# fetch_unit_flat

fetch_unit_flat/logic_types.png
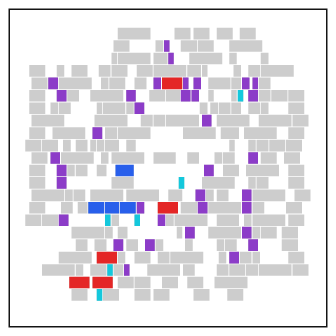
fetch_unit_flat/flops_by_reg.png
Other sequential cells in the stronger grey, the rest of the logic in the fainter grey.
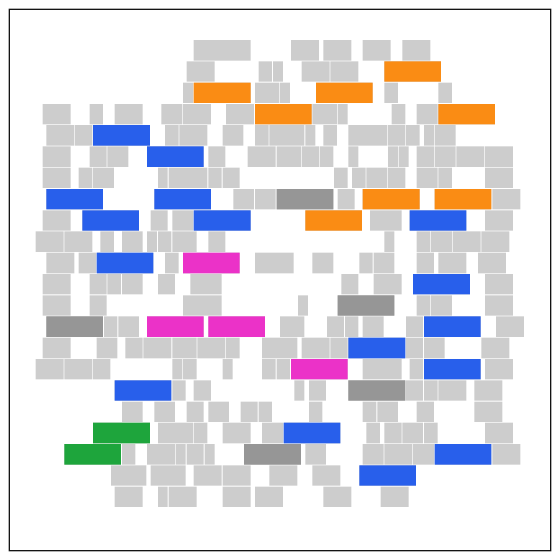
### config.mk
export PLATFORM = sky130hd
export DESIGN_NAME = fetch_unit_flat
export DESIGN_NICKNAME = d
export VERILOG_FILES = /design/src/rtl/fetch_unit_if.sv /design/src/rtl/fetch_unit.sv /design/src/flat_wrapper.sv
export SDC_FILE = /design/constraint.sdc
export NUM_CORES = 1
export LEC_CHECK = 0
export ABC_CLOCK_PERIOD_IN_PS = 4400
export CORE_MARGIN = 3
export CORE_UTILIZATION = 40
export DETAILED_ROUTE_END_ITERATION = 10
export PLACE_DENSITY = 0.84
export SYNTH_ARGS = -nofsm -noshare
export SYNTH_HDL_FRONTEND = slang
export SYNTH_SLANG_ARGS = --single-unit
### constraint.sdc
create_clock -name clk -period 4.4 [get_ports clk]
set_clock_uncertainty 0.1 [all_clocks]
set_input_delay 0.88 -clock clk [delete_from_list [all_inputs] [get_ports clk]]
set_output_delay 0.88 -clock clk [all_outputs]
set_load 0.05 [all_outputs]
### src/rtl/fetch_unit_if.sv
// Fetch unit bus: instruction memory port, decode handshake, redirect and status.
// Parameters must match the fetch_unit instance that uses the master modport.
interface fetch_unit_if #(
    parameter int ADDR_W = 4,
    parameter int DATA_W = 16,
    parameter int CNT_W  = 8
);
    logic              run;
    logic [ADDR_W-1:0] imem_addr;
    logic [DATA_W-1:0] imem_instr;
    logic              ir_enable;
    logic [DATA_W-1:0] ir;
    logic [ADDR_W-1:0] ir_pc;
    logic              ir_valid;
    logic              ir_ready;
    logic              redirect_valid;
    logic [ADDR_W-1:0] redirect_addr;
    logic [1:0]        state;
    logic [CNT_W-1:0]  fetch_count;

    modport master (
        input  run,
        output imem_addr,
        input  imem_instr,
        output ir_enable,
        output ir,
        output ir_pc,
        output ir_valid,
        input  ir_ready,
        input  redirect_valid,
        input  redirect_addr,
        output state,
        output fetch_count
    );

    modport slave (
        output run,
        input  imem_addr,
        output imem_instr,
        input  ir_enable,
        input  ir,
        input  ir_pc,
        input  ir_valid,
        output ir_ready,
        output redirect_valid,
        output redirect_addr,
        input  state,
        input  fetch_count
    );
endinterface

### src/rtl/fetch_unit.sv
// Fetch stage: PC, instruction register and decode handshake with redirect/flush.
// Optional macro FETCH_JUMP_PREDECODE_EN follows 4'b1011 jump words at capture.
module fetch_unit #(
    parameter int ADDR_W = 4,
    parameter int DATA_W = 16,
    parameter int CNT_W  = 8
) (
    input  logic          clk,
    input  logic          reset,
    fetch_unit_if.master  bus
);

    typedef enum logic [1:0] {
        ST_START = 2'b00,
        ST_RUN   = 2'b01,
        ST_PAUSE = 2'b10
    } state_t;

    state_t            r_state;
    state_t            w_state_nxt;
    logic [ADDR_W-1:0] r_pc;
    logic [DATA_W-1:0] r_ir;
    logic [ADDR_W-1:0] r_ir_pc;
    logic              r_ir_valid;
    logic [CNT_W-1:0]  r_cnt;

    logic              w_free;
    logic              w_cap;
    logic              w_hs;
    logic [ADDR_W-1:0] w_pc_inc;
    logic [ADDR_W-1:0] w_next_pc;

    assign w_free   = !r_ir_valid || bus.ir_ready;
    assign w_hs     = r_ir_valid && bus.ir_ready;
    assign w_cap    = (r_state == ST_RUN) && bus.run && w_free
                      && !bus.redirect_valid;
    assign w_pc_inc = r_pc + ADDR_W'(1);

`ifdef FETCH_JUMP_PREDECODE_EN
    logic w_is_jump;
    assign w_is_jump = (bus.imem_instr[DATA_W-1:DATA_W-4] == 4'b1011);
    assign w_next_pc = w_is_jump ? bus.imem_instr[ADDR_W-1:0] : w_pc_inc;
`else
    assign w_next_pc = w_pc_inc;
`endif

    always_comb begin
        w_state_nxt = r_state;
        unique case (r_state)
            ST_START: w_state_nxt = ST_RUN;
            ST_RUN:   w_state_nxt = bus.run ? ST_RUN : ST_PAUSE;
            ST_PAUSE: w_state_nxt = bus.run ? ST_RUN : ST_PAUSE;
            default:  w_state_nxt = ST_START;
        endcase
    end

    always_ff @(posedge clk) begin
        if (reset) begin
            r_state <= ST_START;
        end else begin
            r_state <= w_state_nxt;
        end
    end

    // Redirect beats capture; a handshake in the same cycle still retires.
    always_ff @(posedge clk) begin
        if (reset) begin
            r_pc       <= '0;
            r_ir       <= '0;
            r_ir_pc    <= '0;
            r_ir_valid <= 1'b0;
            r_cnt      <= '0;
        end else begin
            if (w_hs) begin
                r_cnt <= r_cnt + CNT_W'(1);
            end
            if (bus.redirect_valid) begin
                r_pc       <= bus.redirect_addr;
                r_ir_valid <= 1'b0;
            end else if (w_cap) begin
                r_ir       <= bus.imem_instr;
                r_ir_pc    <= r_pc;
                r_ir_valid <= 1'b1;
                r_pc       <= w_next_pc;
            end else if (w_hs) begin
                r_ir_valid <= 1'b0;
            end
        end
    end

    assign bus.imem_addr   = r_pc;
    assign bus.ir_enable   = w_cap && !reset;
    assign bus.ir          = r_ir;
    assign bus.ir_pc       = r_ir_pc;
    assign bus.ir_valid    = r_ir_valid;
    assign bus.state       = r_state;
    assign bus.fetch_count = r_cnt;

endmodule

### src/flat_wrapper.sv
// flat-port wrapper written by rule: the top's interface ports become plain ports
module fetch_unit_flat 
#(
    parameter int ADDR_W = 4,
    parameter int DATA_W = 16,
    parameter int CNT_W  = 8
)
  (clk, reset, bus_run, bus_imem_addr, bus_imem_instr, bus_ir_enable, bus_ir, bus_ir_pc, bus_ir_valid, bus_ir_ready, bus_redirect_valid, bus_redirect_addr, bus_state, bus_fetch_count);
  fetch_unit_if #(.ADDR_W(ADDR_W), .DATA_W(DATA_W), .CNT_W(CNT_W)) bus_i ();
  input  logic clk;
  input  logic reset;
  input wire logic [$bits(bus_i.run)-1:0] bus_run;
  output wire logic [$bits(bus_i.imem_addr)-1:0] bus_imem_addr;
  input wire logic [$bits(bus_i.imem_instr)-1:0] bus_imem_instr;
  output wire logic [$bits(bus_i.ir_enable)-1:0] bus_ir_enable;
  output wire logic [$bits(bus_i.ir)-1:0] bus_ir;
  output wire logic [$bits(bus_i.ir_pc)-1:0] bus_ir_pc;
  output wire logic [$bits(bus_i.ir_valid)-1:0] bus_ir_valid;
  input wire logic [$bits(bus_i.ir_ready)-1:0] bus_ir_ready;
  input wire logic [$bits(bus_i.redirect_valid)-1:0] bus_redirect_valid;
  input wire logic [$bits(bus_i.redirect_addr)-1:0] bus_redirect_addr;
  output wire logic [$bits(bus_i.state)-1:0] bus_state;
  output wire logic [$bits(bus_i.fetch_count)-1:0] bus_fetch_count;
  assign bus_i.run = bus_run;
  assign bus_imem_addr = bus_i.imem_addr;
  assign bus_i.imem_instr = bus_imem_instr;
  assign bus_ir_enable = bus_i.ir_enable;
  assign bus_ir = bus_i.ir;
  assign bus_ir_pc = bus_i.ir_pc;
  assign bus_ir_valid = bus_i.ir_valid;
  assign bus_i.ir_ready = bus_ir_ready;
  assign bus_i.redirect_valid = bus_redirect_valid;
  assign bus_i.redirect_addr = bus_redirect_addr;
  assign bus_state = bus_i.state;
  assign bus_fetch_count = bus_i.fetch_count;
  fetch_unit #(.ADDR_W(ADDR_W), .DATA_W(DATA_W), .CNT_W(CNT_W)) u_core (.clk(clk), .reset(reset), .bus(bus_i));
endmodule
==> metrics.cfg <==
[critical_path]
rr_endpoint=u_core.bus.imem_addr[2]
cp_max_fo=7

[cells_and_area]
n_antenna_cell=0
fill_cells=346
most-common-layout-cells=59 x clkdlybuf4s50_1, 35 x dfxtp_1, 26 x a21oi_1
comb_cells=121

[outcome]
outcome=finished clean

[global_route]
grt_util_met1_pct=25.7
first_global_vias=1514
track_usage_pct=18.8

[detailed_routing]
drc=0
drt-met1-wl_mm=2.04
drt_iter0_drc=161
vias=1614

[power_and_ir_drop]
power_switching_mw=0.210

[final_timing]
hold_viol_final=0

[placed_design]
dp_cells=274

About fetch_unit_flat/logic_types.png:
[NAND gates] purple | cells: 35
[adder and majority cells] red | cells: 5
[inverters] cyan | cells: 6
[AND-OR and OR-AND gates] blue | cells: 4

About fetch_unit_flat/flops_by_reg.png:
[u_core.bus.fetch_count] orange | sequential cells: 8
[u_core.bus.imem_addr] magenta | sequential cells: 4 | where: middle
[u_core.bus.ir] blue | sequential cells: 16
[u_core.bus.state] green | sequential cells: 2

## tightest hold or removal path, delay by kind of cell (launching register included)
family / cells / cell delay [ns]
flops: 1 / 0.31
compound gates: 2 / 0.12
## stage by stage
step | cell area (um2) | total power, mW
after floorplan | 1590 | 0.428
after global placement | 2200 | 0.483
after detailed placement | 2200 | 0.486
after CTS | 2290 | 0.706
after global routing | 2290 | 0.729
final | 2290 | 0.704

# audio_out_fifo

audio_out_fifo/layer_met3.png
Bar = 50 um.
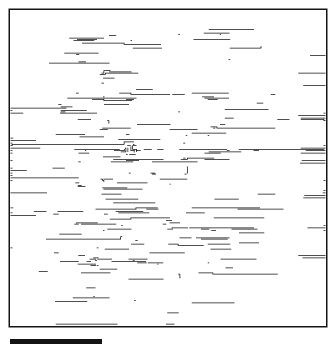
audio_out_fifo/congestion.png
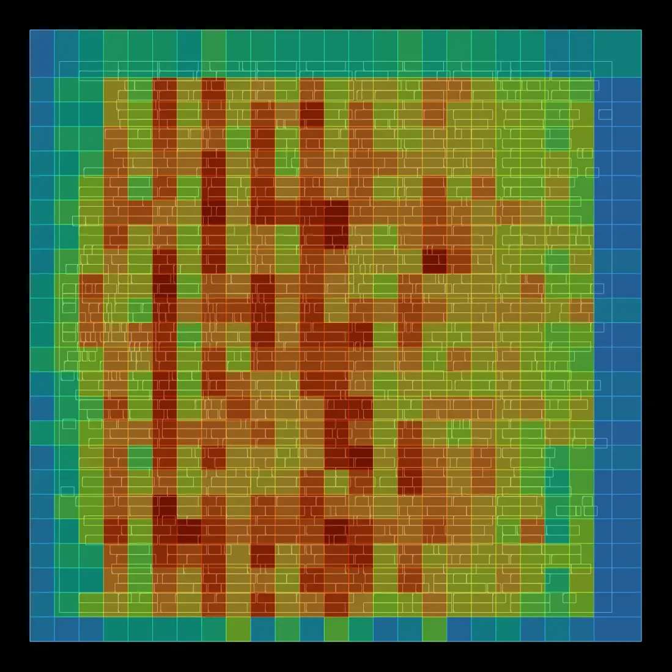
<file path="config.mk">
export PLATFORM = sky130hd
export DESIGN_NAME = audio_out_fifo
export DESIGN_NICKNAME = d
export VERILOG_FILES = /design/src/rtl/audio_out_fifo.sv
export SDC_FILE = /design/constraint.sdc
export NUM_CORES = 1
export LEC_CHECK = 0
export CORE_MARGIN = 8
export CORE_UTILIZATION = 63
export DETAILED_ROUTE_END_ITERATION = 6
export GPL_TIMING_DRIVEN = 0
export PLACE_DENSITY = 0.85
export SLEW_MARGIN = 20
export SYNTH_ARGS = -nofsm -noshare
export SYNTH_HDL_FRONTEND = slang
export SYNTH_SLANG_ARGS = --single-unit
</file>
<file path="constraint.sdc">
create_clock -name clk -period 9.86 [get_ports clk]
set_input_delay 1.972 -clock clk [delete_from_list [all_inputs] [get_ports clk]]
set_output_delay 1.972 -clock clk [all_outputs]
set_load 0.05 [all_outputs]
</file>
<file path="src/rtl/audio_out_fifo.sv">
// Stereo sample FIFO between the moving-average filter and the codec write port.
// Define AUDIO_FIFO_STATUS_EN to build the sticky overflow/underflow status flags.
module audio_out_fifo #(
   parameter int DEPTH = 8,
   parameter int W     = 24
) (
   input  logic                     clk,
   input  logic                     reset_n,
   input  logic                     in_valid,
   input  logic [W-1:0]             in_left,
   input  logic [W-1:0]             in_right,
   output logic                     in_ready,
   input  logic                     write_ready,
   output logic                     write,
   output logic [W-1:0]             writedata_left,
   output logic [W-1:0]             writedata_right,
   output logic [$clog2(DEPTH):0]   count,
   output logic                     overflow,
   output logic                     underflow
);

   localparam int AW = $clog2(DEPTH);
   localparam int CW = AW + 1;
   localparam logic [CW-1:0] FULL = CW'(DEPTH);

   logic [2*W-1:0] mem_q [DEPTH];
   logic [AW-1:0]  wrPtr_q, wrPtr_d;
   logic [AW-1:0]  rdPtr_q, rdPtr_d;
   logic [CW-1:0]  count_q, count_d;
   logic           push, pop;

   // Flow control depends only on registered occupancy, so write_ready never reaches in_ready.
   assign in_ready        = (count_q != FULL);
   assign write           = write_ready && (count_q != '0) && reset_n;
   assign push            = in_valid && in_ready && reset_n;
   assign pop             = write;
   assign writedata_left  = mem_q[rdPtr_q][2*W-1:W];
   assign writedata_right = mem_q[rdPtr_q][W-1:0];
   assign count           = count_q;

   always_comb begin
      wrPtr_d = wrPtr_q;
      rdPtr_d = rdPtr_q;
      count_d = count_q;
      if (push) wrPtr_d = wrPtr_q + 1'b1;
      if (pop)  rdPtr_d = rdPtr_q + 1'b1;
      if (push && !pop)      count_d = count_q + 1'b1;
      else if (pop && !push) count_d = count_q - 1'b1;
   end

   always_ff @(posedge clk) begin
      if (!reset_n) begin
         wrPtr_q <= '0;
         rdPtr_q <= '0;
         count_q <= '0;
      end else begin
         wrPtr_q <= wrPtr_d;
         rdPtr_q <= rdPtr_d;
         count_q <= count_d;
      end
   end

   // Sample storage is never cleared; stale entries are unreachable after a reset.
   always_ff @(posedge clk) begin
      if (push) mem_q[wrPtr_q] <= {in_left, in_right};
   end

`ifdef AUDIO_FIFO_STATUS_EN
   logic primed_q, overflow_q, underflow_q;

   always_ff @(posedge clk) begin
      if (!reset_n) begin
         primed_q    <= 1'b0;
         overflow_q  <= 1'b0;
         underflow_q <= 1'b0;
      end else begin
         if (push) primed_q <= 1'b1;
         if (in_valid && count_q == FULL) overflow_q <= 1'b1;
         if (write_ready && count_q == '0 && primed_q) underflow_q <= 1'b1;
      end
   end

   assign overflow  = overflow_q;
   assign underflow = underflow_q;
`else
   assign overflow  = 1'b0;
   assign underflow = 1'b0;
`endif

endmodule

</file>
==> metrics.cfg <==
[outcome]
outcome=finished clean

[detailed_routing]
drt_iter0_drc=798

[cells_and_area]
final_layout_size_suffix_gt1_share_pct=30.4
comb_area_share_pct=17.9
regArea_um2=11800
regMostFlops=mem_q
inv_count=4

[power_and_ir_drop]
seq_power_share_pct=42.3
p_int_mw=3.32
clockPowerShare_pct=33.0
power_leader=registers
powerComb_mw=1.13

[critical_path]
critical_path.startpoint=reset_n
crit_chain=clkdlybuf4s50_1 > nand2_1 > a21oi_1 > clkdlybuf4s50_1
reg2reg_slack_ns=6.89

[final_timing]
setup_violations=0
layout_setup_ws_ns=3.77

[clock_tree]
holdBufCountCts=0
path_clk_slew_ns=0.06
ctsResizeCount=0

[global_route]
busiest_layer=met2

[synthesis]
top_cells_by_count=384 x edfxtp_1, 73 x mux4_2, 40 x mux2_4
yosys.area_share.adder_pct=0.538

[hold_path]
hp-start=rdPtr_q[2]

[floorplanning]
coreArea_um2=24100

About audio_out_fifo/layer_met3.png:
longest straight run: 61.0 um
share of all routed wire: 7.2%
nets with wire on the layer: 160
wire length on this layer: 2450 um

About audio_out_fifo/congestion.png:
met3 Usage GRT: 4.73%
Layout Utilization: 77.9%
grt met2 use: 40.5%
grt met1 use: 29.6%
Global Route Usage Sum: 23.5%

## layer usage
layer | part of all wire (%) | vias to the layer above | wire (um)
met5 | 0.068 | - | 23
met4 | 2.8 | 4 | 966
met3 | 7.2 | 81 | 2450
met2 | 52 | 394 | 17700
met1 | 38 | 3925 | 12900
li1 | - | 3084 | -
## worst register-to-register path, cell delays in order, from the launching register on
cell,delay [ns]
dfxtp_1,0.46
nor3_1,0.10
nand2_1,0.09
nand3_1,0.25
inv_2,0.19
nand2_1,0.23
nor3_2,0.58
buf_6,0.24
buf_4,0.23
buf_6,0.18
buf_6,0.14

# mem_port_arbiter

**src/rtl/arb_pkg.sv**
```systemverilog
// Shared types and requester indices for the three-way SRAM port arbiter.
package arb_pkg;

  localparam int NUM_REQ      = 3;
  localparam int REQ_LOADER   = 0;
  localparam int REQ_WB       = 1;
  localparam int REQ_READBACK = 2;

  typedef enum logic {
    IDLE = 1'b0,
    OWN  = 1'b1
  } state_t;

  function automatic logic [NUM_REQ-1:0] oneHot(input logic [1:0] idx);
    oneHot = 3'b001 << idx;
  endfunction

endpackage

```
**src/rtl/rr_pick.sv**
```systemverilog
// Combinational round-robin pick: first non-excluded requester after last_owner, wrapping modulo NUM_REQ.
module rr_pick
  import arb_pkg::*;
(
  input  logic [NUM_REQ-1:0] req,
  input  logic [1:0]         last_owner,
  input  logic [NUM_REQ-1:0] exclude,
  output logic               valid,
  output logic [1:0]         winner
);

  logic [NUM_REQ-1:0] w_cand;
  logic [1:0]         w_start;
  logic [2:0]         w_sum;
  logic [1:0]         w_idx;

  assign w_cand = req & ~exclude;

  // Walk the search order backwards so the earliest eligible slot is the last one written.
  always_comb begin
    w_start = (last_owner >= 2'(NUM_REQ - 1)) ? 2'd0 : last_owner + 2'd1;
    valid   = 1'b0;
    winner  = '0;
    w_sum   = '0;
    w_idx   = '0;
    for (int i = NUM_REQ - 1; i >= 0; i--) begin
      w_sum = {1'b0, w_start} + 3'(i);
      if (w_sum >= 3'(NUM_REQ)) w_sum = w_sum - 3'(NUM_REQ);
      w_idx = w_sum[1:0];
      if (w_cand[w_idx]) begin
        valid  = 1'b1;
        winner = w_idx;
      end
    end
  end

endmodule

```
**src/rtl/mem_port_arbiter.sv**
```systemverilog
// Round-robin arbiter sharing one single-port SRAM among the SPI loader, array writeback and SPI readback,
// with burst limiting so a busy owner yields after MAX_BURST beats when someone else is waiting.
module mem_port_arbiter
  import arb_pkg::*;
#(
  parameter int ADDR_SIZE = 10,
  parameter int WORD_SIZE = 16,
  parameter int MAX_BURST = 8
) (
  input  logic                 clk,
  input  logic                 reset,
  input  logic [NUM_REQ-1:0]   req,
  input  logic [NUM_REQ-1:0]   we,
  input  logic [ADDR_SIZE-1:0] addr      [NUM_REQ],
  input  logic [WORD_SIZE-1:0] wdata     [NUM_REQ],
  output logic [NUM_REQ-1:0]   gnt,
  output logic [NUM_REQ-1:0]   rvalid,
  output logic [WORD_SIZE-1:0] rdata,
  output logic [ADDR_SIZE-1:0] mem_addr,
  output logic [WORD_SIZE-1:0] mem_wdata,
  output logic                 mem_we,
  input  logic [WORD_SIZE-1:0] mem_rdata,
  output logic                 busy
);

  localparam int               CNT_W     = (MAX_BURST > 1) ? $clog2(MAX_BURST) : 1;
  localparam logic [CNT_W-1:0] LAST_BEAT = CNT_W'(MAX_BURST - 1);

  state_t             r_state;
  logic [1:0]         r_owner;
  logic [1:0]         r_last_owner;
  logic [CNT_W-1:0]   r_burst_cnt;
  logic [NUM_REQ-1:0] r_rvalid;

  logic                 w_own;
  logic                 w_ownReq;
  logic                 w_ownWe;
  logic [ADDR_SIZE-1:0] w_ownAddr;
  logic [WORD_SIZE-1:0] w_ownWdata;
  logic                 w_beat;
  logic                 w_handover;
  logic [NUM_REQ-1:0]   w_ownOneHot;
  logic [1:0]           w_pickLast;
  logic [NUM_REQ-1:0]   w_pickExclude;
  logic                 w_pickValid;
  logic [1:0]           w_pickWinner;

  // Only the current owner's signals ever reach the SRAM; other requesters are invisible here.
  always_comb begin
    w_ownReq   = req[REQ_LOADER];
    w_ownWe    = we[REQ_LOADER];
    w_ownAddr  = addr[REQ_LOADER];
    w_ownWdata = wdata[REQ_LOADER];
    case (r_owner)
      2'(REQ_WB): begin
        w_ownReq   = req[REQ_WB];
        w_ownWe    = we[REQ_WB];
        w_ownAddr  = addr[REQ_WB];
        w_ownWdata = wdata[REQ_WB];
      end
      2'(REQ_READBACK): begin
        w_ownReq   = req[REQ_READBACK];
        w_ownWe    = we[REQ_READBACK];
        w_ownAddr  = addr[REQ_READBACK];
        w_ownWdata = wdata[REQ_READBACK];
      end
      default: ;
    endcase
  end

  assign w_own       = (r_state == OWN);
  assign w_beat      = w_own & w_ownReq;
  assign w_ownOneHot = oneHot(r_owner);

  assign gnt       = (w_own & ~reset) ? w_ownOneHot : '0;
  assign busy      = w_own & ~reset;
  assign mem_we    = w_beat & w_ownWe & ~reset;
  assign mem_addr  = w_ownAddr;
  assign mem_wdata = w_ownWdata;
  assign rvalid    = reset ? '0 : r_rvalid;
  assign rdata     = mem_rdata;

  // While owning, the pick looks only at the other requesters, starting just after the owner.
  assign w_pickLast    = w_own ? r_owner : r_last_owner;
  assign w_pickExclude = w_own ? w_ownOneHot : '0;
  assign w_handover    = w_own & (~w_ownReq | ((r_burst_cnt == LAST_BEAT) & w_pickValid));

  rr_pick u_rr_pick (
    .req        (req),
    .last_owner (w_pickLast),
    .exclude    (w_pickExclude),
    .valid      (w_pickValid),
    .winner     (w_pickWinner)
  );

  always_ff @(posedge clk) begin
    if (reset) begin
      r_state      <= IDLE;
      r_owner      <= '0;
      r_last_owner <= 2'(REQ_READBACK);
      r_burst_cnt  <= '0;
      r_rvalid     <= '0;
    end else begin
      r_rvalid <= (w_beat & ~w_ownWe) ? w_ownOneHot : '0;
      if (!w_own) begin
        if (w_pickValid) begin
          r_state     <= OWN;
          r_owner     <= w_pickWinner;
          r_burst_cnt <= '0;
        end
      end else if (w_handover) begin
        r_last_owner <= r_owner;
        r_burst_cnt  <= '0;
        if (w_pickValid) r_owner <= w_pickWinner;
        else             r_state <= IDLE;
      end else if (r_burst_cnt == LAST_BEAT) begin
        r_burst_cnt <= '0;
      end else begin
        r_burst_cnt <= r_burst_cnt + 1'b1;
      end
    end
  end

endmodule

```
**config.mk**
```make
export PLATFORM = sky130hd
export DESIGN_NAME = mem_port_arbiter
export DESIGN_NICKNAME = d
export VERILOG_FILES = /design/src/rtl/arb_pkg.sv /design/src/rtl/rr_pick.sv /design/src/rtl/mem_port_arbiter.sv
export SDC_FILE = /design/constraint.sdc
export NUM_CORES = 1
export LEC_CHECK = 0
export ABC_AREA = 1
export CAP_MARGIN = 10
export CORE_UTILIZATION = 31
export CTS_CLUSTER_DIAMETER = 40
export DETAILED_ROUTE_END_ITERATION = 10
export MAX_ROUTING_LAYER = met4
export PLACE_DENSITY = 0.86
export SLEW_MARGIN = 10
export SYNTH_ARGS = -nofsm -noshare
export SYNTH_HDL_FRONTEND = slang
export SYNTH_SLANG_ARGS = --single-unit
```
**constraint.sdc**
```tcl
create_clock -name clk -period 3.2 [get_ports clk]
set_input_delay 0.48 -clock clk [delete_from_list [all_inputs] [get_ports clk]]
set_output_delay 0.48 -clock clk [all_outputs]
set_load 0.02 [all_outputs]
```
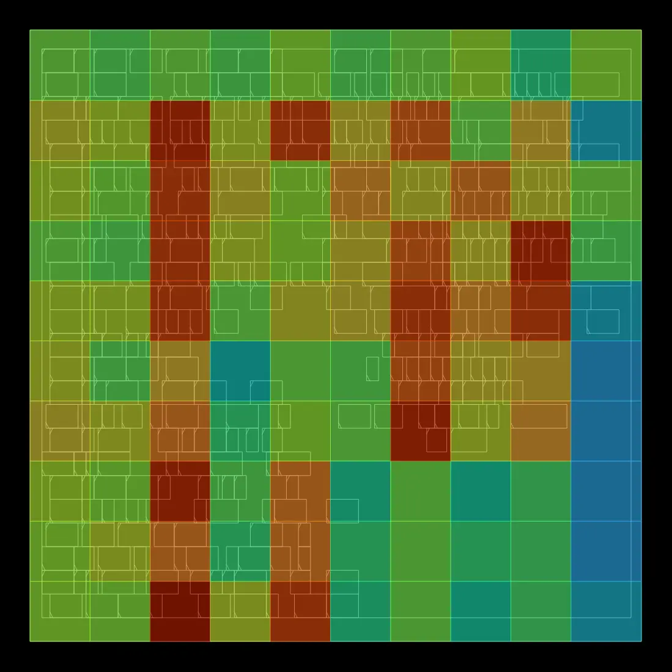
mem_port_arbiter/congestion.png
Layout Utilization: 58.9%
met3 Usage GRT: 3.61%
GR peak layer: met2

==> metrics.cfg <==
[outcome]
outcome=finished clean

[hold_path]
hp-class=reg2reg

[global_route]
grt_max_degree=42
track_usage_pct=21.8
grt_pass1_wl_mm=8.49
grt_util_met1_pct=23.7

[critical_path]
path_class=reg2out
critical_path.startpoint=r_owner[0]
reg2reg_slack_ns=1.13
crit_buf_inv=3
crit_chain=inv_1 > ha_1 > buf_12 > nor2_1 > a31oi_1 > clkdlybuf4s50_1

[final_timing]
rsz0062_at_grt=no

[clock_tree]
path_clk_slew_ns=0.05

[cells_and_area]
top_regs=r_burst_cnt (3), r_rvalid (3)
final_common_cell=clkdlybuf4s50_1

[job]
warnings=28

[synthesis]
netlist.area_leader.share_pct=21.1

[placed_design]
dp_slack_ns=0.502

[floorplanning]
fp-utilization_pct=32.7
rows=24

[detailed_routing]
maxUsedRoutingLayer=met4

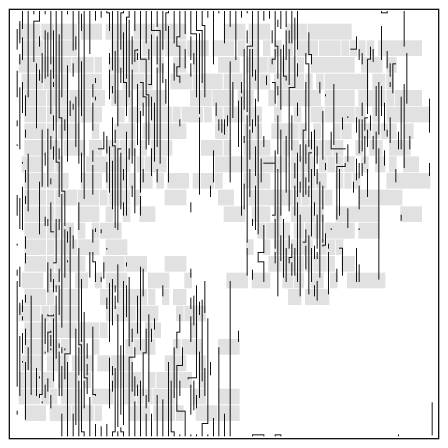
mem_port_arbiter/layer_met2.png
Cells faint in the background.
wire length on this layer: 2680 um
main direction: vertical
share of all routed wire: 51%
nets with wire on the layer: 370
longest straight run: 30.7 um

[worst register-to-register path, delay by kind of cell, from the launching register on]
family                     cells  cell delay [ns]
adders and majority gates      1             0.62
AOI/OAI and AO/OA              4             0.61
buffers and inverters          1             0.11
and+or+nand+nor                3             0.31
DFF                            1             0.36
[cell families (layout without fill, tap and decap cells)]
logic type	Yosys count	in the layout	share of synthesized area [%]
flip-flops	11	11	15.3
buffers and inverters	53	150	18.8
adder cells (fa/ha/maj)	5	5	4.34
AND-OR/OR-AND	43	43	18.7
AND/OR/NAND/NOR	146	146	43.0

# pattern_gen

pattern_gen/logic_types.png
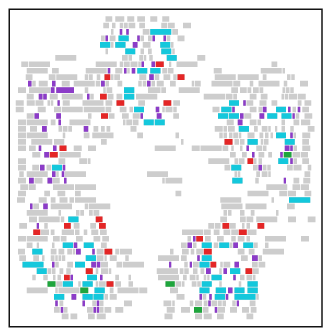
pattern_gen/congestion.png
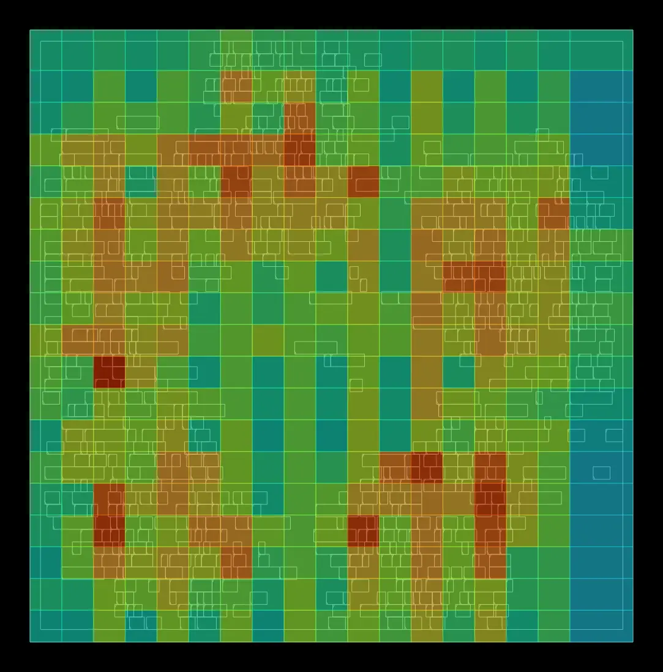
pattern_gen/layer_met2.png
Cells faint in the background.
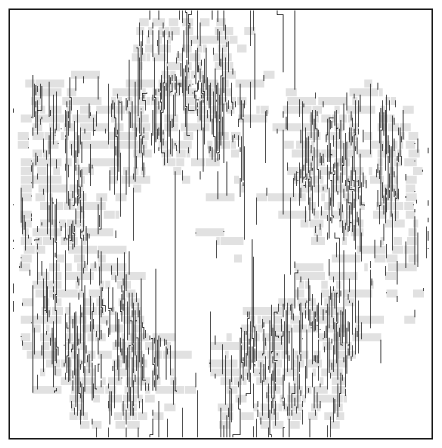
### src/rtl/pattern_gen_pkg.sv
// Shared types and helpers for the pattern generator: mode encoding,
// maximal-length Galois LFSR tap masks, and binary-to-Gray conversion.
package pattern_gen_pkg;

  typedef enum logic [1:0] {
    MODE_COUNT = 2'd0,
    MODE_SHIFT = 2'd1,
    MODE_LFSR  = 2'd2,
    MODE_GRAY  = 2'd3
  } mode_e;

  // Right-shifting Galois masks: tap n of the polynomial sits in bit n-1.
  function automatic logic [63:0] lfsr_taps(input int width);
    logic [63:0] m;
    m = '0;
    case (width)
      4:  m = 64'h0000_0000_0000_000C;
      5:  m = 64'h0000_0000_0000_0014;
      6:  m = 64'h0000_0000_0000_0030;
      7:  m = 64'h0000_0000_0000_0060;
      8:  m = 64'h0000_0000_0000_00B8;
      9:  m = 64'h0000_0000_0000_0110;
      10: m = 64'h0000_0000_0000_0240;
      11: m = 64'h0000_0000_0000_0500;
      12: m = 64'h0000_0000_0000_0829;
      13: m = 64'h0000_0000_0000_100D;
      14: m = 64'h0000_0000_0000_2015;
      15: m = 64'h0000_0000_0000_6000;
      16: m = 64'h0000_0000_0000_D008;
      17: m = 64'h0000_0000_0001_2000;
      18: m = 64'h0000_0000_0002_0400;
      19: m = 64'h0000_0000_0004_0023;
      20: m = 64'h0000_0000_0009_0000;
      21: m = 64'h0000_0000_0014_0000;
      22: m = 64'h0000_0000_0030_0000;
      23: m = 64'h0000_0000_0042_0000;
      24: m = 64'h0000_0000_00E1_0000;
      25: m = 64'h0000_0000_0120_0000;
      26: m = 64'h0000_0000_0200_0023;
      27: m = 64'h0000_0000_0400_0013;
      28: m = 64'h0000_0000_0900_0000;
      29: m = 64'h0000_0000_1400_0000;
      30: m = 64'h0000_0000_2000_0029;
      31: m = 64'h0000_0000_4800_0000;
      32: m = 64'h0000_0000_8020_0003;
      33: m = 64'h0000_0001_0008_0000;
      34: m = 64'h0000_0002_0400_0003;
      35: m = 64'h0000_0005_0000_0000;
      36: m = 64'h0000_0008_0100_0000;
      37: m = 64'h0000_0010_0000_001F;
      38: m = 64'h0000_0020_0000_0031;
      39: m = 64'h0000_0044_0000_0000;
      40: m = 64'h0000_00A0_0014_0000;
      41: m = 64'h0000_0120_0000_0000;
      42: m = 64'h0000_0300_000C_0000;
      43: m = 64'h0000_0630_0000_0000;
      44: m = 64'h0000_0C00_0003_0000;
      45: m = 64'h0000_1B00_0000_0000;
      46: m = 64'h0000_3000_0300_0000;
      47: m = 64'h0000_4200_0000_0000;
      48: m = 64'h0000_C000_0018_0000;
      49: m = 64'h0001_0080_0000_0000;
      50: m = 64'h0003_0000_00C0_0000;
      51: m = 64'h0006_000C_0000_0000;
      52: m = 64'h0009_0000_0000_0000;
      53: m = 64'h0018_0030_0000_0000;
      54: m = 64'h0030_0000_0003_0000;
      55: m = 64'h0040_0000_4000_0000;
      56: m = 64'h00C0_0006_0000_0000;
      57: m = 64'h0102_0000_0000_0000;
      58: m = 64'h0200_0040_0000_0000;
      59: m = 64'h0600_0030_0000_0000;
      60: m = 64'h0C00_0000_0000_0000;
      61: m = 64'h1800_3000_0000_0000;
      62: m = 64'h3000_0000_0000_0030;
      63: m = 64'h6000_0000_0000_0000;
      64: m = 64'hD800_0000_0000_0000;
      default: m = '0;
    endcase
    return m;
  endfunction

  function automatic logic [63:0] to_gray(input logic [63:0] v);
    return v ^ (v >> 1);
  endfunction

endpackage

### src/rtl/pattern_gen_ch.sv
// One pattern channel: state register stepped by the selected mode, with a
// registered one-cycle wrap flag and a mode-dependent output encoding.
module pattern_gen_ch
  import pattern_gen_pkg::*;
#(
  parameter int          WIDTH      = 8,
  parameter int          SHIFT_STEP = 2,
  parameter logic [63:0] LFSR_SEED  = 64'd1
) (
  input  logic             clk,
  input  logic             rst_n,
  input  logic             en_i,
  input  logic [1:0]       mode_i,
  input  logic             load_i,
  input  logic [WIDTH-1:0] load_val_i,
  output logic [WIDTH-1:0] out_o,
  output logic             wrap_o
);

  localparam logic [63:0]      TAPS_FULL = lfsr_taps(WIDTH);
  localparam logic [WIDTH-1:0] TAPS      = TAPS_FULL[WIDTH-1:0];
  localparam logic [WIDTH-1:0] SEED      = LFSR_SEED[WIDTH-1:0];

  mode_e            mode;
  logic [WIDTH-1:0] state_p0;
  logic             wrap_p0;
  logic [WIDTH-1:0] state_nxt;
  logic             wrap_nxt;
  logic [WIDTH-1:0] lfsr_nxt;
  logic [WIDTH-1:0] shift_nxt;
  logic [63:0]      gray_full;

  assign mode      = mode_e'(mode_i);
  assign lfsr_nxt  = (state_p0 >> 1) ^ (state_p0[0] ? TAPS : '0);
  assign shift_nxt = {state_p0[WIDTH-1-SHIFT_STEP:0], {SHIFT_STEP{1'b1}}};

  always_comb begin
    state_nxt = state_p0;
    wrap_nxt  = 1'b0;
    if (load_i) begin
      state_nxt = load_val_i;
    end else if (en_i) begin
      case (mode)
        MODE_COUNT, MODE_GRAY: begin
          state_nxt = state_p0 + WIDTH'(1);
          wrap_nxt  = &state_p0;
        end
        MODE_SHIFT: begin
          if (&state_p0) begin
            state_nxt = '0;
            wrap_nxt  = 1'b1;
          end else begin
            state_nxt = shift_nxt;
          end
        end
        MODE_LFSR: begin
          // Zero is the LFSR lock-up state, so it re-seeds without flagging a wrap.
          if (state_p0 == '0) begin
            state_nxt = SEED;
          end else begin
            state_nxt = lfsr_nxt;
            wrap_nxt  = (lfsr_nxt == SEED);
          end
        end
        default: state_nxt = state_p0;
      endcase
    end
  end

  // stage p0: channel state and wrap flag
  always_ff @(posedge clk or negedge rst_n) begin
    if (!rst_n) begin
      state_p0 <= '0;
      wrap_p0  <= 1'b0;
    end else begin
      state_p0 <= state_nxt;
      wrap_p0  <= wrap_nxt;
    end
  end

  assign gray_full = to_gray(64'(state_p0));
  assign out_o     = (mode == MODE_GRAY) ? gray_full[WIDTH-1:0] : state_p0;
  assign wrap_o    = wrap_p0;

endmodule

### src/rtl/pattern_gen.sv
// Multi-channel activity generator: NUM_CH independent pattern channels plus
// a saturating count of enabled cycles.
module pattern_gen
  import pattern_gen_pkg::*;
#(
  parameter int          NUM_CH     = 4,
  parameter int          WIDTH      = 8,
  parameter int          SHIFT_STEP = 2,
  parameter logic [63:0] LFSR_SEED  = 64'd1,
  parameter int          CYC_W      = 16
) (
  input  logic                    clk,
  input  logic                    rst_n,
  input  logic                    en_i,
  input  logic [2*NUM_CH-1:0]     mode_i,
  input  logic [NUM_CH-1:0]       load_i,
  input  logic [WIDTH*NUM_CH-1:0] load_val_i,
  output logic [WIDTH*NUM_CH-1:0] out_o,
  output logic [NUM_CH-1:0]       wrap_o,
  output logic [CYC_W-1:0]        cyc_o
);

  logic [CYC_W-1:0] cyc_p0;

  for (genvar c = 0; c < NUM_CH; c++) begin : g_ch
    pattern_gen_ch #(
      .WIDTH      (WIDTH),
      .SHIFT_STEP (SHIFT_STEP),
      .LFSR_SEED  (LFSR_SEED)
    ) u_ch (
      .clk        (clk),
      .rst_n      (rst_n),
      .en_i       (en_i),
      .mode_i     (mode_i[2*c +: 2]),
      .load_i     (load_i[c]),
      .load_val_i (load_val_i[WIDTH*c +: WIDTH]),
      .out_o      (out_o[WIDTH*c +: WIDTH]),
      .wrap_o     (wrap_o[c])
    );
  end

  // stage p0: enabled-cycle counter, sticks at all-ones
  always_ff @(posedge clk or negedge rst_n) begin
    if (!rst_n) begin
      cyc_p0 <= '0;
    end else if (en_i && !(&cyc_p0)) begin
      cyc_p0 <= cyc_p0 + CYC_W'(1);
    end
  end

  assign cyc_o = cyc_p0;

endmodule

### config.mk
export PLATFORM = sky130hd
export DESIGN_NAME = pattern_gen
export DESIGN_NICKNAME = d
export VERILOG_FILES = /design/src/rtl/pattern_gen_pkg.sv /design/src/rtl/pattern_gen_ch.sv /design/src/rtl/pattern_gen.sv
export SDC_FILE = /design/constraint.sdc
export NUM_CORES = 1
export LEC_CHECK = 0
export CAP_MARGIN = 30
export CORE_AREA = 2 2 129 131
export CTS_BUF_LIST = sky130_fd_sc_hd__clkbuf_16
export DETAILED_ROUTE_END_ITERATION = 7
export DIE_AREA = 0 0 131 133
export HOLD_SLACK_MARGIN = 0.08
export PLACE_DENSITY = 0.62
export SYNTH_ARGS = -nofsm -noshare
export SYNTH_HDL_FRONTEND = slang
export SYNTH_SLANG_ARGS = --single-unit
### constraint.sdc
create_clock -name clk -period 2.45 [get_ports clk]
set_input_delay 0.6125 -clock clk [delete_from_list [all_inputs] [get_ports clk]]
set_output_delay 0.6125 -clock clk [all_outputs]
set_load 0.01 [all_outputs]
==> metrics.cfg <==
[outcome]
outcome=finished clean

[job]
maxCapViolCount=0

[floorplanning]
fp-utilization_pct=29.3
die_h_um=133
fp.dieW_um=131
io_pins=99
rows=47

[cells_and_area]
comb_area_share_pct=47.6
num-nonclk-buffers=166
fin_util_pct=40.0
final_layout_size_suffix_gt1_share_pct=14.2

[critical_path]
critical_path.startpoint=mode_i[7]
path_class=in2out

[detailed_routing]
firstDrtPassIters=5
vias_per_cell=4.91

[synthesis]
synthArstFlopShare_pct=100
top_area_cell=dfrtp_1
yosys.area_share.simple_pct=15.9

[power_and_ir_drop]
clk-power_mw=0.741
irDropWorstVdd_mv=0.413
p_per_area_nw_per_um2=499

[final_timing]
whs_ns=0.189
setup_violations=0
slew_headroom_pct=73.1

[global_route]
grt_pass1_wl_mm=21.9

[placed_design]
placed_area_um2=6270
io_buffers=98

[clock_tree]
numCtsBuffers=5

[hold_path]
hp-class=in2async

## Picture notes: pattern_gen/logic_types.png
[NAND gates] purple | cells: 95 | where: widely spread
[multiplexers] green | cells: 5
[AND-OR and OR-AND gates] red | cells: 26
[adder and majority cells] cyan | cells: 61 | where: widely spread

## Picture notes: pattern_gen/congestion.png
Global Route Usage Sum: 15.6%
DR WL/cell: 14.2 um
grt met2 use: 25.7%
met3 Usage GRT: 3.64%

## Picture notes: pattern_gen/layer_met2.png
share of all routed wire: 46%
nets with wire on the layer: 625
main direction: vertical

==> metal layers <==
metal	vias to the layer above	wire length, um	track usage [%]
met5	-	10	0
met4	2	183	4.02
met3	16	817	3.64
met2	120	6080	25.7
met1	2105	6020	20.4
li1	2296	-	-
==> critical path, cell delays in order <==
cell,delay (ns)
dlygate4sd2_1,0.27
ha_4,0.20
buf_2,0.15
buf_4,0.14
o21ai_1,0.10
dlygate4sd2_1,0.27
==> what timing repair did <==
item | 4_1_cts | 5_1_grt
setup buffers | 4 | 0
resized | 55 | 0
endpoints found under the setup margin | 28 | 0
endpoints found under the hold margin | 0 | 0

# div_ctrl_flat

div_ctrl_flat/flops_by_reg.png
Other sequential cells in the stronger grey, the rest of the logic in the fainter grey.
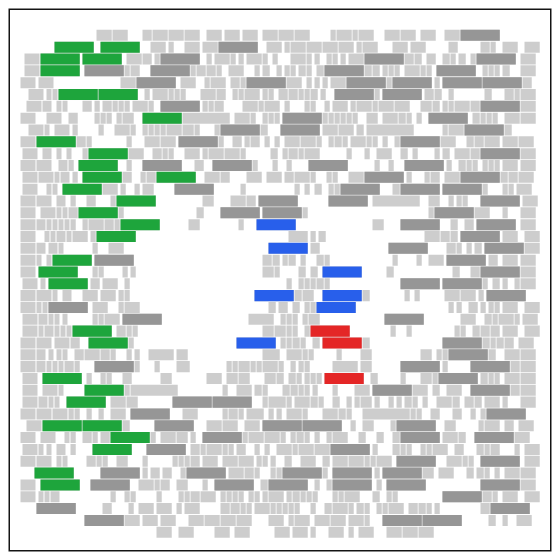
div_ctrl_flat/logic_types.png
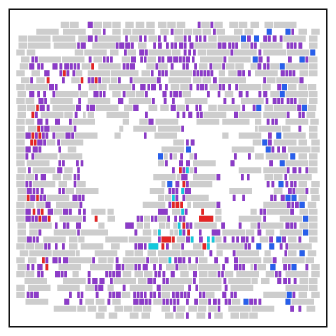
==> src/rtl/div_pkg.sv <==
// Shared definitions for the execute-stage divide sequencer.
// Contents: FSM state encoding, the divide-by-zero quotient and the bit
// positions of the quotient/remainder fields in the divider result bus.
package div_pkg;

  typedef enum logic [2:0] {
    S_IDLE  = 3'd0,
    S_ISSUE = 3'd1,
    S_WAIT  = 3'd2,
    S_DONE  = 3'd3,
    S_DRAIN = 3'd4
  } div_state_e;

  // Quotient written for a zero divisor on the fast path (all ones).
  localparam logic [31:0] DIV_ZERO_Q = 32'hFFFF_FFFF;

  // Divider result bus: {quotient, remainder}.
  localparam int QUOT_MSB = 63;
  localparam int QUOT_LSB = 32;
  localparam int REM_MSB  = 31;

endpackage

==> src/rtl/div_ctrl_if.sv <==
// Handshake bundle between the EX stage / shared divider and div_ctrl.
// Signals:
//   ex_div_req/ex_div_sign/ex_rs/ex_rt/ex_flush : request from EX
//   stall_req                                  : front-end stall
//   hilo_we/hi_wdata/lo_wdata                  : HI/LO write port
//   div_start/div_sign/div_a/div_b             : divider command
//   div_busy/div_done/div_result               : divider status/result
//   div_timeout                                : watchdog abort pulse
// Modports: slave = div_ctrl view, master = EX stage + divider view.
interface div_ctrl_if;
  logic        ex_div_req;
  logic        ex_div_sign;
  logic [31:0] ex_rs;
  logic [31:0] ex_rt;
  logic        ex_flush;
  logic        stall_req;
  logic        hilo_we;
  logic [31:0] hi_wdata;
  logic [31:0] lo_wdata;
  logic        div_start;
  logic        div_sign;
  logic [31:0] div_a;
  logic [31:0] div_b;
  logic        div_busy;
  logic        div_done;
  logic [63:0] div_result;
  logic        div_timeout;

  modport slave (
    input  ex_div_req, ex_div_sign, ex_rs, ex_rt, ex_flush,
    input  div_busy, div_done, div_result,
    output stall_req, hilo_we, hi_wdata, lo_wdata,
    output div_start, div_sign, div_a, div_b, div_timeout
  );

  modport master (
    output ex_div_req, ex_div_sign, ex_rs, ex_rt, ex_flush,
    output div_busy, div_done, div_result,
    input  stall_req, hilo_we, hi_wdata, lo_wdata,
    input  div_start, div_sign, div_a, div_b, div_timeout
  );
endinterface

==> src/rtl/div_ctrl.sv <==
// Execute-stage sequencer for the shared 32-bit divider (DIV/DIVU).
// Accepts a divide from EX, pulses div_start once, stalls the pipeline
// until the divider finishes, then writes quotient/remainder to HI/LO.
// Handles the zero-divisor fast path, flush while the divider is busy
// (the divider cannot be aborted, so its result is drained) and a
// watchdog that gives up after TIMEOUT cycles in WAIT.
// Ports:
//   clk  : clock, rising edge
//   rst  : asynchronous active-high reset
//   bus  : div_ctrl_if.slave (EX request, HI/LO write, divider handshake)
module div_ctrl
  import div_pkg::*;
#(
  parameter int TIMEOUT      = 64,
  parameter bit DIVZERO_FAST = 1'b1
) (
  input  logic        clk,
  input  logic        rst,
  div_ctrl_if.slave   bus
);

  localparam int                CNT_W   = $clog2(TIMEOUT + 1);
  localparam logic [CNT_W-1:0]  WD_LAST = CNT_W'(TIMEOUT - 1);

  div_state_e       state_q, state_d;
  logic [31:0]      op_a_q, op_a_d;
  logic [31:0]      op_b_q, op_b_d;
  logic             op_sign_q, op_sign_d;
  logic [31:0]      res_quot_q, res_quot_d;
  logic [31:0]      res_rem_q, res_rem_d;
  logic [CNT_W-1:0] wd_cnt_q, wd_cnt_d;
  logic             timeout_pulse;
  logic             accept;

  assign accept = bus.ex_div_req && !bus.ex_flush;

  // ---- state register ----
  always_ff @(posedge clk or posedge rst) begin
    if (rst) begin
      state_q    <= S_IDLE;
      op_a_q     <= '0;
      op_b_q     <= '0;
      op_sign_q  <= 1'b0;
      res_quot_q <= '0;
      res_rem_q  <= '0;
      wd_cnt_q   <= '0;
    end else begin
      state_q    <= state_d;
      op_a_q     <= op_a_d;
      op_b_q     <= op_b_d;
      op_sign_q  <= op_sign_d;
      res_quot_q <= res_quot_d;
      res_rem_q  <= res_rem_d;
      wd_cnt_q   <= wd_cnt_d;
    end
  end

  // ---- next-state logic ----
  always_comb begin
    state_d       = state_q;
    op_a_d        = op_a_q;
    op_b_d        = op_b_q;
    op_sign_d     = op_sign_q;
    res_quot_d    = res_quot_q;
    res_rem_d     = res_rem_q;
    wd_cnt_d      = wd_cnt_q;
    timeout_pulse = 1'b0;

    unique case (state_q)
      S_IDLE: begin
        if (accept) begin
          if (DIVZERO_FAST && (bus.ex_rt == 32'd0)) begin
            // Zero divisor never reaches the divider.
            res_quot_d = DIV_ZERO_Q;
            res_rem_d  = bus.ex_rs;
            state_d    = S_DONE;
          end else begin
            op_a_d    = bus.ex_rs;
            op_b_d    = bus.ex_rt;
            op_sign_d = bus.ex_div_sign;
            state_d   = S_ISSUE;
          end
        end
      end
      S_ISSUE: begin
        wd_cnt_d = '0;
        state_d  = S_WAIT;
      end
      S_WAIT: begin
        if (bus.div_done && bus.ex_flush) begin
          // Divider already finished, so nothing is left to drain.
          state_d = S_IDLE;
        end else if (bus.div_done) begin
          res_quot_d = bus.div_result[QUOT_MSB:QUOT_LSB];
          res_rem_d  = bus.div_result[REM_MSB:0];
          state_d    = S_DONE;
        end else if (bus.ex_flush) begin
          state_d = S_DRAIN;
        end else if (wd_cnt_q == WD_LAST) begin
          timeout_pulse = 1'b1;
          state_d       = S_DRAIN;
        end else begin
          wd_cnt_d = wd_cnt_q + 1'b1;
        end
      end
      S_DONE: begin
        state_d = S_IDLE;
      end
      S_DRAIN: begin
        if (bus.div_done || !bus.div_busy) begin
          state_d = S_IDLE;
        end
      end
      default: begin
        state_d = S_IDLE;
      end
    endcase
  end

  // ---- outputs ----
  assign bus.div_start   = (state_q == S_ISSUE);
  assign bus.div_a       = op_a_q;
  assign bus.div_b       = op_b_q;
  assign bus.div_sign    = op_sign_q;
  assign bus.hilo_we     = (state_q == S_DONE) && !bus.ex_flush;
  assign bus.hi_wdata    = res_rem_q;
  assign bus.lo_wdata    = res_quot_q;
  assign bus.div_timeout = timeout_pulse;
  // Stall drops in DONE so EX advances on the edge HI/LO commits; in DRAIN
  // any new request is held off even if it arrives with a flush. Reset
  // forces it low so every output is quiet while rst is asserted.
  assign bus.stall_req   = !rst &&
                           ((accept && (state_q != S_DONE)) ||
                            ((state_q == S_DRAIN) && bus.ex_div_req));

endmodule

==> src/flat_wrapper.sv <==
// flat-port wrapper written by rule: the top's interface ports become plain ports
module div_ctrl_flat import div_pkg::*;
#(
  parameter int TIMEOUT      = 64,
  parameter bit DIVZERO_FAST = 1'b1
)
  (clk, rst, bus_ex_div_req, bus_ex_div_sign, bus_ex_rs, bus_ex_rt, bus_ex_flush, bus_div_busy, bus_div_done, bus_div_result, bus_stall_req, bus_hilo_we, bus_hi_wdata, bus_lo_wdata, bus_div_start, bus_div_sign, bus_div_a, bus_div_b, bus_div_timeout);
  div_ctrl_if bus_i ();
  input  logic clk;
  input  logic rst;
  input wire logic [$bits(bus_i.ex_div_req)-1:0] bus_ex_div_req;
  input wire logic [$bits(bus_i.ex_div_sign)-1:0] bus_ex_div_sign;
  input wire logic [$bits(bus_i.ex_rs)-1:0] bus_ex_rs;
  input wire logic [$bits(bus_i.ex_rt)-1:0] bus_ex_rt;
  input wire logic [$bits(bus_i.ex_flush)-1:0] bus_ex_flush;
  input wire logic [$bits(bus_i.div_busy)-1:0] bus_div_busy;
  input wire logic [$bits(bus_i.div_done)-1:0] bus_div_done;
  input wire logic [$bits(bus_i.div_result)-1:0] bus_div_result;
  output wire logic [$bits(bus_i.stall_req)-1:0] bus_stall_req;
  output wire logic [$bits(bus_i.hilo_we)-1:0] bus_hilo_we;
  output wire logic [$bits(bus_i.hi_wdata)-1:0] bus_hi_wdata;
  output wire logic [$bits(bus_i.lo_wdata)-1:0] bus_lo_wdata;
  output wire logic [$bits(bus_i.div_start)-1:0] bus_div_start;
  output wire logic [$bits(bus_i.div_sign)-1:0] bus_div_sign;
  output wire logic [$bits(bus_i.div_a)-1:0] bus_div_a;
  output wire logic [$bits(bus_i.div_b)-1:0] bus_div_b;
  output wire logic [$bits(bus_i.div_timeout)-1:0] bus_div_timeout;
  assign bus_i.ex_div_req = bus_ex_div_req;
  assign bus_i.ex_div_sign = bus_ex_div_sign;
  assign bus_i.ex_rs = bus_ex_rs;
  assign bus_i.ex_rt = bus_ex_rt;
  assign bus_i.ex_flush = bus_ex_flush;
  assign bus_i.div_busy = bus_div_busy;
  assign bus_i.div_done = bus_div_done;
  assign bus_i.div_result = bus_div_result;
  assign bus_stall_req = bus_i.stall_req;
  assign bus_hilo_we = bus_i.hilo_we;
  assign bus_hi_wdata = bus_i.hi_wdata;
  assign bus_lo_wdata = bus_i.lo_wdata;
  assign bus_div_start = bus_i.div_start;
  assign bus_div_sign = bus_i.div_sign;
  assign bus_div_a = bus_i.div_a;
  assign bus_div_b = bus_i.div_b;
  assign bus_div_timeout = bus_i.div_timeout;
  div_ctrl #(.TIMEOUT(TIMEOUT), .DIVZERO_FAST(DIVZERO_FAST)) u_core (.clk(clk), .rst(rst), .bus(bus_i));
endmodule
==> config.mk <==
export PLATFORM = sky130hd
export DESIGN_NAME = div_ctrl_flat
export DESIGN_NICKNAME = d
export VERILOG_FILES = /design/src/rtl/div_pkg.sv /design/src/rtl/div_ctrl_if.sv /design/src/rtl/div_ctrl.sv /design/src/flat_wrapper.sv
export SDC_FILE = /design/constraint.sdc
export NUM_CORES = 1
export LEC_CHECK = 0
export ABC_AREA = 1
export CORE_MARGIN = 2
export CORE_UTILIZATION = 45
export CTS_BUF_LIST = sky130_fd_sc_hd__clkbuf_4
export CTS_CLUSTER_SIZE = 28
export DETAILED_ROUTE_END_ITERATION = 7
export GPL_ROUTABILITY_DRIVEN = 1
export PLACE_DENSITY = 0.94
export SLEW_MARGIN = 25
export SYNTH_ARGS = -nofsm -noshare
export SYNTH_HDL_FRONTEND = slang
export SYNTH_SLANG_ARGS = --single-unit
==> constraint.sdc <==
create_clock -name clk -period 4.8 [get_ports clk]
set_input_delay 0.48 -clock clk [delete_from_list [all_inputs] [get_ports clk]]
set_output_delay 0.48 -clock clk [all_outputs]
set_load 0.01 [all_outputs]
==> metrics.cfg <==
[outcome]
outcome=finished clean

[synthesis]
netlist.area_leader.share_pct=53.5
ys_area_um2=6500
top_area_cell=dfrtp_1
ys_ff=139
synth-edff-count=0

[power_and_ir_drop]
power_frac_comb_pct=51.2
irDropWorstVdd_mv=0.369
p_per_area_nw_per_um2=624

[critical_path]
worst_r2r_path_depth=8

[global_route]
grt_pass1_wl_mm=32.1

[final_timing]
maxSlewViolCount=0
layout_setup_ws_ns=1.76

[floorplanning]
coreArea_um2=14000

[cells_and_area]
mi_logic_area_um2=2760
final_layout_size_suffix_gt1_share_pct=7.53

[detailed_routing]
firstDrtPassIters=5

## Picture notes: div_ctrl_flat/flops_by_reg.png
[u_core.wd_cnt_q] blue | sequential cells: 7 | where: middle
[u_core.state_q] red | sequential cells: 3
[u_core.bus.div_b] green | sequential cells: 32 | where: a vertical strip on the left

## Picture notes: div_ctrl_flat/logic_types.png
[inverters] cyan | cells: 13
[NAND gates] purple | cells: 532 | where: widely spread
[NOR gates] red | cells: 34
[AND and OR gates] blue | cells: 35 | where: a vertical strip on the right

cell families (layout without fill, tap and decap cells):
group                      Yosys count  count (layout)  share of synthesized area [%]
AOI/OAI and AO/OA                   15              15                           1.19
adders and majority gates            1               1                          0.193
buffers and inverters               73             320                           4.81
DFF                                139             139                           53.5
other                                0               1                              0
and+or+nand+nor                    601             601                           40.3
per-layer routing:
metal  routed length (um)  vias up  track usage [%]
met5                    0        -                0
met3                 1830       43             7.74
met2                10200      324             44.7
met4                  476        0             9.41
met1                 8500     3124             35.0
li1                     -     3145                -

# fp_add_norm_sequencer

fp_add_norm_sequencer/layer_met3.png
Bar = 20 um.
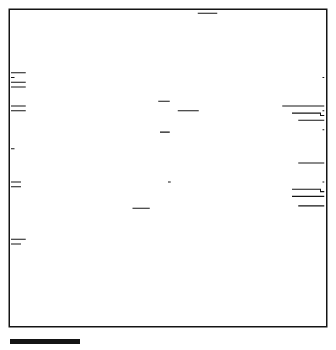
**src/rtl/fp_add_norm_sequencer.sv**
```systemverilog
// Control sequencer for the multi-cycle FP adder: bounded-step alignment, normalisation, rounding.
// Build option FP_ADD_ROUND_EN enables the ROUND/RENORM states; without it results are truncated.
module fp_add_norm_sequencer #(
  parameter int EXPBITS      = 8,
  parameter int MANTISSABITS = 23,
  parameter int SHIFTSTEP    = 8,
  localparam int SW          = $clog2(MANTISSABITS + 3)
) (
  input  logic               Clock,
  input  logic               Reset,
  input  logic               Go,
  input  logic [EXPBITS-1:0] ExpA,
  input  logic [EXPBITS-1:0] ExpB,
  input  logic [EXPBITS-1:0] ExpCur,
  input  logic               FFOValid,
  input  logic [SW-1:0]      FFOIndex,
  input  logic               RoundCarry,
  output logic               Ready,
  output logic               Done,
  output logic               AlignEn,
  output logic               AlignSelB,
  output logic [SW-1:0]      AlignAmt,
  output logic               SREn,
  output logic               SLEn,
  output logic [SW-1:0]      ShiftAmount,
  output logic               IncrEn,
  output logic               DecrEn,
  output logic               RoundEn,
  output logic               Overflow,
  output logic               Underflow,
  output logic               Zero,
  output logic [2:0]         StateDbg
);

  localparam int CIDX  = MANTISSABITS + 2;
  localparam int HIDX  = MANTISSABITS + 1;
  localparam int MAXAL = MANTISSABITS + 2;

  localparam logic [SW-1:0]      CIDX_W  = SW'(CIDX);
  localparam logic [SW-1:0]      HIDX_W  = SW'(HIDX);
  localparam logic [SW-1:0]      MAXAL_W = SW'(MAXAL);
  localparam logic [SW-1:0]      STEP_W  = SW'(SHIFTSTEP);
  localparam logic [EXPBITS:0]   MAXAL_D = (EXPBITS + 1)'(MAXAL);
  localparam logic [EXPBITS-1:0] HIDX_E  = EXPBITS'(HIDX);
  localparam logic [EXPBITS-1:0] EXP_OVF = {{(EXPBITS - 1){1'b1}}, 1'b0};

  typedef enum logic [2:0] {
    S_IDLE   = 3'd0,
    S_ALIGN  = 3'd1,
    S_NORM   = 3'd2,
    S_SHR    = 3'd3,
    S_SHL    = 3'd4,
    S_ROUND  = 3'd5,
    S_RENORM = 3'd6,
    S_DONE   = 3'd7
  } state_t;

`ifdef FP_ADD_ROUND_EN
  localparam state_t S_POST = S_ROUND;
`else
  localparam state_t S_POST = S_DONE;
  logic unused_round_carry;
  assign unused_round_carry = RoundCarry;
`endif

  state_t         state, state_d;
  logic [SW-1:0]  cnt, cnt_d;
  logic           sel_b, sel_b_d;
  logic           clr_flags, set_ovf, set_unf, set_zero;

  logic [EXPBITS:0]   diff_ab, d_abs;
  logic               a_ge_b;
  logic [SW-1:0]      d_clamp;
  logic [EXPBITS-1:0] l_raw, l_lim;
  logic               l_under;
  logic [SW-1:0]      l_cnt;
  logic [SW-1:0]      step;

  assign diff_ab = {1'b0, ExpA} - {1'b0, ExpB};
  assign a_ge_b  = ~diff_ab[EXPBITS];
  assign d_abs   = a_ge_b ? diff_ab : -diff_ab;
  assign d_clamp = (d_abs > MAXAL_D) ? MAXAL_W : d_abs[SW-1:0];

  // Left distance is bounded so the exponent never goes below 1.
  assign l_raw   = HIDX_E - EXPBITS'(FFOIndex);
  assign l_lim   = (ExpCur == '0) ? '0 : ExpCur - 1'b1;
  assign l_under = l_raw > l_lim;
  assign l_cnt   = l_under ? l_lim[SW-1:0] : l_raw[SW-1:0];

  assign step = (cnt < STEP_W) ? cnt : STEP_W;

  assign AlignSelB = sel_b;
  assign StateDbg  = state;

  always_ff @(posedge Clock) begin
    if (Reset) begin
      state     <= S_IDLE;
      cnt       <= '0;
      sel_b     <= 1'b0;
      Overflow  <= 1'b0;
      Underflow <= 1'b0;
      Zero      <= 1'b0;
    end else begin
      state <= state_d;
      cnt   <= cnt_d;
      sel_b <= sel_b_d;
      if (clr_flags) begin
        Overflow  <= 1'b0;
        Underflow <= 1'b0;
        Zero      <= 1'b0;
      end else begin
        if (set_ovf)  Overflow  <= 1'b1;
        if (set_unf)  Underflow <= 1'b1;
        if (set_zero) Zero      <= 1'b1;
      end
    end
  end

  // Handshake: an operation starts on any edge where Go=1 and Ready=1; Ready is high only in
  // IDLE, and a Go seen while busy is dropped, never queued.
  always_comb begin
    state_d     = state;
    cnt_d       = cnt;
    sel_b_d     = sel_b;
    clr_flags   = 1'b0;
    set_ovf     = 1'b0;
    set_unf     = 1'b0;
    set_zero    = 1'b0;
    Ready       = 1'b0;
    Done        = 1'b0;
    AlignEn     = 1'b0;
    AlignAmt    = '0;
    SREn        = 1'b0;
    SLEn        = 1'b0;
    ShiftAmount = '0;
    IncrEn      = 1'b0;
    DecrEn      = 1'b0;
    RoundEn     = 1'b0;
    case (state)
      S_IDLE: begin
        Ready = 1'b1;
        if (Go) begin
          clr_flags = 1'b1;
          sel_b_d   = a_ge_b;
          cnt_d     = d_clamp;
          state_d   = (d_clamp != '0) ? S_ALIGN : S_NORM;
        end
      end
      S_ALIGN: begin
        AlignEn  = 1'b1;
        AlignAmt = step;
        cnt_d    = cnt - step;
        if (cnt == step) state_d = S_NORM;
      end
      S_NORM: begin
        if (!FFOValid) begin
          set_zero = 1'b1;
          state_d  = S_DONE;
        end else if (FFOIndex == CIDX_W) begin
          state_d = S_SHR;
        end else if (FFOIndex < HIDX_W) begin
          set_unf = l_under;
          cnt_d   = l_cnt;
          state_d = (l_cnt != '0) ? S_SHL : S_POST;
        end else begin
          state_d = S_POST;
        end
      end
      S_SHR: begin
        SREn   = 1'b1;
        IncrEn = 1'b1;
        if (ExpCur == EXP_OVF) begin
          set_ovf = 1'b1;
          state_d = S_DONE;
        end else begin
          state_d = S_POST;
        end
      end
      S_SHL: begin
        SLEn        = 1'b1;
        DecrEn      = 1'b1;
        ShiftAmount = step;
        cnt_d       = cnt - step;
        if (cnt == step) state_d = S_POST;
      end
`ifdef FP_ADD_ROUND_EN
      S_ROUND: begin
        RoundEn = 1'b1;
        state_d = RoundCarry ? S_RENORM : S_DONE;
      end
      S_RENORM: begin
        SREn    = 1'b1;
        IncrEn  = 1'b1;
        RoundEn = 1'b1;
        set_ovf = (ExpCur == EXP_OVF);
        state_d = S_DONE;
      end
`endif
      S_DONE: begin
        Done    = 1'b1;
        state_d = S_IDLE;
      end
      default: state_d = S_IDLE;
    endcase
  end

endmodule

```
**config.mk**
```make
export PLATFORM = sky130hd
export DESIGN_NAME = fp_add_norm_sequencer
export DESIGN_NICKNAME = d
export VERILOG_FILES = /design/src/rtl/fp_add_norm_sequencer.sv
export SDC_FILE = /design/constraint.sdc
export NUM_CORES = 1
export LEC_CHECK = 0
export CAP_MARGIN = 20
export CELL_PAD_IN_SITES_DETAIL_PLACEMENT = 1
export CELL_PAD_IN_SITES_GLOBAL_PLACEMENT = 2
export CORE_MARGIN = 2
export CORE_UTILIZATION = 28
export CTS_CLUSTER_DIAMETER = 50
export DETAILED_ROUTE_END_ITERATION = 8
export GPL_TIMING_DRIVEN = 0
export PLACE_DENSITY_LB_ADDON = 0.1
export SLEW_MARGIN = 40
export SYNTH_ARGS = -nofsm -noshare
export SYNTH_HDL_FRONTEND = slang
export SYNTH_SLANG_ARGS = --single-unit
```
**constraint.sdc**
```tcl
create_clock -name Clock -period 8.1 [get_ports Clock]
set_clock_uncertainty 0.15 [all_clocks]
set_input_delay 0.81 -clock Clock [delete_from_list [all_inputs] [get_ports Clock]]
set_output_delay 0.81 -clock Clock [all_outputs]
set_load 0.05 [all_outputs]
```
==> metrics.cfg <==
[hold_path]
hp-start=Zero

[placed_design]
hpwl_mm=5.56

[power_and_ir_drop]
p_per_area_nw_per_um2=194
clockPowerShare_pct=10.2
clk-power_mw=0.0551
swShare_pct=52.7

[critical_path]
path_depth=16
r2r-start=StateDbg[1]

[global_route]
busiest_layer=met2

[cells_and_area]
num-nonclk-buffers=64
largest_register_ffs=5

[synthesis]
top_area_cell=ha_1
synth-warning-count=0
post_synth_main_area_contributors=ha_1 13%, dfxtp_1 12%, nor2_1 6.5%, nand2_1 5.0%, a21oi_1 4.6%
ys_seq_share_pct=11.5

[clock_tree]
numCtsBuffers=3

[final_timing]
fmax_mhz=228
slew_headroom_pct=51.3

[outcome]
outcome=finished clean

[job]
maxCapViolCount=0

Notes on fp_add_norm_sequencer/layer_met3.png above:
main direction: horizontal
longest straight run: 11.7 um
wire length on this layer: 116 um
share of all routed wire: 1.8%
nets with wire on the layer: 25

cell families (layout without fill, tap and decap cells):
| group | Yosys count | after routing | share of synthesized area (%) |
|---|---|---|---|
| AND/OR/NAND/NOR | 128 | 128 | 30.3 |
| XOR/XNOR | 14 | 14 | 5.88 |
| flip-flops | 12 | 12 | 11.5 |
| multiplexers | 6 | 6 | 2.94 |
| adder cells (fa/ha/maj) | 23 | 23 | 14.1 |
| buffers and inverters | 35 | 92 | 7.55 |
| other | 2 | 4 | 0.360 |
| AND-OR/OR-AND | 79 | 79 | 27.3 |

# alu_sequencer

alu_sequencer/congestion.png
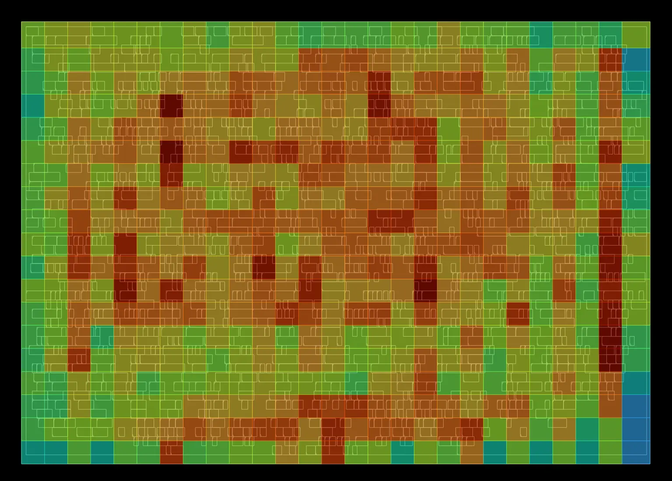
alu_sequencer/layer_met2.png
Cells faint in the background.
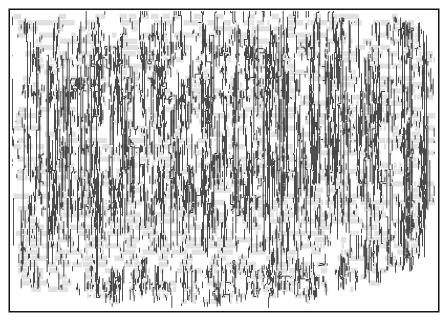
$ cat src/rtl/alu_sequencer.sv
// alu_sequencer: four-op calculator FSM with saturating-to-error range check;
// the multi-cycle restoring divider exists only when CALC_DIV_EN is defined.
module alu_sequencer #(
  parameter int BITS    = 15,
  parameter int MAX_VAL = 9999
) (
  input  logic            clk,
  input  logic            reset_in,
  input  logic            start,
  input  logic [1:0]      op_code,
  input  logic [BITS-1:0] lhs,
  input  logic [BITS-1:0] rhs,
  input  logic            abort,
  output logic            busy,
  output logic            done,
  output logic [BITS-1:0] result,
  output logic            neg,
  output logic [1:0]      err
);
  localparam logic [1:0] IDLE   = 2'd0;
  localparam logic [1:0] EXEC   = 2'd1;
  localparam logic [1:0] FINISH = 2'd3;
  localparam logic [1:0] SUMA   = 2'd0;
  localparam logic [1:0] RESTA  = 2'd1;
  localparam logic [1:0] MULT   = 2'd2;
  localparam logic [1:0] DIV    = 2'd3;
  localparam logic [2*BITS-1:0] MAX_W = (2*BITS)'(MAX_VAL);
  logic [1:0]      state_q, state_d, op_q, op_d, err_q, err_d;
  logic [BITS-1:0] a_q, a_d, b_q, b_d, result_q, result_d;
  logic            neg_q, neg_d;
  logic [BITS:0]   sum;
  logic [2*BITS-1:0] sum_w, prod_w;
  logic [BITS-1:0] ex_res;
  logic            ex_neg;
  logic [1:0]      ex_err;
`ifdef CALC_DIV_EN
  localparam logic [1:0] DIVIDE = 2'd2;
  localparam int CW = $clog2(BITS + 1);
  logic [BITS-1:0] quo_q, quo_d, rem_q, rem_d, quo_nx, rem_nx;
  logic [CW-1:0]   cnt_q, cnt_d;
  logic [BITS:0]   shifted;
  logic            ge, ex_div;
  always_comb begin
    shifted = {rem_q, quo_q[BITS-1]};
    ge      = shifted >= {1'b0, b_q};
    rem_nx  = ge ? BITS'(shifted - {1'b0, b_q}) : shifted[BITS-1:0];
    quo_nx  = {quo_q[BITS-2:0], ge};
  end
`endif
  // Single-cycle outcome of the captured operation, consumed in EXEC
  always_comb begin
    sum    = {1'b0, a_q} + {1'b0, b_q};
    sum_w  = {{(BITS-1){1'b0}}, sum};
    prod_w = {{BITS{1'b0}}, a_q} * {{BITS{1'b0}}, b_q};
    ex_res = '0;
    ex_neg = 1'b0;
    ex_err = 2'b00;
`ifdef CALC_DIV_EN
    ex_div = 1'b0;
`endif
    case (op_q)
      SUMA: begin
        ex_err = sum_w > MAX_W ? 2'b01 : 2'b00;
        ex_res = sum_w > MAX_W ? '0 : sum[BITS-1:0];
      end
      RESTA: begin
        ex_neg = a_q < b_q;
        ex_res = ex_neg ? b_q - a_q : a_q - b_q;
      end
      MULT: begin
        ex_err = prod_w > MAX_W ? 2'b01 : 2'b00;
        ex_res = prod_w > MAX_W ? '0 : prod_w[BITS-1:0];
      end
      DIV: begin
`ifdef CALC_DIV_EN
        ex_err = b_q == '0 ? 2'b10 : 2'b00;
        ex_div = b_q != '0;
`else
        ex_err = 2'b11;
`endif
      end
    endcase
  end
  always_comb begin
    state_d  = state_q;
    op_d     = op_q;
    a_d      = a_q;
    b_d      = b_q;
    result_d = result_q;
    neg_d    = neg_q;
    err_d    = err_q;
`ifdef CALC_DIV_EN
    quo_d    = quo_q;
    rem_d    = rem_q;
    cnt_d    = cnt_q;
`endif
    if (abort) begin
      state_d  = IDLE;
      result_d = '0;
      neg_d    = 1'b0;
      err_d    = 2'b00;
    end else begin
      case (state_q)
        IDLE: begin
          state_d = start ? EXEC : IDLE;
          op_d    = start ? op_code : op_q;
          a_d     = start ? lhs : a_q;
          b_d     = start ? rhs : b_q;
        end
        EXEC: begin
`ifdef CALC_DIV_EN
          if (ex_div) begin
            state_d = DIVIDE;
            quo_d   = a_q;
            rem_d   = '0;
            cnt_d   = '0;
          end else begin
            state_d  = FINISH;
            result_d = ex_res;
            neg_d    = ex_neg;
            err_d    = ex_err;
          end
`else
          state_d  = FINISH;
          result_d = ex_res;
          neg_d    = ex_neg;
          err_d    = ex_err;
`endif
        end
`ifdef CALC_DIV_EN
        DIVIDE: begin
          quo_d    = quo_nx;
          rem_d    = rem_nx;
          cnt_d    = cnt_q + CW'(1);
          state_d  = cnt_q == CW'(BITS - 1) ? FINISH : DIVIDE;
          result_d = cnt_q == CW'(BITS - 1) ? quo_nx : result_q;
          neg_d    = cnt_q == CW'(BITS - 1) ? 1'b0 : neg_q;
          err_d    = cnt_q == CW'(BITS - 1) ? 2'b00 : err_q;
        end
`endif
        default: state_d = IDLE;
      endcase
    end
  end
  always_ff @(posedge clk or posedge reset_in) begin
    if (reset_in) begin
      state_q  <= IDLE;
      op_q     <= 2'b00;
      a_q      <= '0;
      b_q      <= '0;
      result_q <= '0;
      neg_q    <= 1'b0;
      err_q    <= 2'b00;
`ifdef CALC_DIV_EN
      quo_q    <= '0;
      rem_q    <= '0;
      cnt_q    <= '0;
`endif
    end else begin
      state_q  <= state_d;
      op_q     <= op_d;
      a_q      <= a_d;
      b_q      <= b_d;
      result_q <= result_d;
      neg_q    <= neg_d;
      err_q    <= err_d;
`ifdef CALC_DIV_EN
      quo_q    <= quo_d;
      rem_q    <= rem_d;
      cnt_q    <= cnt_d;
`endif
    end
  end
  assign busy   = state_q != IDLE;
  assign done   = state_q == FINISH;
  assign result = result_q;
  assign neg    = neg_q;
  assign err    = err_q;
endmodule

$ cat config.mk
export PLATFORM = sky130hd
export DESIGN_NAME = alu_sequencer
export DESIGN_NICKNAME = d
export VERILOG_FILES = /design/src/rtl/alu_sequencer.sv
export SDC_FILE = /design/constraint.sdc
export NUM_CORES = 1
export LEC_CHECK = 0
export ABC_CLOCK_PERIOD_IN_PS = 19500
export CAP_MARGIN = 20
export CORE_ASPECT_RATIO = 0.7
export CORE_UTILIZATION = 50
export DETAILED_ROUTE_END_ITERATION = 8
export PLACE_DENSITY_LB_ADDON = 0.05
export SLEW_MARGIN = 30
export SYNTH_ARGS = -nofsm -noshare
export SYNTH_HDL_FRONTEND = slang
export SYNTH_SLANG_ARGS = --single-unit
$ cat constraint.sdc
create_clock -name clk -period 19.5 [get_ports clk]
set_clock_uncertainty 0.2 [all_clocks]
set_input_delay 1.95 -clock clk [delete_from_list [all_inputs] [get_ports clk]]
set_output_delay 1.95 -clock clk [all_outputs]
set_load 0.005 [all_outputs]
==> metrics.cfg <==
[outcome]
outcome=finished clean

[cells_and_area]
dominant-cell-class=multi-input combinational cells
fill_cells=2243
nNetsFinal=1813

[critical_path]
critPathCapture=result[13]
path_class=reg2reg
reg2reg_slack_ns=11.47
rr_endpoint=result[13]

[synthesis]
synth-edff-count=0
ys_seq_share_pct=10.8
netlist.area_leader.share_pct=28.2
xor_share_pct=2.17
post_synth_main_area_contributors=fa_1 28%, ha_1 14%, dfrtp_1 11%, inv_1 7.6%, nor2_1 5.0%
ys_area_um2=12100

[clock_tree]
clk_latency_ns=0.31

[hold_path]
hp-class=reg2reg

[global_route]
grt_pass1_wl_mm=59.7

[detailed_routing]
firstDrtPassIters=6

About alu_sequencer/congestion.png:
DR WL/cell: 21.3 um
grt met2 use: 44.5%

About alu_sequencer/layer_met2.png:
wire length on this layer: 15900 um
nets with wire on the layer: 1515

==> critical path, stage by stage, from the launching register on <==
cell      delay [ns]
dfrtp_1         0.61
clkinv_1        0.55
nor2_1          0.29
fa_1            0.44
inv_1           0.08
fa_1            0.40
inv_1           0.08
fa_1            0.43
fa_1            0.47
fa_1            0.54
inv_1           0.05
fa_1            0.53
inv_1           0.04
ha_1            0.41
a21oi_1         0.26
o21ai_0         0.16
a311oi_1        0.59
a211oi_1        0.18
nor4_1          0.32
o32ai_1         0.16
nor3_2          0.68
nand3_1         0.29
nand3_1         0.17

# alu_imm_iq

<file path="src/rtl/alu_imm_iq_pkg.sv">
// Issue-queue helpers: lowest-set-bit priority encoder shared by selectors.
package alu_imm_iq_pkg;

    localparam int unsigned PE_W     = 32;
    localparam int unsigned PE_IDX_W = 5;

    // Index of the lowest set bit of req (0 when req is empty).
    function automatic logic [PE_IDX_W-1:0] pe_lsb(input logic [PE_W-1:0] req);
        logic [PE_IDX_W-1:0] idx;
        idx = '0;
        for (int i = PE_W - 1; i >= 0; i--) begin
            if (req[i]) idx = PE_IDX_W'(i);
        end
        return idx;
    endfunction

endpackage

</file>
<file path="src/rtl/core_types.sv">
// Core-wide physical register, ROB and issue-queue entry types.
package core_types;

    localparam int unsigned PR_W           = 7;
    localparam int unsigned PRF_BANK_COUNT = 4;
    localparam int unsigned PR_BANK_W      = 2;
    localparam int unsigned UPPER_PR_W     = PR_W - PR_BANK_W;
    localparam int unsigned ROB_W          = 6;

    typedef logic [PR_W-1:0]       PR_t;
    typedef logic [UPPER_PR_W-1:0] upper_PR_t;
    typedef logic [PR_BANK_W-1:0]  PR_bank_t;
    typedef logic [ROB_W-1:0]      ROB_index_t;

    // Bank is the low PR bits; the upper bits form the writeback tag within a bank.
    function automatic PR_bank_t PR_bank_bits(input PR_t pr);
        return pr[PR_BANK_W-1:0];
    endfunction

    function automatic upper_PR_t upper_PR_bits(input PR_t pr);
        return pr[PR_W-1:PR_BANK_W];
    endfunction

    typedef struct packed {
        logic [3:0]  op;
        logic [11:0] imm12;
        PR_t         A_PR;
        logic        A_ready;
        logic        A_is_zero;
        PR_t         dest_PR;
        ROB_index_t  ROB_index;
    } alu_imm_iq_entry_t;

endpackage

</file>
<file path="src/rtl/alu_imm_iq_wakeup.sv">
// Writeback-bus tag compare for one operand: high when its bank writes its PR.
module alu_imm_iq_wakeup
    import core_types::*;
(
    input  logic                                valid,
    input  PR_t                                 A_PR,
    input  logic [PRF_BANK_COUNT-1:0]           WB_bus_valid_by_bank,
    input  upper_PR_t [PRF_BANK_COUNT-1:0]      WB_bus_upper_PR_by_bank,
    output logic                                new_A_ready
);

    PR_bank_t bank;

    // Look up the bank this PR lives in and compare its upper tag.
    always_comb begin
        bank        = PR_bank_bits(A_PR);
        new_A_ready = valid & WB_bus_valid_by_bank[bank]
                    & (upper_PR_bits(A_PR) == WB_bus_upper_PR_by_bank[bank]);
    end

endmodule

</file>
<file path="src/rtl/alu_imm_iq.sv">
// ALU reg-imm issue queue: age-ordered, compacting, operand-A wakeup from WB bus.
// Optional macro ALU_IMM_IQ_OCCUPANCY_EN adds the registered iq_occupancy output.
module alu_imm_iq
    import core_types::*;
    import alu_imm_iq_pkg::*;
#(
    parameter int unsigned ALU_IMM_IQ_ENTRIES = 8
) (
    input  logic                            CLK,
    input  logic                            nRST,
    input  logic                            iq_enq_valid,
    input  logic [3:0]                      iq_enq_op,
    input  logic [11:0]                     iq_enq_imm12,
    input  PR_t                             iq_enq_A_PR,
    input  logic                            iq_enq_A_ready,
    input  logic                            iq_enq_A_is_zero,
    input  PR_t                             iq_enq_dest_PR,
    input  ROB_index_t                      iq_enq_ROB_index,
    output logic                            iq_enq_ready,
    input  logic [PRF_BANK_COUNT-1:0]       WB_bus_valid_by_bank,
    input  upper_PR_t [PRF_BANK_COUNT-1:0]  WB_bus_upper_PR_by_bank,
    output logic                            issue_valid,
    output logic [3:0]                      issue_op,
    output logic [11:0]                     issue_imm12,
    output logic                            issue_A_forward,
    output logic                            issue_A_is_zero,
    output PR_bank_t                        issue_A_bank,
    output PR_t                             issue_dest_PR,
    output ROB_index_t                      issue_ROB_index,
    output logic                            PRF_req_A_valid,
    output PR_t                             PRF_req_A_PR,
    input  logic                            issue_ready
`ifdef ALU_IMM_IQ_OCCUPANCY_EN
    ,
    output logic [$clog2(ALU_IMM_IQ_ENTRIES+1)-1:0] iq_occupancy
`endif
);

    localparam int unsigned E     = ALU_IMM_IQ_ENTRIES;
    localparam int unsigned IDX_W = $clog2(E);
    localparam int unsigned CNT_W = $clog2(E + 1);

    alu_imm_iq_entry_t entry_q [E];
    alu_imm_iq_entry_t entry_d [E];
    logic [E-1:0]      valid_q, valid_d;
    logic [E-1:0]      new_A_ready;
    logic [E-1:0]      ready_vec;
    logic              enq_new_A_ready;
    logic              any_ready, issuing, enq_fire;
    logic [IDX_W-1:0]  sel_idx, enq_idx;
    logic [CNT_W-1:0]  count;
    alu_imm_iq_entry_t sel_entry;
    logic              sel_new;

    // Per-entry wakeup compares against the writeback bus.
    for (genvar g = 0; g < E; g++) begin : g_wake
        alu_imm_iq_wakeup u_wake (
            .valid                   (valid_q[g]),
            .A_PR                    (entry_q[g].A_PR),
            .WB_bus_valid_by_bank    (WB_bus_valid_by_bank),
            .WB_bus_upper_PR_by_bank (WB_bus_upper_PR_by_bank),
            .new_A_ready             (new_A_ready[g])
        );
    end

    // Incoming op can catch a writeback in the same cycle it is enqueued.
    alu_imm_iq_wakeup u_enq_wake (
        .valid                   (1'b1),
        .A_PR                    (iq_enq_A_PR),
        .WB_bus_valid_by_bank    (WB_bus_valid_by_bank),
        .WB_bus_upper_PR_by_bank (WB_bus_upper_PR_by_bank),
        .new_A_ready             (enq_new_A_ready)
    );

    // Ready vector, oldest-ready select, issue outputs and occupancy count.
    always_comb begin
        for (int i = 0; i < int'(E); i++) begin
            ready_vec[i] = valid_q[i] & (entry_q[i].A_ready | entry_q[i].A_is_zero | new_A_ready[i]);
        end
        any_ready = |ready_vec;
        sel_idx   = IDX_W'(pe_lsb(PE_W'(ready_vec)));
        issuing   = any_ready & issue_ready;
        sel_entry = entry_q[sel_idx];
        sel_new   = new_A_ready[sel_idx];

        count = '0;
        for (int i = 0; i < int'(E); i++) begin
            count = count + CNT_W'(valid_q[i]);
        end

        iq_enq_ready = ~valid_q[E-1];
        enq_fire     = iq_enq_valid & iq_enq_ready;
        enq_idx      = IDX_W'(count - CNT_W'(issuing));

        issue_valid     = issuing;
        issue_op        = sel_entry.op;
        issue_imm12     = sel_entry.imm12;
        issue_A_forward = sel_new & ~sel_entry.A_ready & ~sel_entry.A_is_zero;
        issue_A_is_zero = sel_entry.A_is_zero;
        issue_A_bank    = PR_bank_bits(sel_entry.A_PR);
        issue_dest_PR   = sel_entry.dest_PR;
        issue_ROB_index = sel_entry.ROB_index;
        PRF_req_A_valid = issuing & sel_entry.A_ready & ~sel_entry.A_is_zero;
        PRF_req_A_PR    = sel_entry.A_PR;
    end

    // Next queue state: accumulate wakeup, compact above the issued slot, append enqueue.
    always_comb begin
        for (int i = 0; i < int'(E); i++) begin
            entry_d[i]         = entry_q[i];
            entry_d[i].A_ready = entry_q[i].A_ready | new_A_ready[i];
            valid_d[i]         = valid_q[i];
        end
        if (issuing) begin
            for (int i = 0; i < int'(E) - 1; i++) begin
                if (IDX_W'(i) >= sel_idx) begin
                    entry_d[i]         = entry_q[i+1];
                    entry_d[i].A_ready = entry_q[i+1].A_ready | new_A_ready[i+1];
                    valid_d[i]         = valid_q[i+1];
                end
            end
            entry_d[E-1] = '0;
            valid_d[E-1] = 1'b0;
        end
        if (enq_fire) begin
            entry_d[enq_idx].op        = iq_enq_op;
            entry_d[enq_idx].imm12     = iq_enq_imm12;
            entry_d[enq_idx].A_PR      = iq_enq_A_PR;
            entry_d[enq_idx].A_ready   = iq_enq_A_ready | enq_new_A_ready;
            entry_d[enq_idx].A_is_zero = iq_enq_A_is_zero;
            entry_d[enq_idx].dest_PR   = iq_enq_dest_PR;
            entry_d[enq_idx].ROB_index = iq_enq_ROB_index;
            valid_d[enq_idx]           = 1'b1;
        end
    end

    // Queue storage with synchronous clear.
    always_ff @(posedge CLK) begin
        if (!nRST) begin
            valid_q <= '0;
            for (int i = 0; i < int'(E); i++) begin
                entry_q[i] <= '0;
            end
        end else begin
            valid_q <= valid_d;
            entry_q <= entry_d;
        end
    end

`ifdef ALU_IMM_IQ_OCCUPANCY_EN
    logic [CNT_W-1:0] occ_q, occ_d;

    // Running occupancy: +1 on enqueue, -1 on issue.
    always_comb begin
        occ_d = occ_q + CNT_W'(enq_fire) - CNT_W'(issuing);
    end

    // Occupancy register.
    always_ff @(posedge CLK) begin
        if (!nRST) occ_q <= '0;
        else       occ_q <= occ_d;
    end

    assign iq_occupancy = occ_q;
`endif

endmodule

</file>
<file path="config.mk">
export PLATFORM = sky130hd
export DESIGN_NAME = alu_imm_iq
export DESIGN_NICKNAME = d
export VERILOG_FILES = /design/src/rtl/alu_imm_iq_pkg.sv /design/src/rtl/core_types.sv /design/src/rtl/alu_imm_iq_wakeup.sv /design/src/rtl/alu_imm_iq.sv
export SDC_FILE = /design/constraint.sdc
export NUM_CORES = 1
export LEC_CHECK = 0
export CELL_PAD_IN_SITES_DETAIL_PLACEMENT = 0
export CELL_PAD_IN_SITES_GLOBAL_PLACEMENT = 1
export CORE_MARGIN = 2
export CORE_UTILIZATION = 45
export DETAILED_ROUTE_END_ITERATION = 8
export PLACE_DENSITY_LB_ADDON = 0.1
export RECOVER_POWER = 25
export SLEW_MARGIN = 0
export SYNTH_ARGS = -nofsm -noshare
export SYNTH_HDL_FRONTEND = slang
export SYNTH_SLANG_ARGS = --single-unit
</file>
<file path="constraint.sdc">
create_clock -name CLK -period 8.2 [get_ports CLK]
set_clock_uncertainty 0.05 [all_clocks]
set_input_delay 2.05 -clock CLK [delete_from_list [all_inputs] [get_ports CLK]]
set_output_delay 2.05 -clock CLK [all_outputs]
set_load 0.005 [all_outputs]
</file>
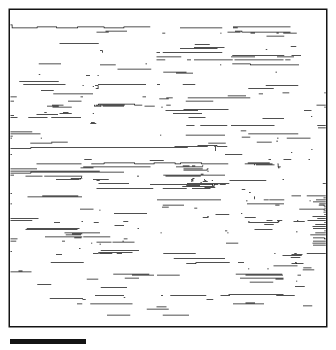
alu_imm_iq/layer_met3.png
Bar = 50 um.
share of all routed wire: 5.6%
nets with wire on the layer: 205

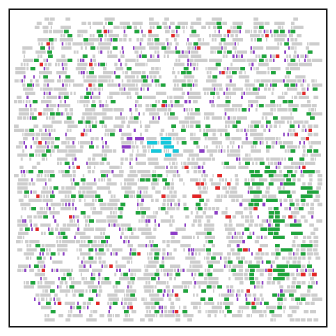
alu_imm_iq/logic_types.png
[NAND gates] purple | cells: 335 | where: widely spread
[AND-OR and OR-AND gates] red | cells: 51 | where: widely spread
[adder and majority cells] cyan | cells: 7 | where: middle
[multiplexers] green | cells: 316 | where: widely spread

[routing by layer]
metal,vias up,part of all wire (%),GRT usage (%),routed length (um)
met5,-,0.019,0,13
met1,8542,44,40.8,30400
met2,551,48,51.0,32800
met4,2,2.5,9.43,1700
met3,121,5.6,3.71,3850
li1,8393,-,-,-
[power groups by stage]
stage	Clock, mW	Combinational, mW	Sequential (mW)
after global placement	0	2.59	2.08
final	1.66	2.63	2.06
after global routing	1.75	2.83	2.09
after detailed placement	0	2.63	2.08
after CTS	1.69	2.65	2.06
after floorplan	0	1.65	1.95
==> metrics.cfg <==
[outcome]
outcome=finished clean

[critical_path]
reg2reg_slack_ns=1.65
cp_max_fo=6
crit_arrival_ns=6.02
path_depth=13

[detailed_routing]
postRouteAntennaNets=0
routed_wl_mm=68.8
firstDrtPassIters=5

[clock_tree]
ctsResizeCount=9

[cells_and_area]
largest_register_ffs=304
final_area_um2=22800
seq_area_share_pct=27.4
final_common_cell=dfxtp_1
final_layout_size_suffix_gt1_share_pct=13.3

[hold_path]
hold_end=entry_q[25]

[placed_design]
dp_cells=2806

[synthesis]
synthesis.area_um2=18900
netlist.area_leader.share_pct=33.1

[final_timing]
slew_headroom_pct=30.1
fmax_mhz=123

[power_and_ir_drop]
power_frac_comb_pct=41.4

[floorplanning]
die_h_um=209

[global_route]
track_usage_pct=30.4


# sensor_link_arbiter

sensor_link_arbiter/logic_types.png
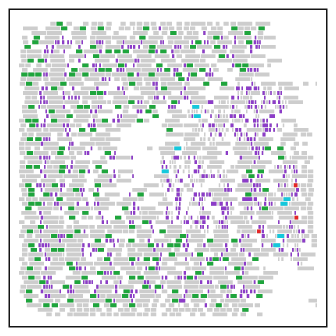
sensor_link_arbiter/layer_met2.png
Cells faint in the background.
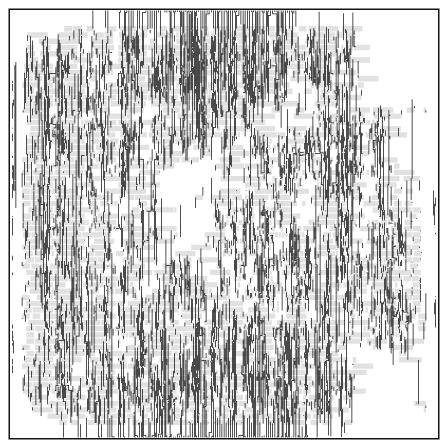
### config.mk
export PLATFORM = sky130hd
export DESIGN_NAME = sensor_link_arbiter
export DESIGN_NICKNAME = d
export VERILOG_FILES = /design/src/rtl/sensor_link_pkg.sv /design/src/rtl/link_watchdog.sv /design/src/rtl/sensor_link_arbiter.sv
export SDC_FILE = /design/constraint.sdc
export NUM_CORES = 1
export LEC_CHECK = 0
export ABC_AREA = 1
export CAP_MARGIN = 10
export CORE_MARGIN = 5
export CORE_UTILIZATION = 50
export DETAILED_ROUTE_END_ITERATION = 16
export PLACE_DENSITY = 0.77
export SLEW_MARGIN = 30
export SYNTH_ARGS = -nofsm -noshare
export SYNTH_HDL_FRONTEND = slang
export SYNTH_HIERARCHICAL = 1
export SYNTH_SLANG_ARGS = --single-unit
### constraint.sdc
create_clock -name clk -period 4.7 [get_ports clk]
set_clock_uncertainty 0.05 [all_clocks]
set_input_delay 0.94 -clock clk [delete_from_list [all_inputs] [get_ports clk]]
set_output_delay 0.94 -clock clk [all_outputs]
set_load 0.05 [all_outputs]
### src/rtl/sensor_link_pkg.sv
// sensor_link_pkg: shared frame layout and arbiter state types for the sensor link arbiter
package sensor_link_pkg;
  localparam int FRAME_W = 96;
  localparam int ROLL_MSB = 95, ROLL_LSB = 80, PITCH_MSB = 79, PITCH_LSB = 64;
  localparam int YAW_MSB = 63, YAW_LSB = 48, GYRO_X_MSB = 47, GYRO_X_LSB = 32;
  localparam int GYRO_Y_MSB = 31, GYRO_Y_LSB = 16, GYRO_Z_MSB = 15, GYRO_Z_LSB = 0;
  typedef struct packed {
    logic [15:0] roll;
    logic [15:0] pitch;
    logic [15:0] yaw;
    logic [15:0] gyro_x;
    logic [15:0] gyro_y;
    logic [15:0] gyro_z;
  } sensor_frame_t;
  typedef enum logic {IDLE, OFFER} arb_state_t;
endpackage

### src/rtl/link_watchdog.sv
// link_watchdog: per-link freshness counter; alive once a frame was seen and the last one is under TIMEOUT_CYCLES old
// ports: clk, rst_n (async active-low), pulse (frame arrived), alive (registered freshness flag)
module link_watchdog #(
  parameter int TIMEOUT_CYCLES = 960000,
  parameter int CNT_W = 20
) (
  input  logic clk,
  input  logic rst_n,
  input  logic pulse,
  output logic alive
);
  localparam logic [CNT_W-1:0] LIM = CNT_W'(TIMEOUT_CYCLES);
  logic [CNT_W-1:0] cnt, cnt_n;
  logic seen;
  assign cnt_n = pulse ? '0 : (cnt == LIM ? cnt : cnt + 1'b1);
  always_ff @(posedge clk or negedge rst_n) begin
    if (!rst_n) begin
      cnt <= '0;
      seen <= 1'b0;
      alive <= 1'b0;
    end else begin
      cnt <= cnt_n;
      seen <= seen | pulse;
      alive <= (seen | pulse) && (cnt_n < LIM);
    end
  end
endmodule

### src/rtl/sensor_link_arbiter.sv
// sensor_link_arbiter: one-deep per-link frame slots, round-robin grant onto a valid/ready port, watchdog and overrun stats
// ports: clk, rst_n (async active-low); link_valid/link_frame/link_flags per link in;
//        out_valid/out_ready/out_link_id/out_frame/out_flags downstream; link_alive, link_overrun, drop_count, clear_stats
module sensor_link_arbiter import sensor_link_pkg::*; #(
  parameter int NUM_LINKS = 2,
  parameter int FRAME_W = sensor_link_pkg::FRAME_W,
  parameter int TIMEOUT_CYCLES = 960000,
  parameter int CNT_W = 20
) (
  input  logic                           clk,
  input  logic                           rst_n,
  input  logic [NUM_LINKS-1:0]           link_valid,
  input  logic [NUM_LINKS*FRAME_W-1:0]   link_frame,
  input  logic [NUM_LINKS*2-1:0]         link_flags,
  output logic                           out_valid,
  input  logic                           out_ready,
  output logic [2:0]                     out_link_id,
  output logic [FRAME_W-1:0]             out_frame,
  output logic [1:0]                     out_flags,
  output logic [NUM_LINKS-1:0]           link_alive,
  output logic [NUM_LINKS-1:0]           link_overrun,
  output logic [NUM_LINKS*8-1:0]         drop_count,
  input  logic                           clear_stats
);
  localparam int IW = NUM_LINKS > 1 ? $clog2(NUM_LINKS) : 1;
  arb_state_t state, state_n;
  logic [NUM_LINKS-1:0] pend, gnt_vec, ovr;
  logic [FRAME_W-1:0] slot_frame [NUM_LINKS];
  logic [1:0] slot_flags [NUM_LINKS];
  logic [IW-1:0] rr_ptr, gnt_idx;
  logic gnt_en;
  // descending scan so the pending link closest to rr_ptr is the one left standing
  always_comb begin
    gnt_en = 1'b0;
    gnt_idx = '0;
    for (int k = NUM_LINKS - 1; k >= 0; k--)
      if (pend[IW'((int'(rr_ptr) + k) % NUM_LINKS)]) begin
        gnt_en = 1'b1;
        gnt_idx = IW'((int'(rr_ptr) + k) % NUM_LINKS);
      end
    gnt_en = gnt_en && (state == IDLE || out_ready);
  end
  assign gnt_vec = gnt_en ? (NUM_LINKS'(1) << gnt_idx) : '0;
  // a slot being granted this cycle hands its old frame out, so a new pulse there is not an overrun
  assign ovr = link_valid & pend & ~gnt_vec;
  assign state_n = (gnt_en || (state == OFFER && !out_ready)) ? OFFER : IDLE;
  assign out_valid = (state == OFFER);
  always_ff @(posedge clk or negedge rst_n)
    if (!rst_n) state <= IDLE;
    else state <= state_n;
  always_ff @(posedge clk or negedge rst_n) begin
    if (!rst_n) begin
      pend <= '0;
      rr_ptr <= '0;
      out_link_id <= '0;
      out_frame <= '0;
      out_flags <= '0;
      link_overrun <= '0;
      drop_count <= '0;
      for (int i = 0; i < NUM_LINKS; i++) begin
        slot_frame[i] <= '0;
        slot_flags[i] <= '0;
      end
    end else begin
      pend <= link_valid | (pend & ~gnt_vec);
      link_overrun <= (clear_stats ? '0 : link_overrun) | ovr;
      for (int i = 0; i < NUM_LINKS; i++) begin
        if (link_valid[i]) begin
          slot_frame[i] <= link_frame[i*FRAME_W +: FRAME_W];
          slot_flags[i] <= link_flags[i*2 +: 2];
        end
        drop_count[i*8 +: 8] <= clear_stats ? {7'd0, ovr[i]}
          : drop_count[i*8 +: 8] + {7'd0, ovr[i] && drop_count[i*8 +: 8] != 8'hFF};
      end
      if (gnt_en) begin
        out_frame <= slot_frame[gnt_idx];
        out_flags <= slot_flags[gnt_idx];
        out_link_id <= 3'(gnt_idx);
        rr_ptr <= IW'((int'(gnt_idx) + 1) % NUM_LINKS);
      end
    end
  end
  for (genvar i = 0; i < NUM_LINKS; i++) begin : g_wd
    link_watchdog #(.TIMEOUT_CYCLES(TIMEOUT_CYCLES), .CNT_W(CNT_W)) u_wd (
      .clk(clk),
      .rst_n(rst_n),
      .pulse(link_valid[i]),
      .alive(link_alive[i])
    );
  end
endmodule

==> metrics.cfg <==
[detailed_routing]
postRouteAntennaNets=0
vias=11800
firstDrtPassIters=5

[outcome]
outcome=finished clean

[cells_and_area]
ff_count=361
n_antenna_cell=8
most-common-layout-cells=361 x dfrtp_1, 318 x clkdlybuf4s50_1, 312 x nand2_1
num-nonclk-buffers=336
bufAreaShareNonClock_pct=16.8

[final_timing]
setup_violations=0
fin_crit_sh_pct=60.8

[synthesis]
post_synth_main_area_contributors=dfrtp_1 58%, mux2_2 14%, nand2_1 7.5%, nand3_1 7.5%, buf_2 2.0%
top_area_cell=dfrtp_1
top_cells_by_count=361 x dfrtp_1, 312 x nand2_1, 232 x nand3_1

[critical_path]
reg2reg_slack_ns=1.84
r2r-start=pend[0]
critPathMostFrequentCell=nor2_1

[global_route]
track_usage_pct=23.6
grt_max_degree=123

[floorplanning]
die_h_um=186
coreArea_um2=30700

[clock_tree]
path_clk_slew_ns=0.06
clk_latency_ns=0.52

[job]
warnings=29

[placed_design]
hpwl_mm=27.7

Notes on sensor_link_arbiter/logic_types.png above:
[adder and majority cells] cyan | cells: 8
[AND-OR and OR-AND gates] red | cells: 3
[multiplexers] green | cells: 196 | where: widely spread
[NAND gates] purple | cells: 591 | where: widely spread

Notes on sensor_link_arbiter/layer_met2.png above:
main direction: vertical
share of all routed wire: 48%
wire length on this layer: 19700 um

## power by group
group	leakage (nW)	switching (mW)	total (mW)	internal, mW
registers	4.37	0.418	4.16	3.74
logic	4.02	2.76	4.14	1.37
clock network	0.646	1.22	3.12	1.91
total	9.04	4.40	11.4	7.02
## sequential cells by signal, indices dropped and copies added, names as in the netlist
register / cells
g_wd.u_wd/seen: 2
drop_count: 16
out_flags: 2
rr_ptr: 1
out_frame: 96
pend: 2
slot_flags: 4
slot_frame: 192
g_wd.u_wd/cnt: 40
out_valid: 1
out_link_id: 1
link_overrun: 2
g_wd.u_wd/alive: 2

# dmi_host_bridge

<file path="config.mk">
export PLATFORM = sky130hd
export DESIGN_NAME = dmi_host_bridge
export DESIGN_NICKNAME = d
export VERILOG_FILES = /design/src/rtl/dmi_host_bridge.sv
export SDC_FILE = /design/constraint.sdc
export NUM_CORES = 1
export LEC_CHECK = 0
export CAP_MARGIN = 20
export CORE_UTILIZATION = 43
export DETAILED_ROUTE_END_ITERATION = 12
export PLACE_DENSITY = 0.82
export REMOVE_ABC_BUFFERS = 1
export SLEW_MARGIN = 20
export SYNTH_ARGS = -nofsm -noshare
export SYNTH_HDL_FRONTEND = slang
export SYNTH_SLANG_ARGS = --single-unit
</file>
<file path="constraint.sdc">
create_clock -name clk_i -period 2.2 [get_ports clk_i]
set_input_delay 0.55 -clock clk_i [delete_from_list [all_inputs] [get_ports clk_i]]
set_output_delay 0.55 -clock clk_i [all_outputs]
set_load 0.005 [all_outputs]
</file>
<file path="src/rtl/dmi_host_bridge.sv">
// Host-side front end for the debug module DMI port: turns a level host command
// into a single valid/ready DMI request, waits for the response and holds the result.
module dmi_host_bridge #(
    parameter int TIMEOUT_CYCLES = 1024,
    parameter int CNT_WIDTH      = (TIMEOUT_CYCLES > 0) ? $clog2(TIMEOUT_CYCLES + 1) : 1
) (
    input  logic        clk_i,
    input  logic        rst_i,
    input  logic        host_req_i,
    input  logic        host_wr_i,
    input  logic [6:0]  host_addr_i,
    input  logic [31:0] host_wdata_i,
    output logic [31:0] host_rdata_o,
    output logic        host_ack_o,
    output logic        host_busy_o,
    output logic        host_err_o,
    output logic        dmi_req_valid_o,
    input  logic        dmi_req_ready_i,
    output logic [1:0]  dmi_req_op_o,
    output logic [6:0]  dmi_req_addr_o,
    output logic [31:0] dmi_req_data_o,
    input  logic        dmi_resp_valid_i,
    output logic        dmi_resp_ready_o,
    input  logic [31:0] dmi_resp_data_i,
    input  logic [1:0]  dmi_resp_resp_i
);

    localparam logic [1:0] OP_NOP   = 2'd0;
    localparam logic [1:0] OP_READ  = 2'd1;
    localparam logic [1:0] OP_WRITE = 2'd2;
    localparam logic [CNT_WIDTH-1:0] CNT_LAST =
        CNT_WIDTH'((TIMEOUT_CYCLES > 0) ? TIMEOUT_CYCLES - 1 : 0);

    typedef enum logic [1:0] {
        IDLE,
        REQ,
        RESP,
        DONE
    } state_t;

    state_t                state_q;
    state_t                state_d;
    logic [1:0]            op_q;
    logic [6:0]            addr_q;
    logic [31:0]           wdata_q;
    logic [31:0]           rdata_q;
    logic                  err_q;
    logic                  ack_q;
    logic [CNT_WIDTH-1:0]  cnt_q;
    logic                  start;
    logic                  finish;
    logic                  abort;
    logic                  timeout_hit;
    logic                  in_req;
    logic                  busy;

    assign timeout_hit = (TIMEOUT_CYCLES > 0) && (cnt_q == CNT_LAST);
    assign in_req      = (state_q == REQ);
    assign busy        = (state_q == REQ) || (state_q == RESP);

    always_ff @(posedge clk_i) begin
        if (rst_i) begin
            state_q <= IDLE;
        end else begin
            state_q <= state_d;
        end
    end

    // A completed handshake always takes priority over a timeout in the same cycle.
    always_comb begin
        state_d = state_q;
        start   = 1'b0;
        finish  = 1'b0;
        abort   = 1'b0;
        case (state_q)
            IDLE: begin
                if (host_req_i) begin
                    start   = 1'b1;
                    state_d = REQ;
                end
            end
            REQ: begin
                if (dmi_req_ready_i) begin
                    state_d = RESP;
                end else if (timeout_hit) begin
                    abort   = 1'b1;
                    state_d = DONE;
                end
            end
            RESP: begin
                if (dmi_resp_valid_i) begin
                    finish  = 1'b1;
                    state_d = DONE;
                end else if (timeout_hit) begin
                    abort   = 1'b1;
                    state_d = DONE;
                end
            end
            DONE: begin
                if (!host_req_i) begin
                    state_d = IDLE;
                end
            end
            default: state_d = IDLE;
        endcase
    end

    always_ff @(posedge clk_i) begin
        if (rst_i) begin
            op_q    <= OP_NOP;
            addr_q  <= 7'd0;
            wdata_q <= 32'd0;
            rdata_q <= 32'd0;
            err_q   <= 1'b0;
            ack_q   <= 1'b0;
            cnt_q   <= '0;
        end else begin
            ack_q <= finish | abort;
            if (start) begin
                op_q    <= host_wr_i ? OP_WRITE : OP_READ;
                addr_q  <= host_addr_i;
                wdata_q <= host_wdata_i;
                err_q   <= 1'b0;
                cnt_q   <= '0;
            end else if (busy) begin
                cnt_q <= cnt_q + 1'b1;
            end
            if (finish) begin
                if (dmi_resp_resp_i != 2'b00) begin
                    err_q <= 1'b1;
                end else if (op_q == OP_READ) begin
                    rdata_q <= dmi_resp_data_i;
                end
            end
            if (abort) begin
                err_q <= 1'b1;
            end
        end
    end

    // Responses are accepted outside REQ so stale answers to aborted requests drain away.
    assign dmi_resp_ready_o = !rst_i && (state_q != REQ);
    assign dmi_req_valid_o  = in_req;
    assign dmi_req_op_o     = in_req ? op_q : OP_NOP;
    assign dmi_req_addr_o   = in_req ? addr_q : 7'd0;
    assign dmi_req_data_o   = in_req ? wdata_q : 32'd0;
    assign host_rdata_o     = rdata_q;
    assign host_ack_o       = ack_q;
    assign host_busy_o      = busy;
    assign host_err_o       = err_q;

endmodule

</file>
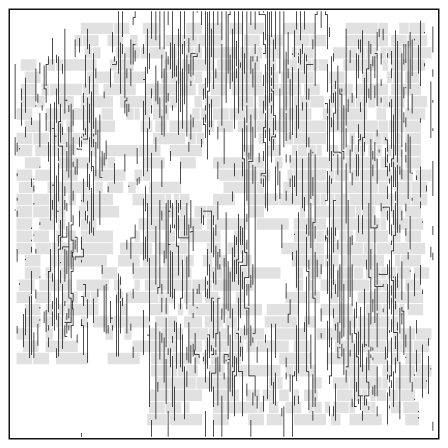
dmi_host_bridge/layer_met2.png
Cells faint in the background.
main direction: vertical
longest straight run: 50.7 um
share of all routed wire: 48%

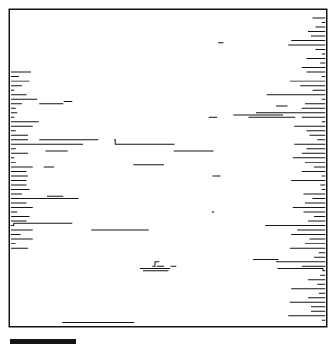
dmi_host_bridge/layer_met3.png
Bar = 20 um.
wire length on this layer: 799 um
longest straight run: 21.4 um
share of all routed wire: 7.6%
main direction: horizontal
nets with wire on the layer: 124

## layout make-up
type | count | share of cell area (%)
Sequential cell | 88 | 30.6
Clock buffer | 11 | 2.28
Timing Repair Buffer | 176 | 31.4
Tap cell | 105 | 2.28
Multi-Input combinational cell | 339 | 31.8
Inverter | 3 | 0.195
Clock inverter | 5 | 1.41
## timing repair
| item | CTS | global route |
|---|---|---|
| setup endpoints to repair | 44 | 5 |
| setup buffers | 0 | 3 |
| pin swaps | 1 | 1 |
| resized | 46 | 29 |
| hold endpoints to repair | 0 | 0 |
| gates cloned | 1 | 1 |
==> metrics.cfg <==
[global_route]
grt-ovfl-total=0
grt_use_met3_pct=3.83

[outcome]
outcome=finished clean

[detailed_routing]
vias_per_cell=5.18
postRouteAntennaNets=0

[job]
warnings=32

[critical_path]
crit_buf_inv=4
crit_family=buffers and inverters

[synthesis]
synthDistinctLibCells=37
synthArstFlopShare_pct=0
synthCells=467
synthAoiAreaFrac_pct=17.9
most_common_cell=nand2_1
ys_area_um2=3740
yosys.area_share.adder_pct=2.34

[power_and_ir_drop]
swShare_pct=26.1
power_switching_mw=0.979

[clock_tree]
holdBufCountCts=0

[cells_and_area]
syn_to_final_growth_pct=54.5
fin_util_pct=69.6

[placed_design]
io_buffers=156

[final_timing]
whs_ns=0.453
min_period_ns=2.16
skew_ns=0.0132

[floorplanning]
coreArea_um2=8300


# device_sel_timer

device_sel_timer/layer_met2.png
Cells faint in the background.
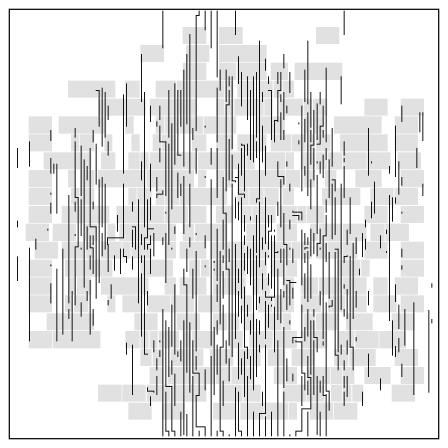
device_sel_timer/layer_met3.png
Bar = 20 um.
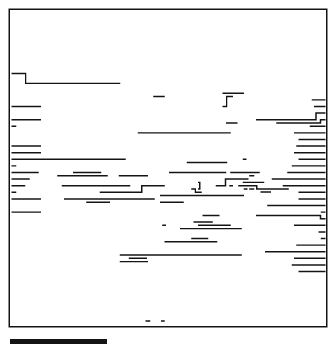
## src/rtl/zeus_pkg.sv

```systemverilog
// -----------------------------------------------------------------------------
// zeus_pkg -- shared definitions for the device-select timing logic.
//
// Contents:
//   DEV_*        device codes decoded by device_sel_timer (0 = no device)
//   fsm_state_t  access sequencer states (IDLE -> ACTIVE -> RECOVER -> IDLE)
//   cnt_width()  width needed for a down-counter that loads values 0..max_val
// -----------------------------------------------------------------------------
package zeus_pkg;

    localparam logic [3:0] DEV_NONE  = 4'd0;
    localparam logic [3:0] DEV_EXP   = 4'd1;
    localparam logic [3:0] DEV_AUDIO = 4'd2;
    localparam logic [3:0] DEV_VIDEO = 4'd3;
    localparam logic [3:0] DEV_IRQ   = 4'd4;
    localparam logic [3:0] DEV_SPI   = 4'd5;
    localparam logic [3:0] DEV_VIA   = 4'd6;
    localparam logic [3:0] DEV_SMC   = 4'd7;
    localparam logic [3:0] DEV_RAM   = 4'd8;
    localparam logic [3:0] DEV_VRAM  = 4'd9;
    localparam logic [3:0] DEV_MMU   = 4'd10;

    typedef enum logic [1:0] {
        ST_IDLE    = 2'd0,
        ST_ACTIVE  = 2'd1,
        ST_RECOVER = 2'd2
    } fsm_state_t;

    // A counter must hold at least one bit even when it only ever loads 0.
    function automatic int cnt_width(input int max_val);
        return (max_val < 2) ? 1 : $clog2(max_val + 1);
    endfunction

endpackage

```

## src/rtl/ws_counter.sv

```systemverilog
// -----------------------------------------------------------------------------
// ws_counter -- loadable down-counter used for wait states and recovery time.
//
// Ports:
//   clk       block clock (rising edge)
//   reset_n   synchronous active-low reset, clears the count
//   load      load load_val (has priority over dec)
//   load_val  value to load
//   dec       decrement by one; holds at zero
//   cnt       current count
//   zero      cnt == 0
// -----------------------------------------------------------------------------
module ws_counter
    import zeus_pkg::*;
#(
    parameter int W = 3
) (
    input  logic         clk,
    input  logic         reset_n,
    input  logic         load,
    input  logic [W-1:0] load_val,
    input  logic         dec,
    output logic [W-1:0] cnt,
    output logic         zero
);

    logic [W-1:0] cnt_q;
    logic [W-1:0] cnt_d;

    always_comb begin
        // NOTE: default assignment first so every path drives cnt_d -- no latch.
        cnt_d = cnt_q;
        if (load) begin
            cnt_d = load_val;
        end else if (dec && (cnt_q != '0)) begin
            cnt_d = cnt_q - 1'b1;
        end
    end

    always_ff @(posedge clk) begin
        // NOTE: non-blocking assignments for all clocked state, so every register
        // samples pre-edge values regardless of block evaluation order.
        if (!reset_n) begin
            cnt_q <= '0;
        end else begin
            cnt_q <= cnt_d;
        end
    end

    assign cnt  = cnt_q;
    assign zero = (cnt_q == '0);

endmodule

```

## src/rtl/device_sel_timer.sv

```systemverilog
// -----------------------------------------------------------------------------
// device_sel_timer -- decodes a device code into an active-low chip select and
// stretches the access by a per-device number of wait states, stalling the CPU
// meanwhile, then enforces a fixed recovery gap before the next access.
//
// Ports:
//   clk            block clock (rising edge)
//   reset_n        synchronous active-low reset
//   device_select  device code of the access being started (0 = none)
//   access_strobe  one-cycle pulse qualifying device_select
//   wait_cfg       wait states for device d in [d*WAIT_W +: WAIT_W]
//   dev_sel_n      registered active-low chip selects, at most one low
//   cpu_rdy        registered ready, low stalls the CPU
//   busy           high whenever an access or its recovery is in progress
//   collision      one-cycle pulse when a strobe arrives while busy (dropped)
//
// Timing for an access with W wait states accepted at edge T: the select is
// low for W+1 cycles from T+1, cpu_rdy is low for the first W of them, then
// RECOVER_CYCLES idle cycles follow before a new strobe can be accepted.
// -----------------------------------------------------------------------------
module device_sel_timer
    import zeus_pkg::*;
#(
    parameter int NUM_DEV        = 16,
    parameter int SEL_W          = 4,
    parameter int WAIT_W         = 3,
    parameter int RECOVER_CYCLES = 1
) (
    input  logic                      clk,
    input  logic                      reset_n,
    input  logic [SEL_W-1:0]          device_select,
    input  logic                      access_strobe,
    input  logic [NUM_DEV*WAIT_W-1:0] wait_cfg,
    output logic [NUM_DEV-1:0]        dev_sel_n,
    output logic                      cpu_rdy,
    output logic                      busy,
    output logic                      collision
);

    localparam int REC_W = cnt_width(RECOVER_CYCLES);

    fsm_state_t          state_q, state_d;
    logic [NUM_DEV-1:0]  dev_sel_n_q, dev_sel_n_d;
    logic                cpu_rdy_q, cpu_rdy_d;
    logic                collision_q, collision_d;

    logic                sel_valid;
    logic                accept;
    logic [WAIT_W-1:0]   wait_sel;
    logic [NUM_DEV-1:0]  sel_onehot_n;

    logic [WAIT_W-1:0]   wcnt;
    logic                wzero;
    logic [REC_W-1:0]    rcnt;
    logic                rzero;

    // Decode the incoming code; only meaningful on the accepting edge.
    always_comb begin
        sel_valid    = (device_select != '0) && (int'(device_select) < NUM_DEV);
        wait_sel     = '0;
        sel_onehot_n = '1;
        for (int d = 0; d < NUM_DEV; d++) begin
            if (int'(device_select) == d) begin
                wait_sel        = wait_cfg[d*WAIT_W +: WAIT_W];
                sel_onehot_n[d] = 1'b0;
            end
        end
    end

    assign accept = access_strobe && sel_valid && (state_q == ST_IDLE);

    ws_counter #(.W(WAIT_W)) u_wait_cnt (
        .clk      (clk),
        .reset_n  (reset_n),
        .load     (accept),
        .load_val (wait_sel),
        .dec      (state_q == ST_ACTIVE),
        .cnt      (wcnt),
        .zero     (wzero)
    );

    // Loaded as the select is released, so it counts the RECOVER cycles.
    ws_counter #(.W(REC_W)) u_rec_cnt (
        .clk      (clk),
        .reset_n  (reset_n),
        .load     ((state_q == ST_ACTIVE) && wzero),
        .load_val (REC_W'(RECOVER_CYCLES)),
        .dec      (state_q == ST_RECOVER),
        .cnt      (rcnt),
        .zero     (rzero)
    );

    always_comb begin
        state_d     = state_q;
        dev_sel_n_d = dev_sel_n_q;
        cpu_rdy_d   = cpu_rdy_q;
        // Any strobe outside IDLE is dropped and flagged.
        collision_d = access_strobe && (state_q != ST_IDLE);

        case (state_q)
            ST_IDLE: begin
                if (accept) begin
                    state_d     = ST_ACTIVE;
                    dev_sel_n_d = sel_onehot_n;
                    cpu_rdy_d   = (wait_sel == '0);
                end
            end
            ST_ACTIVE: begin
                if (wzero) begin
                    dev_sel_n_d = '1;
                    state_d     = (RECOVER_CYCLES == 0) ? ST_IDLE : ST_RECOVER;
                end else if (wcnt == WAIT_W'(1)) begin
                    // Last wait state: release the CPU one cycle before the
                    // select so the data phase lines up with the final cycle.
                    cpu_rdy_d = 1'b1;
                end
            end
            ST_RECOVER: begin
                // Leave on the edge where the recovery count reaches zero.
                if (rzero || (rcnt == REC_W'(1))) begin
                    state_d = ST_IDLE;
                end
            end
            default: begin
                state_d = ST_IDLE;
            end
        endcase
    end

    always_ff @(posedge clk) begin
        if (!reset_n) begin
            state_q     <= ST_IDLE;
            dev_sel_n_q <= '1;
            cpu_rdy_q   <= 1'b1;
            collision_q <= 1'b0;
        end else begin
            state_q     <= state_d;
            dev_sel_n_q <= dev_sel_n_d;
            cpu_rdy_q   <= cpu_rdy_d;
            collision_q <= collision_d;
        end
    end

    assign dev_sel_n = dev_sel_n_q;
    assign cpu_rdy   = cpu_rdy_q;
    assign busy      = (state_q != ST_IDLE);
    assign collision = collision_q;

endmodule

```

## config.mk

```make
export PLATFORM = sky130hd
export DESIGN_NAME = device_sel_timer
export DESIGN_NICKNAME = d
export VERILOG_FILES = /design/src/rtl/zeus_pkg.sv /design/src/rtl/ws_counter.sv /design/src/rtl/device_sel_timer.sv
export SDC_FILE = /design/constraint.sdc
export NUM_CORES = 1
export LEC_CHECK = 0
export CAP_MARGIN = 20
export CORE_MARGIN = 2
export CORE_UTILIZATION = 41
export CTS_CLUSTER_DIAMETER = 80
export DETAILED_ROUTE_END_ITERATION = 12
export GPL_TIMING_DRIVEN = 0
export PLACE_DENSITY = 0.88
export SYNTH_ARGS = -nofsm -noshare
export SYNTH_HDL_FRONTEND = slang
export SYNTH_SLANG_ARGS = --single-unit
```

## constraint.sdc

```tcl
create_clock -name clk -period 2.6 [get_ports clk]
set_clock_uncertainty 0.05 [all_clocks]
set_input_delay 0.39 -clock clk [delete_from_list [all_inputs] [get_ports clk]]
set_output_delay 0.39 -clock clk [all_outputs]
set_load 0.005 [all_outputs]
```

==> metrics.cfg <==
[final_timing]
setup_violations=0
slew_headroom_pct=58.4
fmax_mhz=443
layout_setup_ws_ns=0.344

[outcome]
outcome=finished clean

[synthesis]
ys_area_um2=1530

[detailed_routing]
vias=1803
drt_iter0_drc=148

[hold_path]
hp-start=dev_sel_n[0]

[critical_path]
cp_max_fo=10
critPathCapture=cpu_rdy

[job]
warnings=28

[clock_tree]
post-cts-setup-buffer-count=0

[global_route]
grt-ovfl-total=0

[cells_and_area]
most-common-layout-cells=72 x clkdlybuf4s50_1, 24 x nand2_1, 23 x dfxtp_1
final_layout_size_suffix_gt1_share_pct=8.24

[floorplanning]
fp-utilization_pct=42.1

## Picture notes: device_sel_timer/layer_met2.png
wire length on this layer: 2200 um
nets with wire on the layer: 278

## Picture notes: device_sel_timer/layer_met3.png
wire length on this layer: 529 um
share of all routed wire: 11%
main direction: horizontal
longest straight run: 24.8 um

==> area by class of cell <==
cell class / count / share of cell area [%]
Multi-Input combinational cell: 150 / 40.7
Timing Repair Buffer: 72 / 30.6
Sequential cell: 23 / 19.5
Buffer: 13 / 3.93
Tap cell: 48 / 2.55
Clock buffer: 4 / 1.91
Inverter: 5 / 0.797
==> registers in the layout, indices dropped and copies added, names as in the netlist <==
name and flops:
u_wait_cnt.cnt 3, cpu_rdy 1, state_q 2, collision 1
dev_sel_n 16

# module_uart_tx_ctrl

[src/rtl/uart_pkg.sv]
// Shared UART definitions: transmitter state encoding and control-word bit positions.
// The receiver side imports the same package.
package uart_pkg;

    typedef enum logic [2:0] {
        ST_IDLE,
        ST_START,
        ST_DATA,
        ST_STOP,
        ST_CLEAR
    } uart_tx_state_t;

    localparam int CTRL_SEND_BIT   = 0;
    localparam int CTRL_RX_NEW_BIT = 1;
    localparam int UART_DATA_BITS  = 8;

endpackage

[src/rtl/module_uart_tx_ctrl_baud_tick.sv]
// Baud-rate tick generator: one-cycle pulse every BAUD_DIV cycles counted from the last clear.
module module_baud_tick #(
    parameter int BAUD_DIV = 1042
) (
    input  logic clk_i,
    input  logic rst_i,
    input  logic clear_i,
    output logic tick_o
);

    localparam logic [15:0] TERM_COUNT = 16'(BAUD_DIV - 1);

    logic [15:0] cnt_q;
    logic [15:0] cnt_d;

    always_comb begin
        tick_o = (cnt_q == TERM_COUNT);
        cnt_d  = cnt_q + 16'd1;
        if (clear_i || tick_o) begin
            cnt_d = 16'd0;
        end
    end

    always_ff @(posedge clk_i or posedge rst_i) begin
        if (rst_i) begin
            cnt_q <= 16'd0;
        end else begin
            cnt_q <= cnt_d;
        end
    end

endmodule

[src/rtl/module_uart_tx_ctrl.sv]
// UART transmit controller: sends one 8N1 frame per SEND request, then writes the
// control word back with SEND cleared so software sees the transfer finish.
module module_uart_tx_ctrl
    import uart_pkg::*;
#(
    parameter int BAUD_DIV = 1042
) (
    input  logic        clk_i,
    input  logic        rst_i,
    input  logic [31:0] instrucciones_fsm_i,
    input  logic [31:0] data_tx_i,
    output logic        we_fsm_o,
    output logic [31:0] instruccion_fsm_o,
    output logic        tx_o,
    output logic        busy_o
);

    localparam logic [2:0] LAST_BIT = 3'(UART_DATA_BITS - 1);

    uart_tx_state_t state_q, state_d;
    logic [7:0]     shift_q, shift_d;
    logic [2:0]     bit_idx_q, bit_idx_d;
    logic           tx_q, tx_d;
    logic           we_q, we_d;
    logic [31:0]    instr_q, instr_d;
    logic           baud_clear;
    logic           baud_tick;

    // Counter is held at zero while idle so the start bit gets a full period.
    assign baud_clear = (state_q == ST_IDLE);

    module_baud_tick #(
        .BAUD_DIV (BAUD_DIV)
    ) u_baud_tick (
        .clk_i   (clk_i),
        .rst_i   (rst_i),
        .clear_i (baud_clear),
        .tick_o  (baud_tick)
    );

    // Outputs are computed from the next state so tx_o, we_fsm_o and the
    // write-back word line up with the state they belong to.
    always_comb begin
        state_d   = state_q;
        shift_d   = shift_q;
        bit_idx_d = bit_idx_q;
        tx_d      = tx_q;
        we_d      = 1'b0;
        instr_d   = 32'd0;
        case (state_q)
            ST_IDLE: begin
                tx_d = 1'b1;
                if (instrucciones_fsm_i[CTRL_SEND_BIT]) begin
                    shift_d   = data_tx_i[7:0];
                    bit_idx_d = 3'd0;
                    state_d   = ST_START;
                    tx_d      = 1'b0;
                end
            end
            ST_START: begin
                if (baud_tick) begin
                    state_d = ST_DATA;
                    tx_d    = shift_q[0];
                end
            end
            ST_DATA: begin
                if (baud_tick) begin
                    if (bit_idx_q == LAST_BIT) begin
                        state_d = ST_STOP;
                        tx_d    = 1'b1;
                    end else begin
                        bit_idx_d = bit_idx_q + 3'd1;
                        shift_d   = {1'b0, shift_q[7:1]};
                        tx_d      = shift_q[1];
                    end
                end
            end
            ST_STOP: begin
                if (baud_tick) begin
                    state_d                  = ST_CLEAR;
                    tx_d                     = 1'b1;
                    we_d                     = 1'b1;
                    instr_d                  = instrucciones_fsm_i;
                    instr_d[CTRL_SEND_BIT]   = 1'b0;
                end
            end
            ST_CLEAR: begin
                state_d = ST_IDLE;
                tx_d    = 1'b1;
            end
            default: begin
                state_d = ST_IDLE;
                tx_d    = 1'b1;
            end
        endcase
    end

    always_ff @(posedge clk_i or posedge rst_i) begin
        if (rst_i) begin
            state_q   <= ST_IDLE;
            shift_q   <= 8'd0;
            bit_idx_q <= 3'd0;
            tx_q      <= 1'b1;
            we_q      <= 1'b0;
            instr_q   <= 32'd0;
        end else begin
            state_q   <= state_d;
            shift_q   <= shift_d;
            bit_idx_q <= bit_idx_d;
            tx_q      <= tx_d;
            we_q      <= we_d;
            instr_q   <= instr_d;
        end
    end

    assign tx_o              = tx_q;
    assign we_fsm_o          = we_q;
    assign instruccion_fsm_o = instr_q;
    assign busy_o            = (state_q != ST_IDLE);

endmodule

[config.mk]
export PLATFORM = sky130hd
export DESIGN_NAME = module_uart_tx_ctrl
export DESIGN_NICKNAME = d
export VERILOG_FILES = /design/src/rtl/uart_pkg.sv /design/src/rtl/module_uart_tx_ctrl_baud_tick.sv /design/src/rtl/module_uart_tx_ctrl.sv
export SDC_FILE = /design/constraint.sdc
export NUM_CORES = 1
export LEC_CHECK = 0
export ABC_AREA = 1
export CAP_MARGIN = 10
export CORE_MARGIN = 10
export CORE_UTILIZATION = 40
export CTS_CLUSTER_SIZE = 20
export DETAILED_ROUTE_END_ITERATION = 7
export PLACE_DENSITY = 0.82
export SLEW_MARGIN = 25
export SYNTH_ARGS = -nofsm -noshare
export SYNTH_HDL_FRONTEND = slang
export SYNTH_HIERARCHICAL = 1
export SYNTH_SLANG_ARGS = --single-unit
export TNS_END_PERCENT = 50
[constraint.sdc]
create_clock -name clk_i -period 4.97 [get_ports clk_i]
set_clock_uncertainty 0.05 [all_clocks]
set_input_delay 0.994 -clock clk_i [delete_from_list [all_inputs] [get_ports clk_i]]
set_output_delay 0.994 -clock clk_i [all_outputs]
set_load 0.01 [all_outputs]
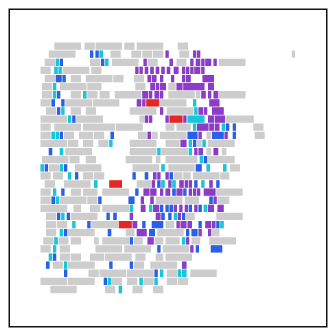
module_uart_tx_ctrl/logic_types.png
[NAND gates] purple | cells: 111
[inverters] cyan | cells: 56
[NOR gates] blue | cells: 72
[adder and majority cells] red | cells: 4 | where: middle

==> metrics.cfg <==
[synthesis]
synthDistinctLibCells=30
synth_nets=405

[power_and_ir_drop]
clk-power_mw=0.489
irDropWorstVdd_mv=0.200
power_frac_comb_pct=4.8

[placed_design]
place_congestion=0.866

[final_timing]
fmax_mhz=366
hold_viol_final=0

[outcome]
outcome=finished clean

[cells_and_area]
instances_no_fill=517
most-common-layout-cells=75 x clkdlybuf4s50_1, 65 x nand2_1, 63 x nor2_1

[global_route]
grt_util_met1_pct=13.9
grt-ovfl-total=0
first_global_vias=2426
track_usage_pct=12.3
grt_max_degree=48

[critical_path]
cp_max_fo=5
crit_arrival_ns=1.69
critPathCapture=busy_o
critPathMostFrequentCell=inv_1

[detailed_routing]
drt_iter0_drc=96
dr_wl_met3_um=722

[floorplanning]
tapCellCount=99
io_pins=101
fp.dieW_um=106

-- worst max-delay path: cells and delay by family, from the launching register on --
family,cells,cell delay (ns)
buf+inv,3,0.74
flops,1,0.48
simple gates,2,0.15
-- kinds of logic (layout without fill, tap and decap cells) --
group / after synthesis / in the layout / share of synthesized area [%]
DFF: 63 / 63 / 53.4
adders and majority gates: 4 / 4 / 1.69
buffers and inverters: 64 / 147 / 10.6
other: 1 / 1 / 0.127
and+or+nand+nor: 184 / 184 / 29.4
AOI/OAI and AO/OA: 12 / 12 / 2.67
xor gates and xnor gates: 7 / 7 / 2.08


## Gallery

Selected gate families.
Plate I
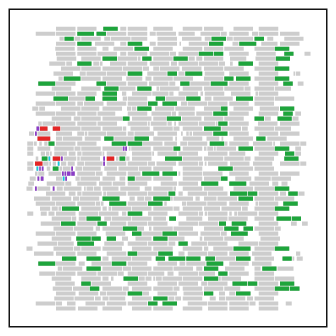
Plate II
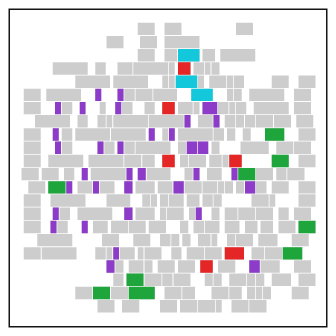
Plate III
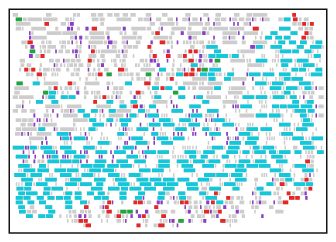
Plate IV
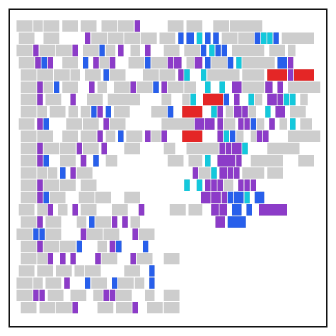
Plate V
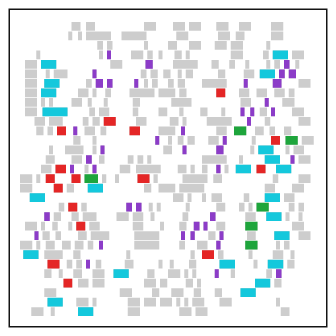
Plate VI
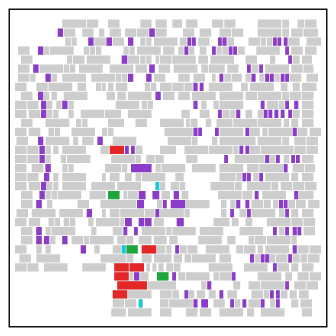
Plate IV -> mem_port_arbiter
Plate VI -> dmi_host_bridge
Plate II -> device_sel_timer
Plate III -> alu_sequencer
Plate V -> fp_add_norm_sequencer
Plate I -> audio_out_fifo


==> notes/layouts.md <==
Pictures saved along the way, in no particular order.

Track usage over the die.
picture 1
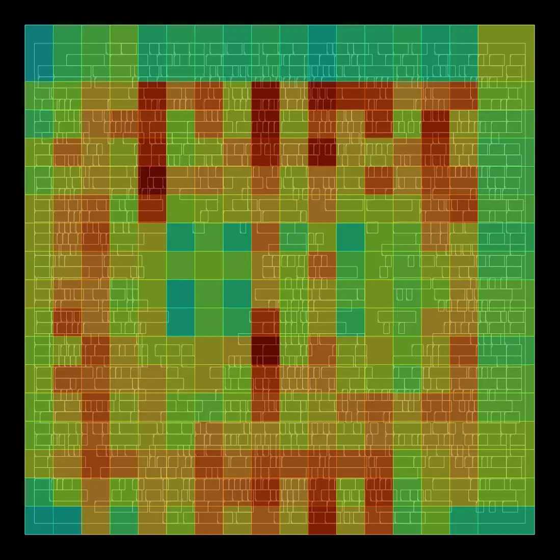
picture 2
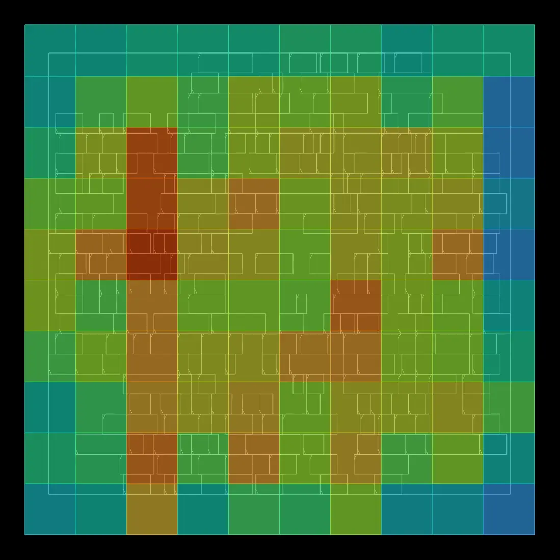
picture 3
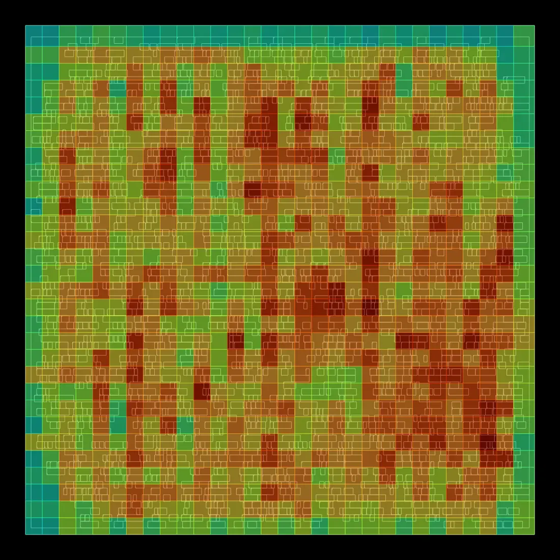
picture 4
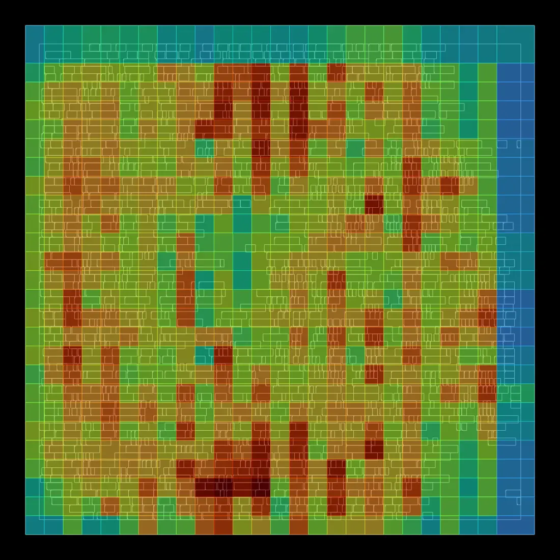
picture 5
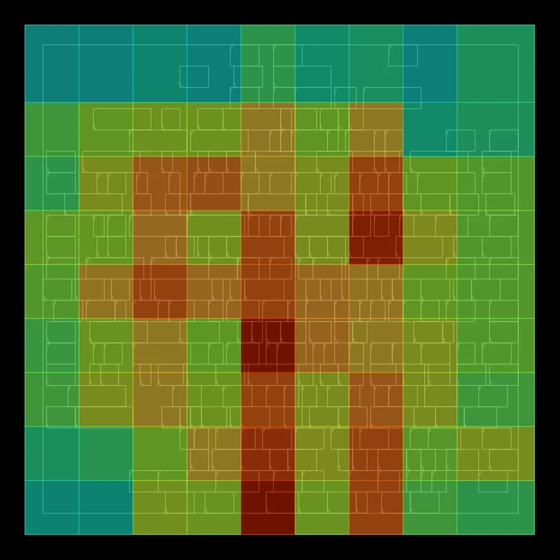
picture 6
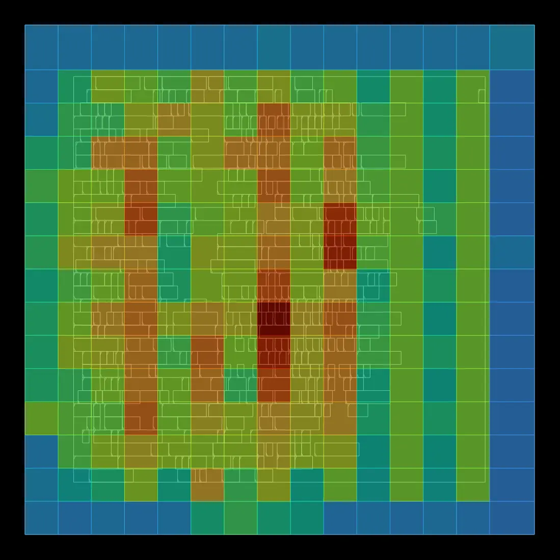
Picture 5 comes from device_sel_timer.
Picture 4 comes from sensor_link_arbiter.
Picture 6 comes from module_uart_tx_ctrl.
Picture 2 comes from fetch_unit_flat.
Picture 1 comes from div_ctrl_flat.
Picture 3 comes from alu_imm_iq.
- lowest track usage: picture 6

No activity file was given, so power comes from the tool's default toggle rates.
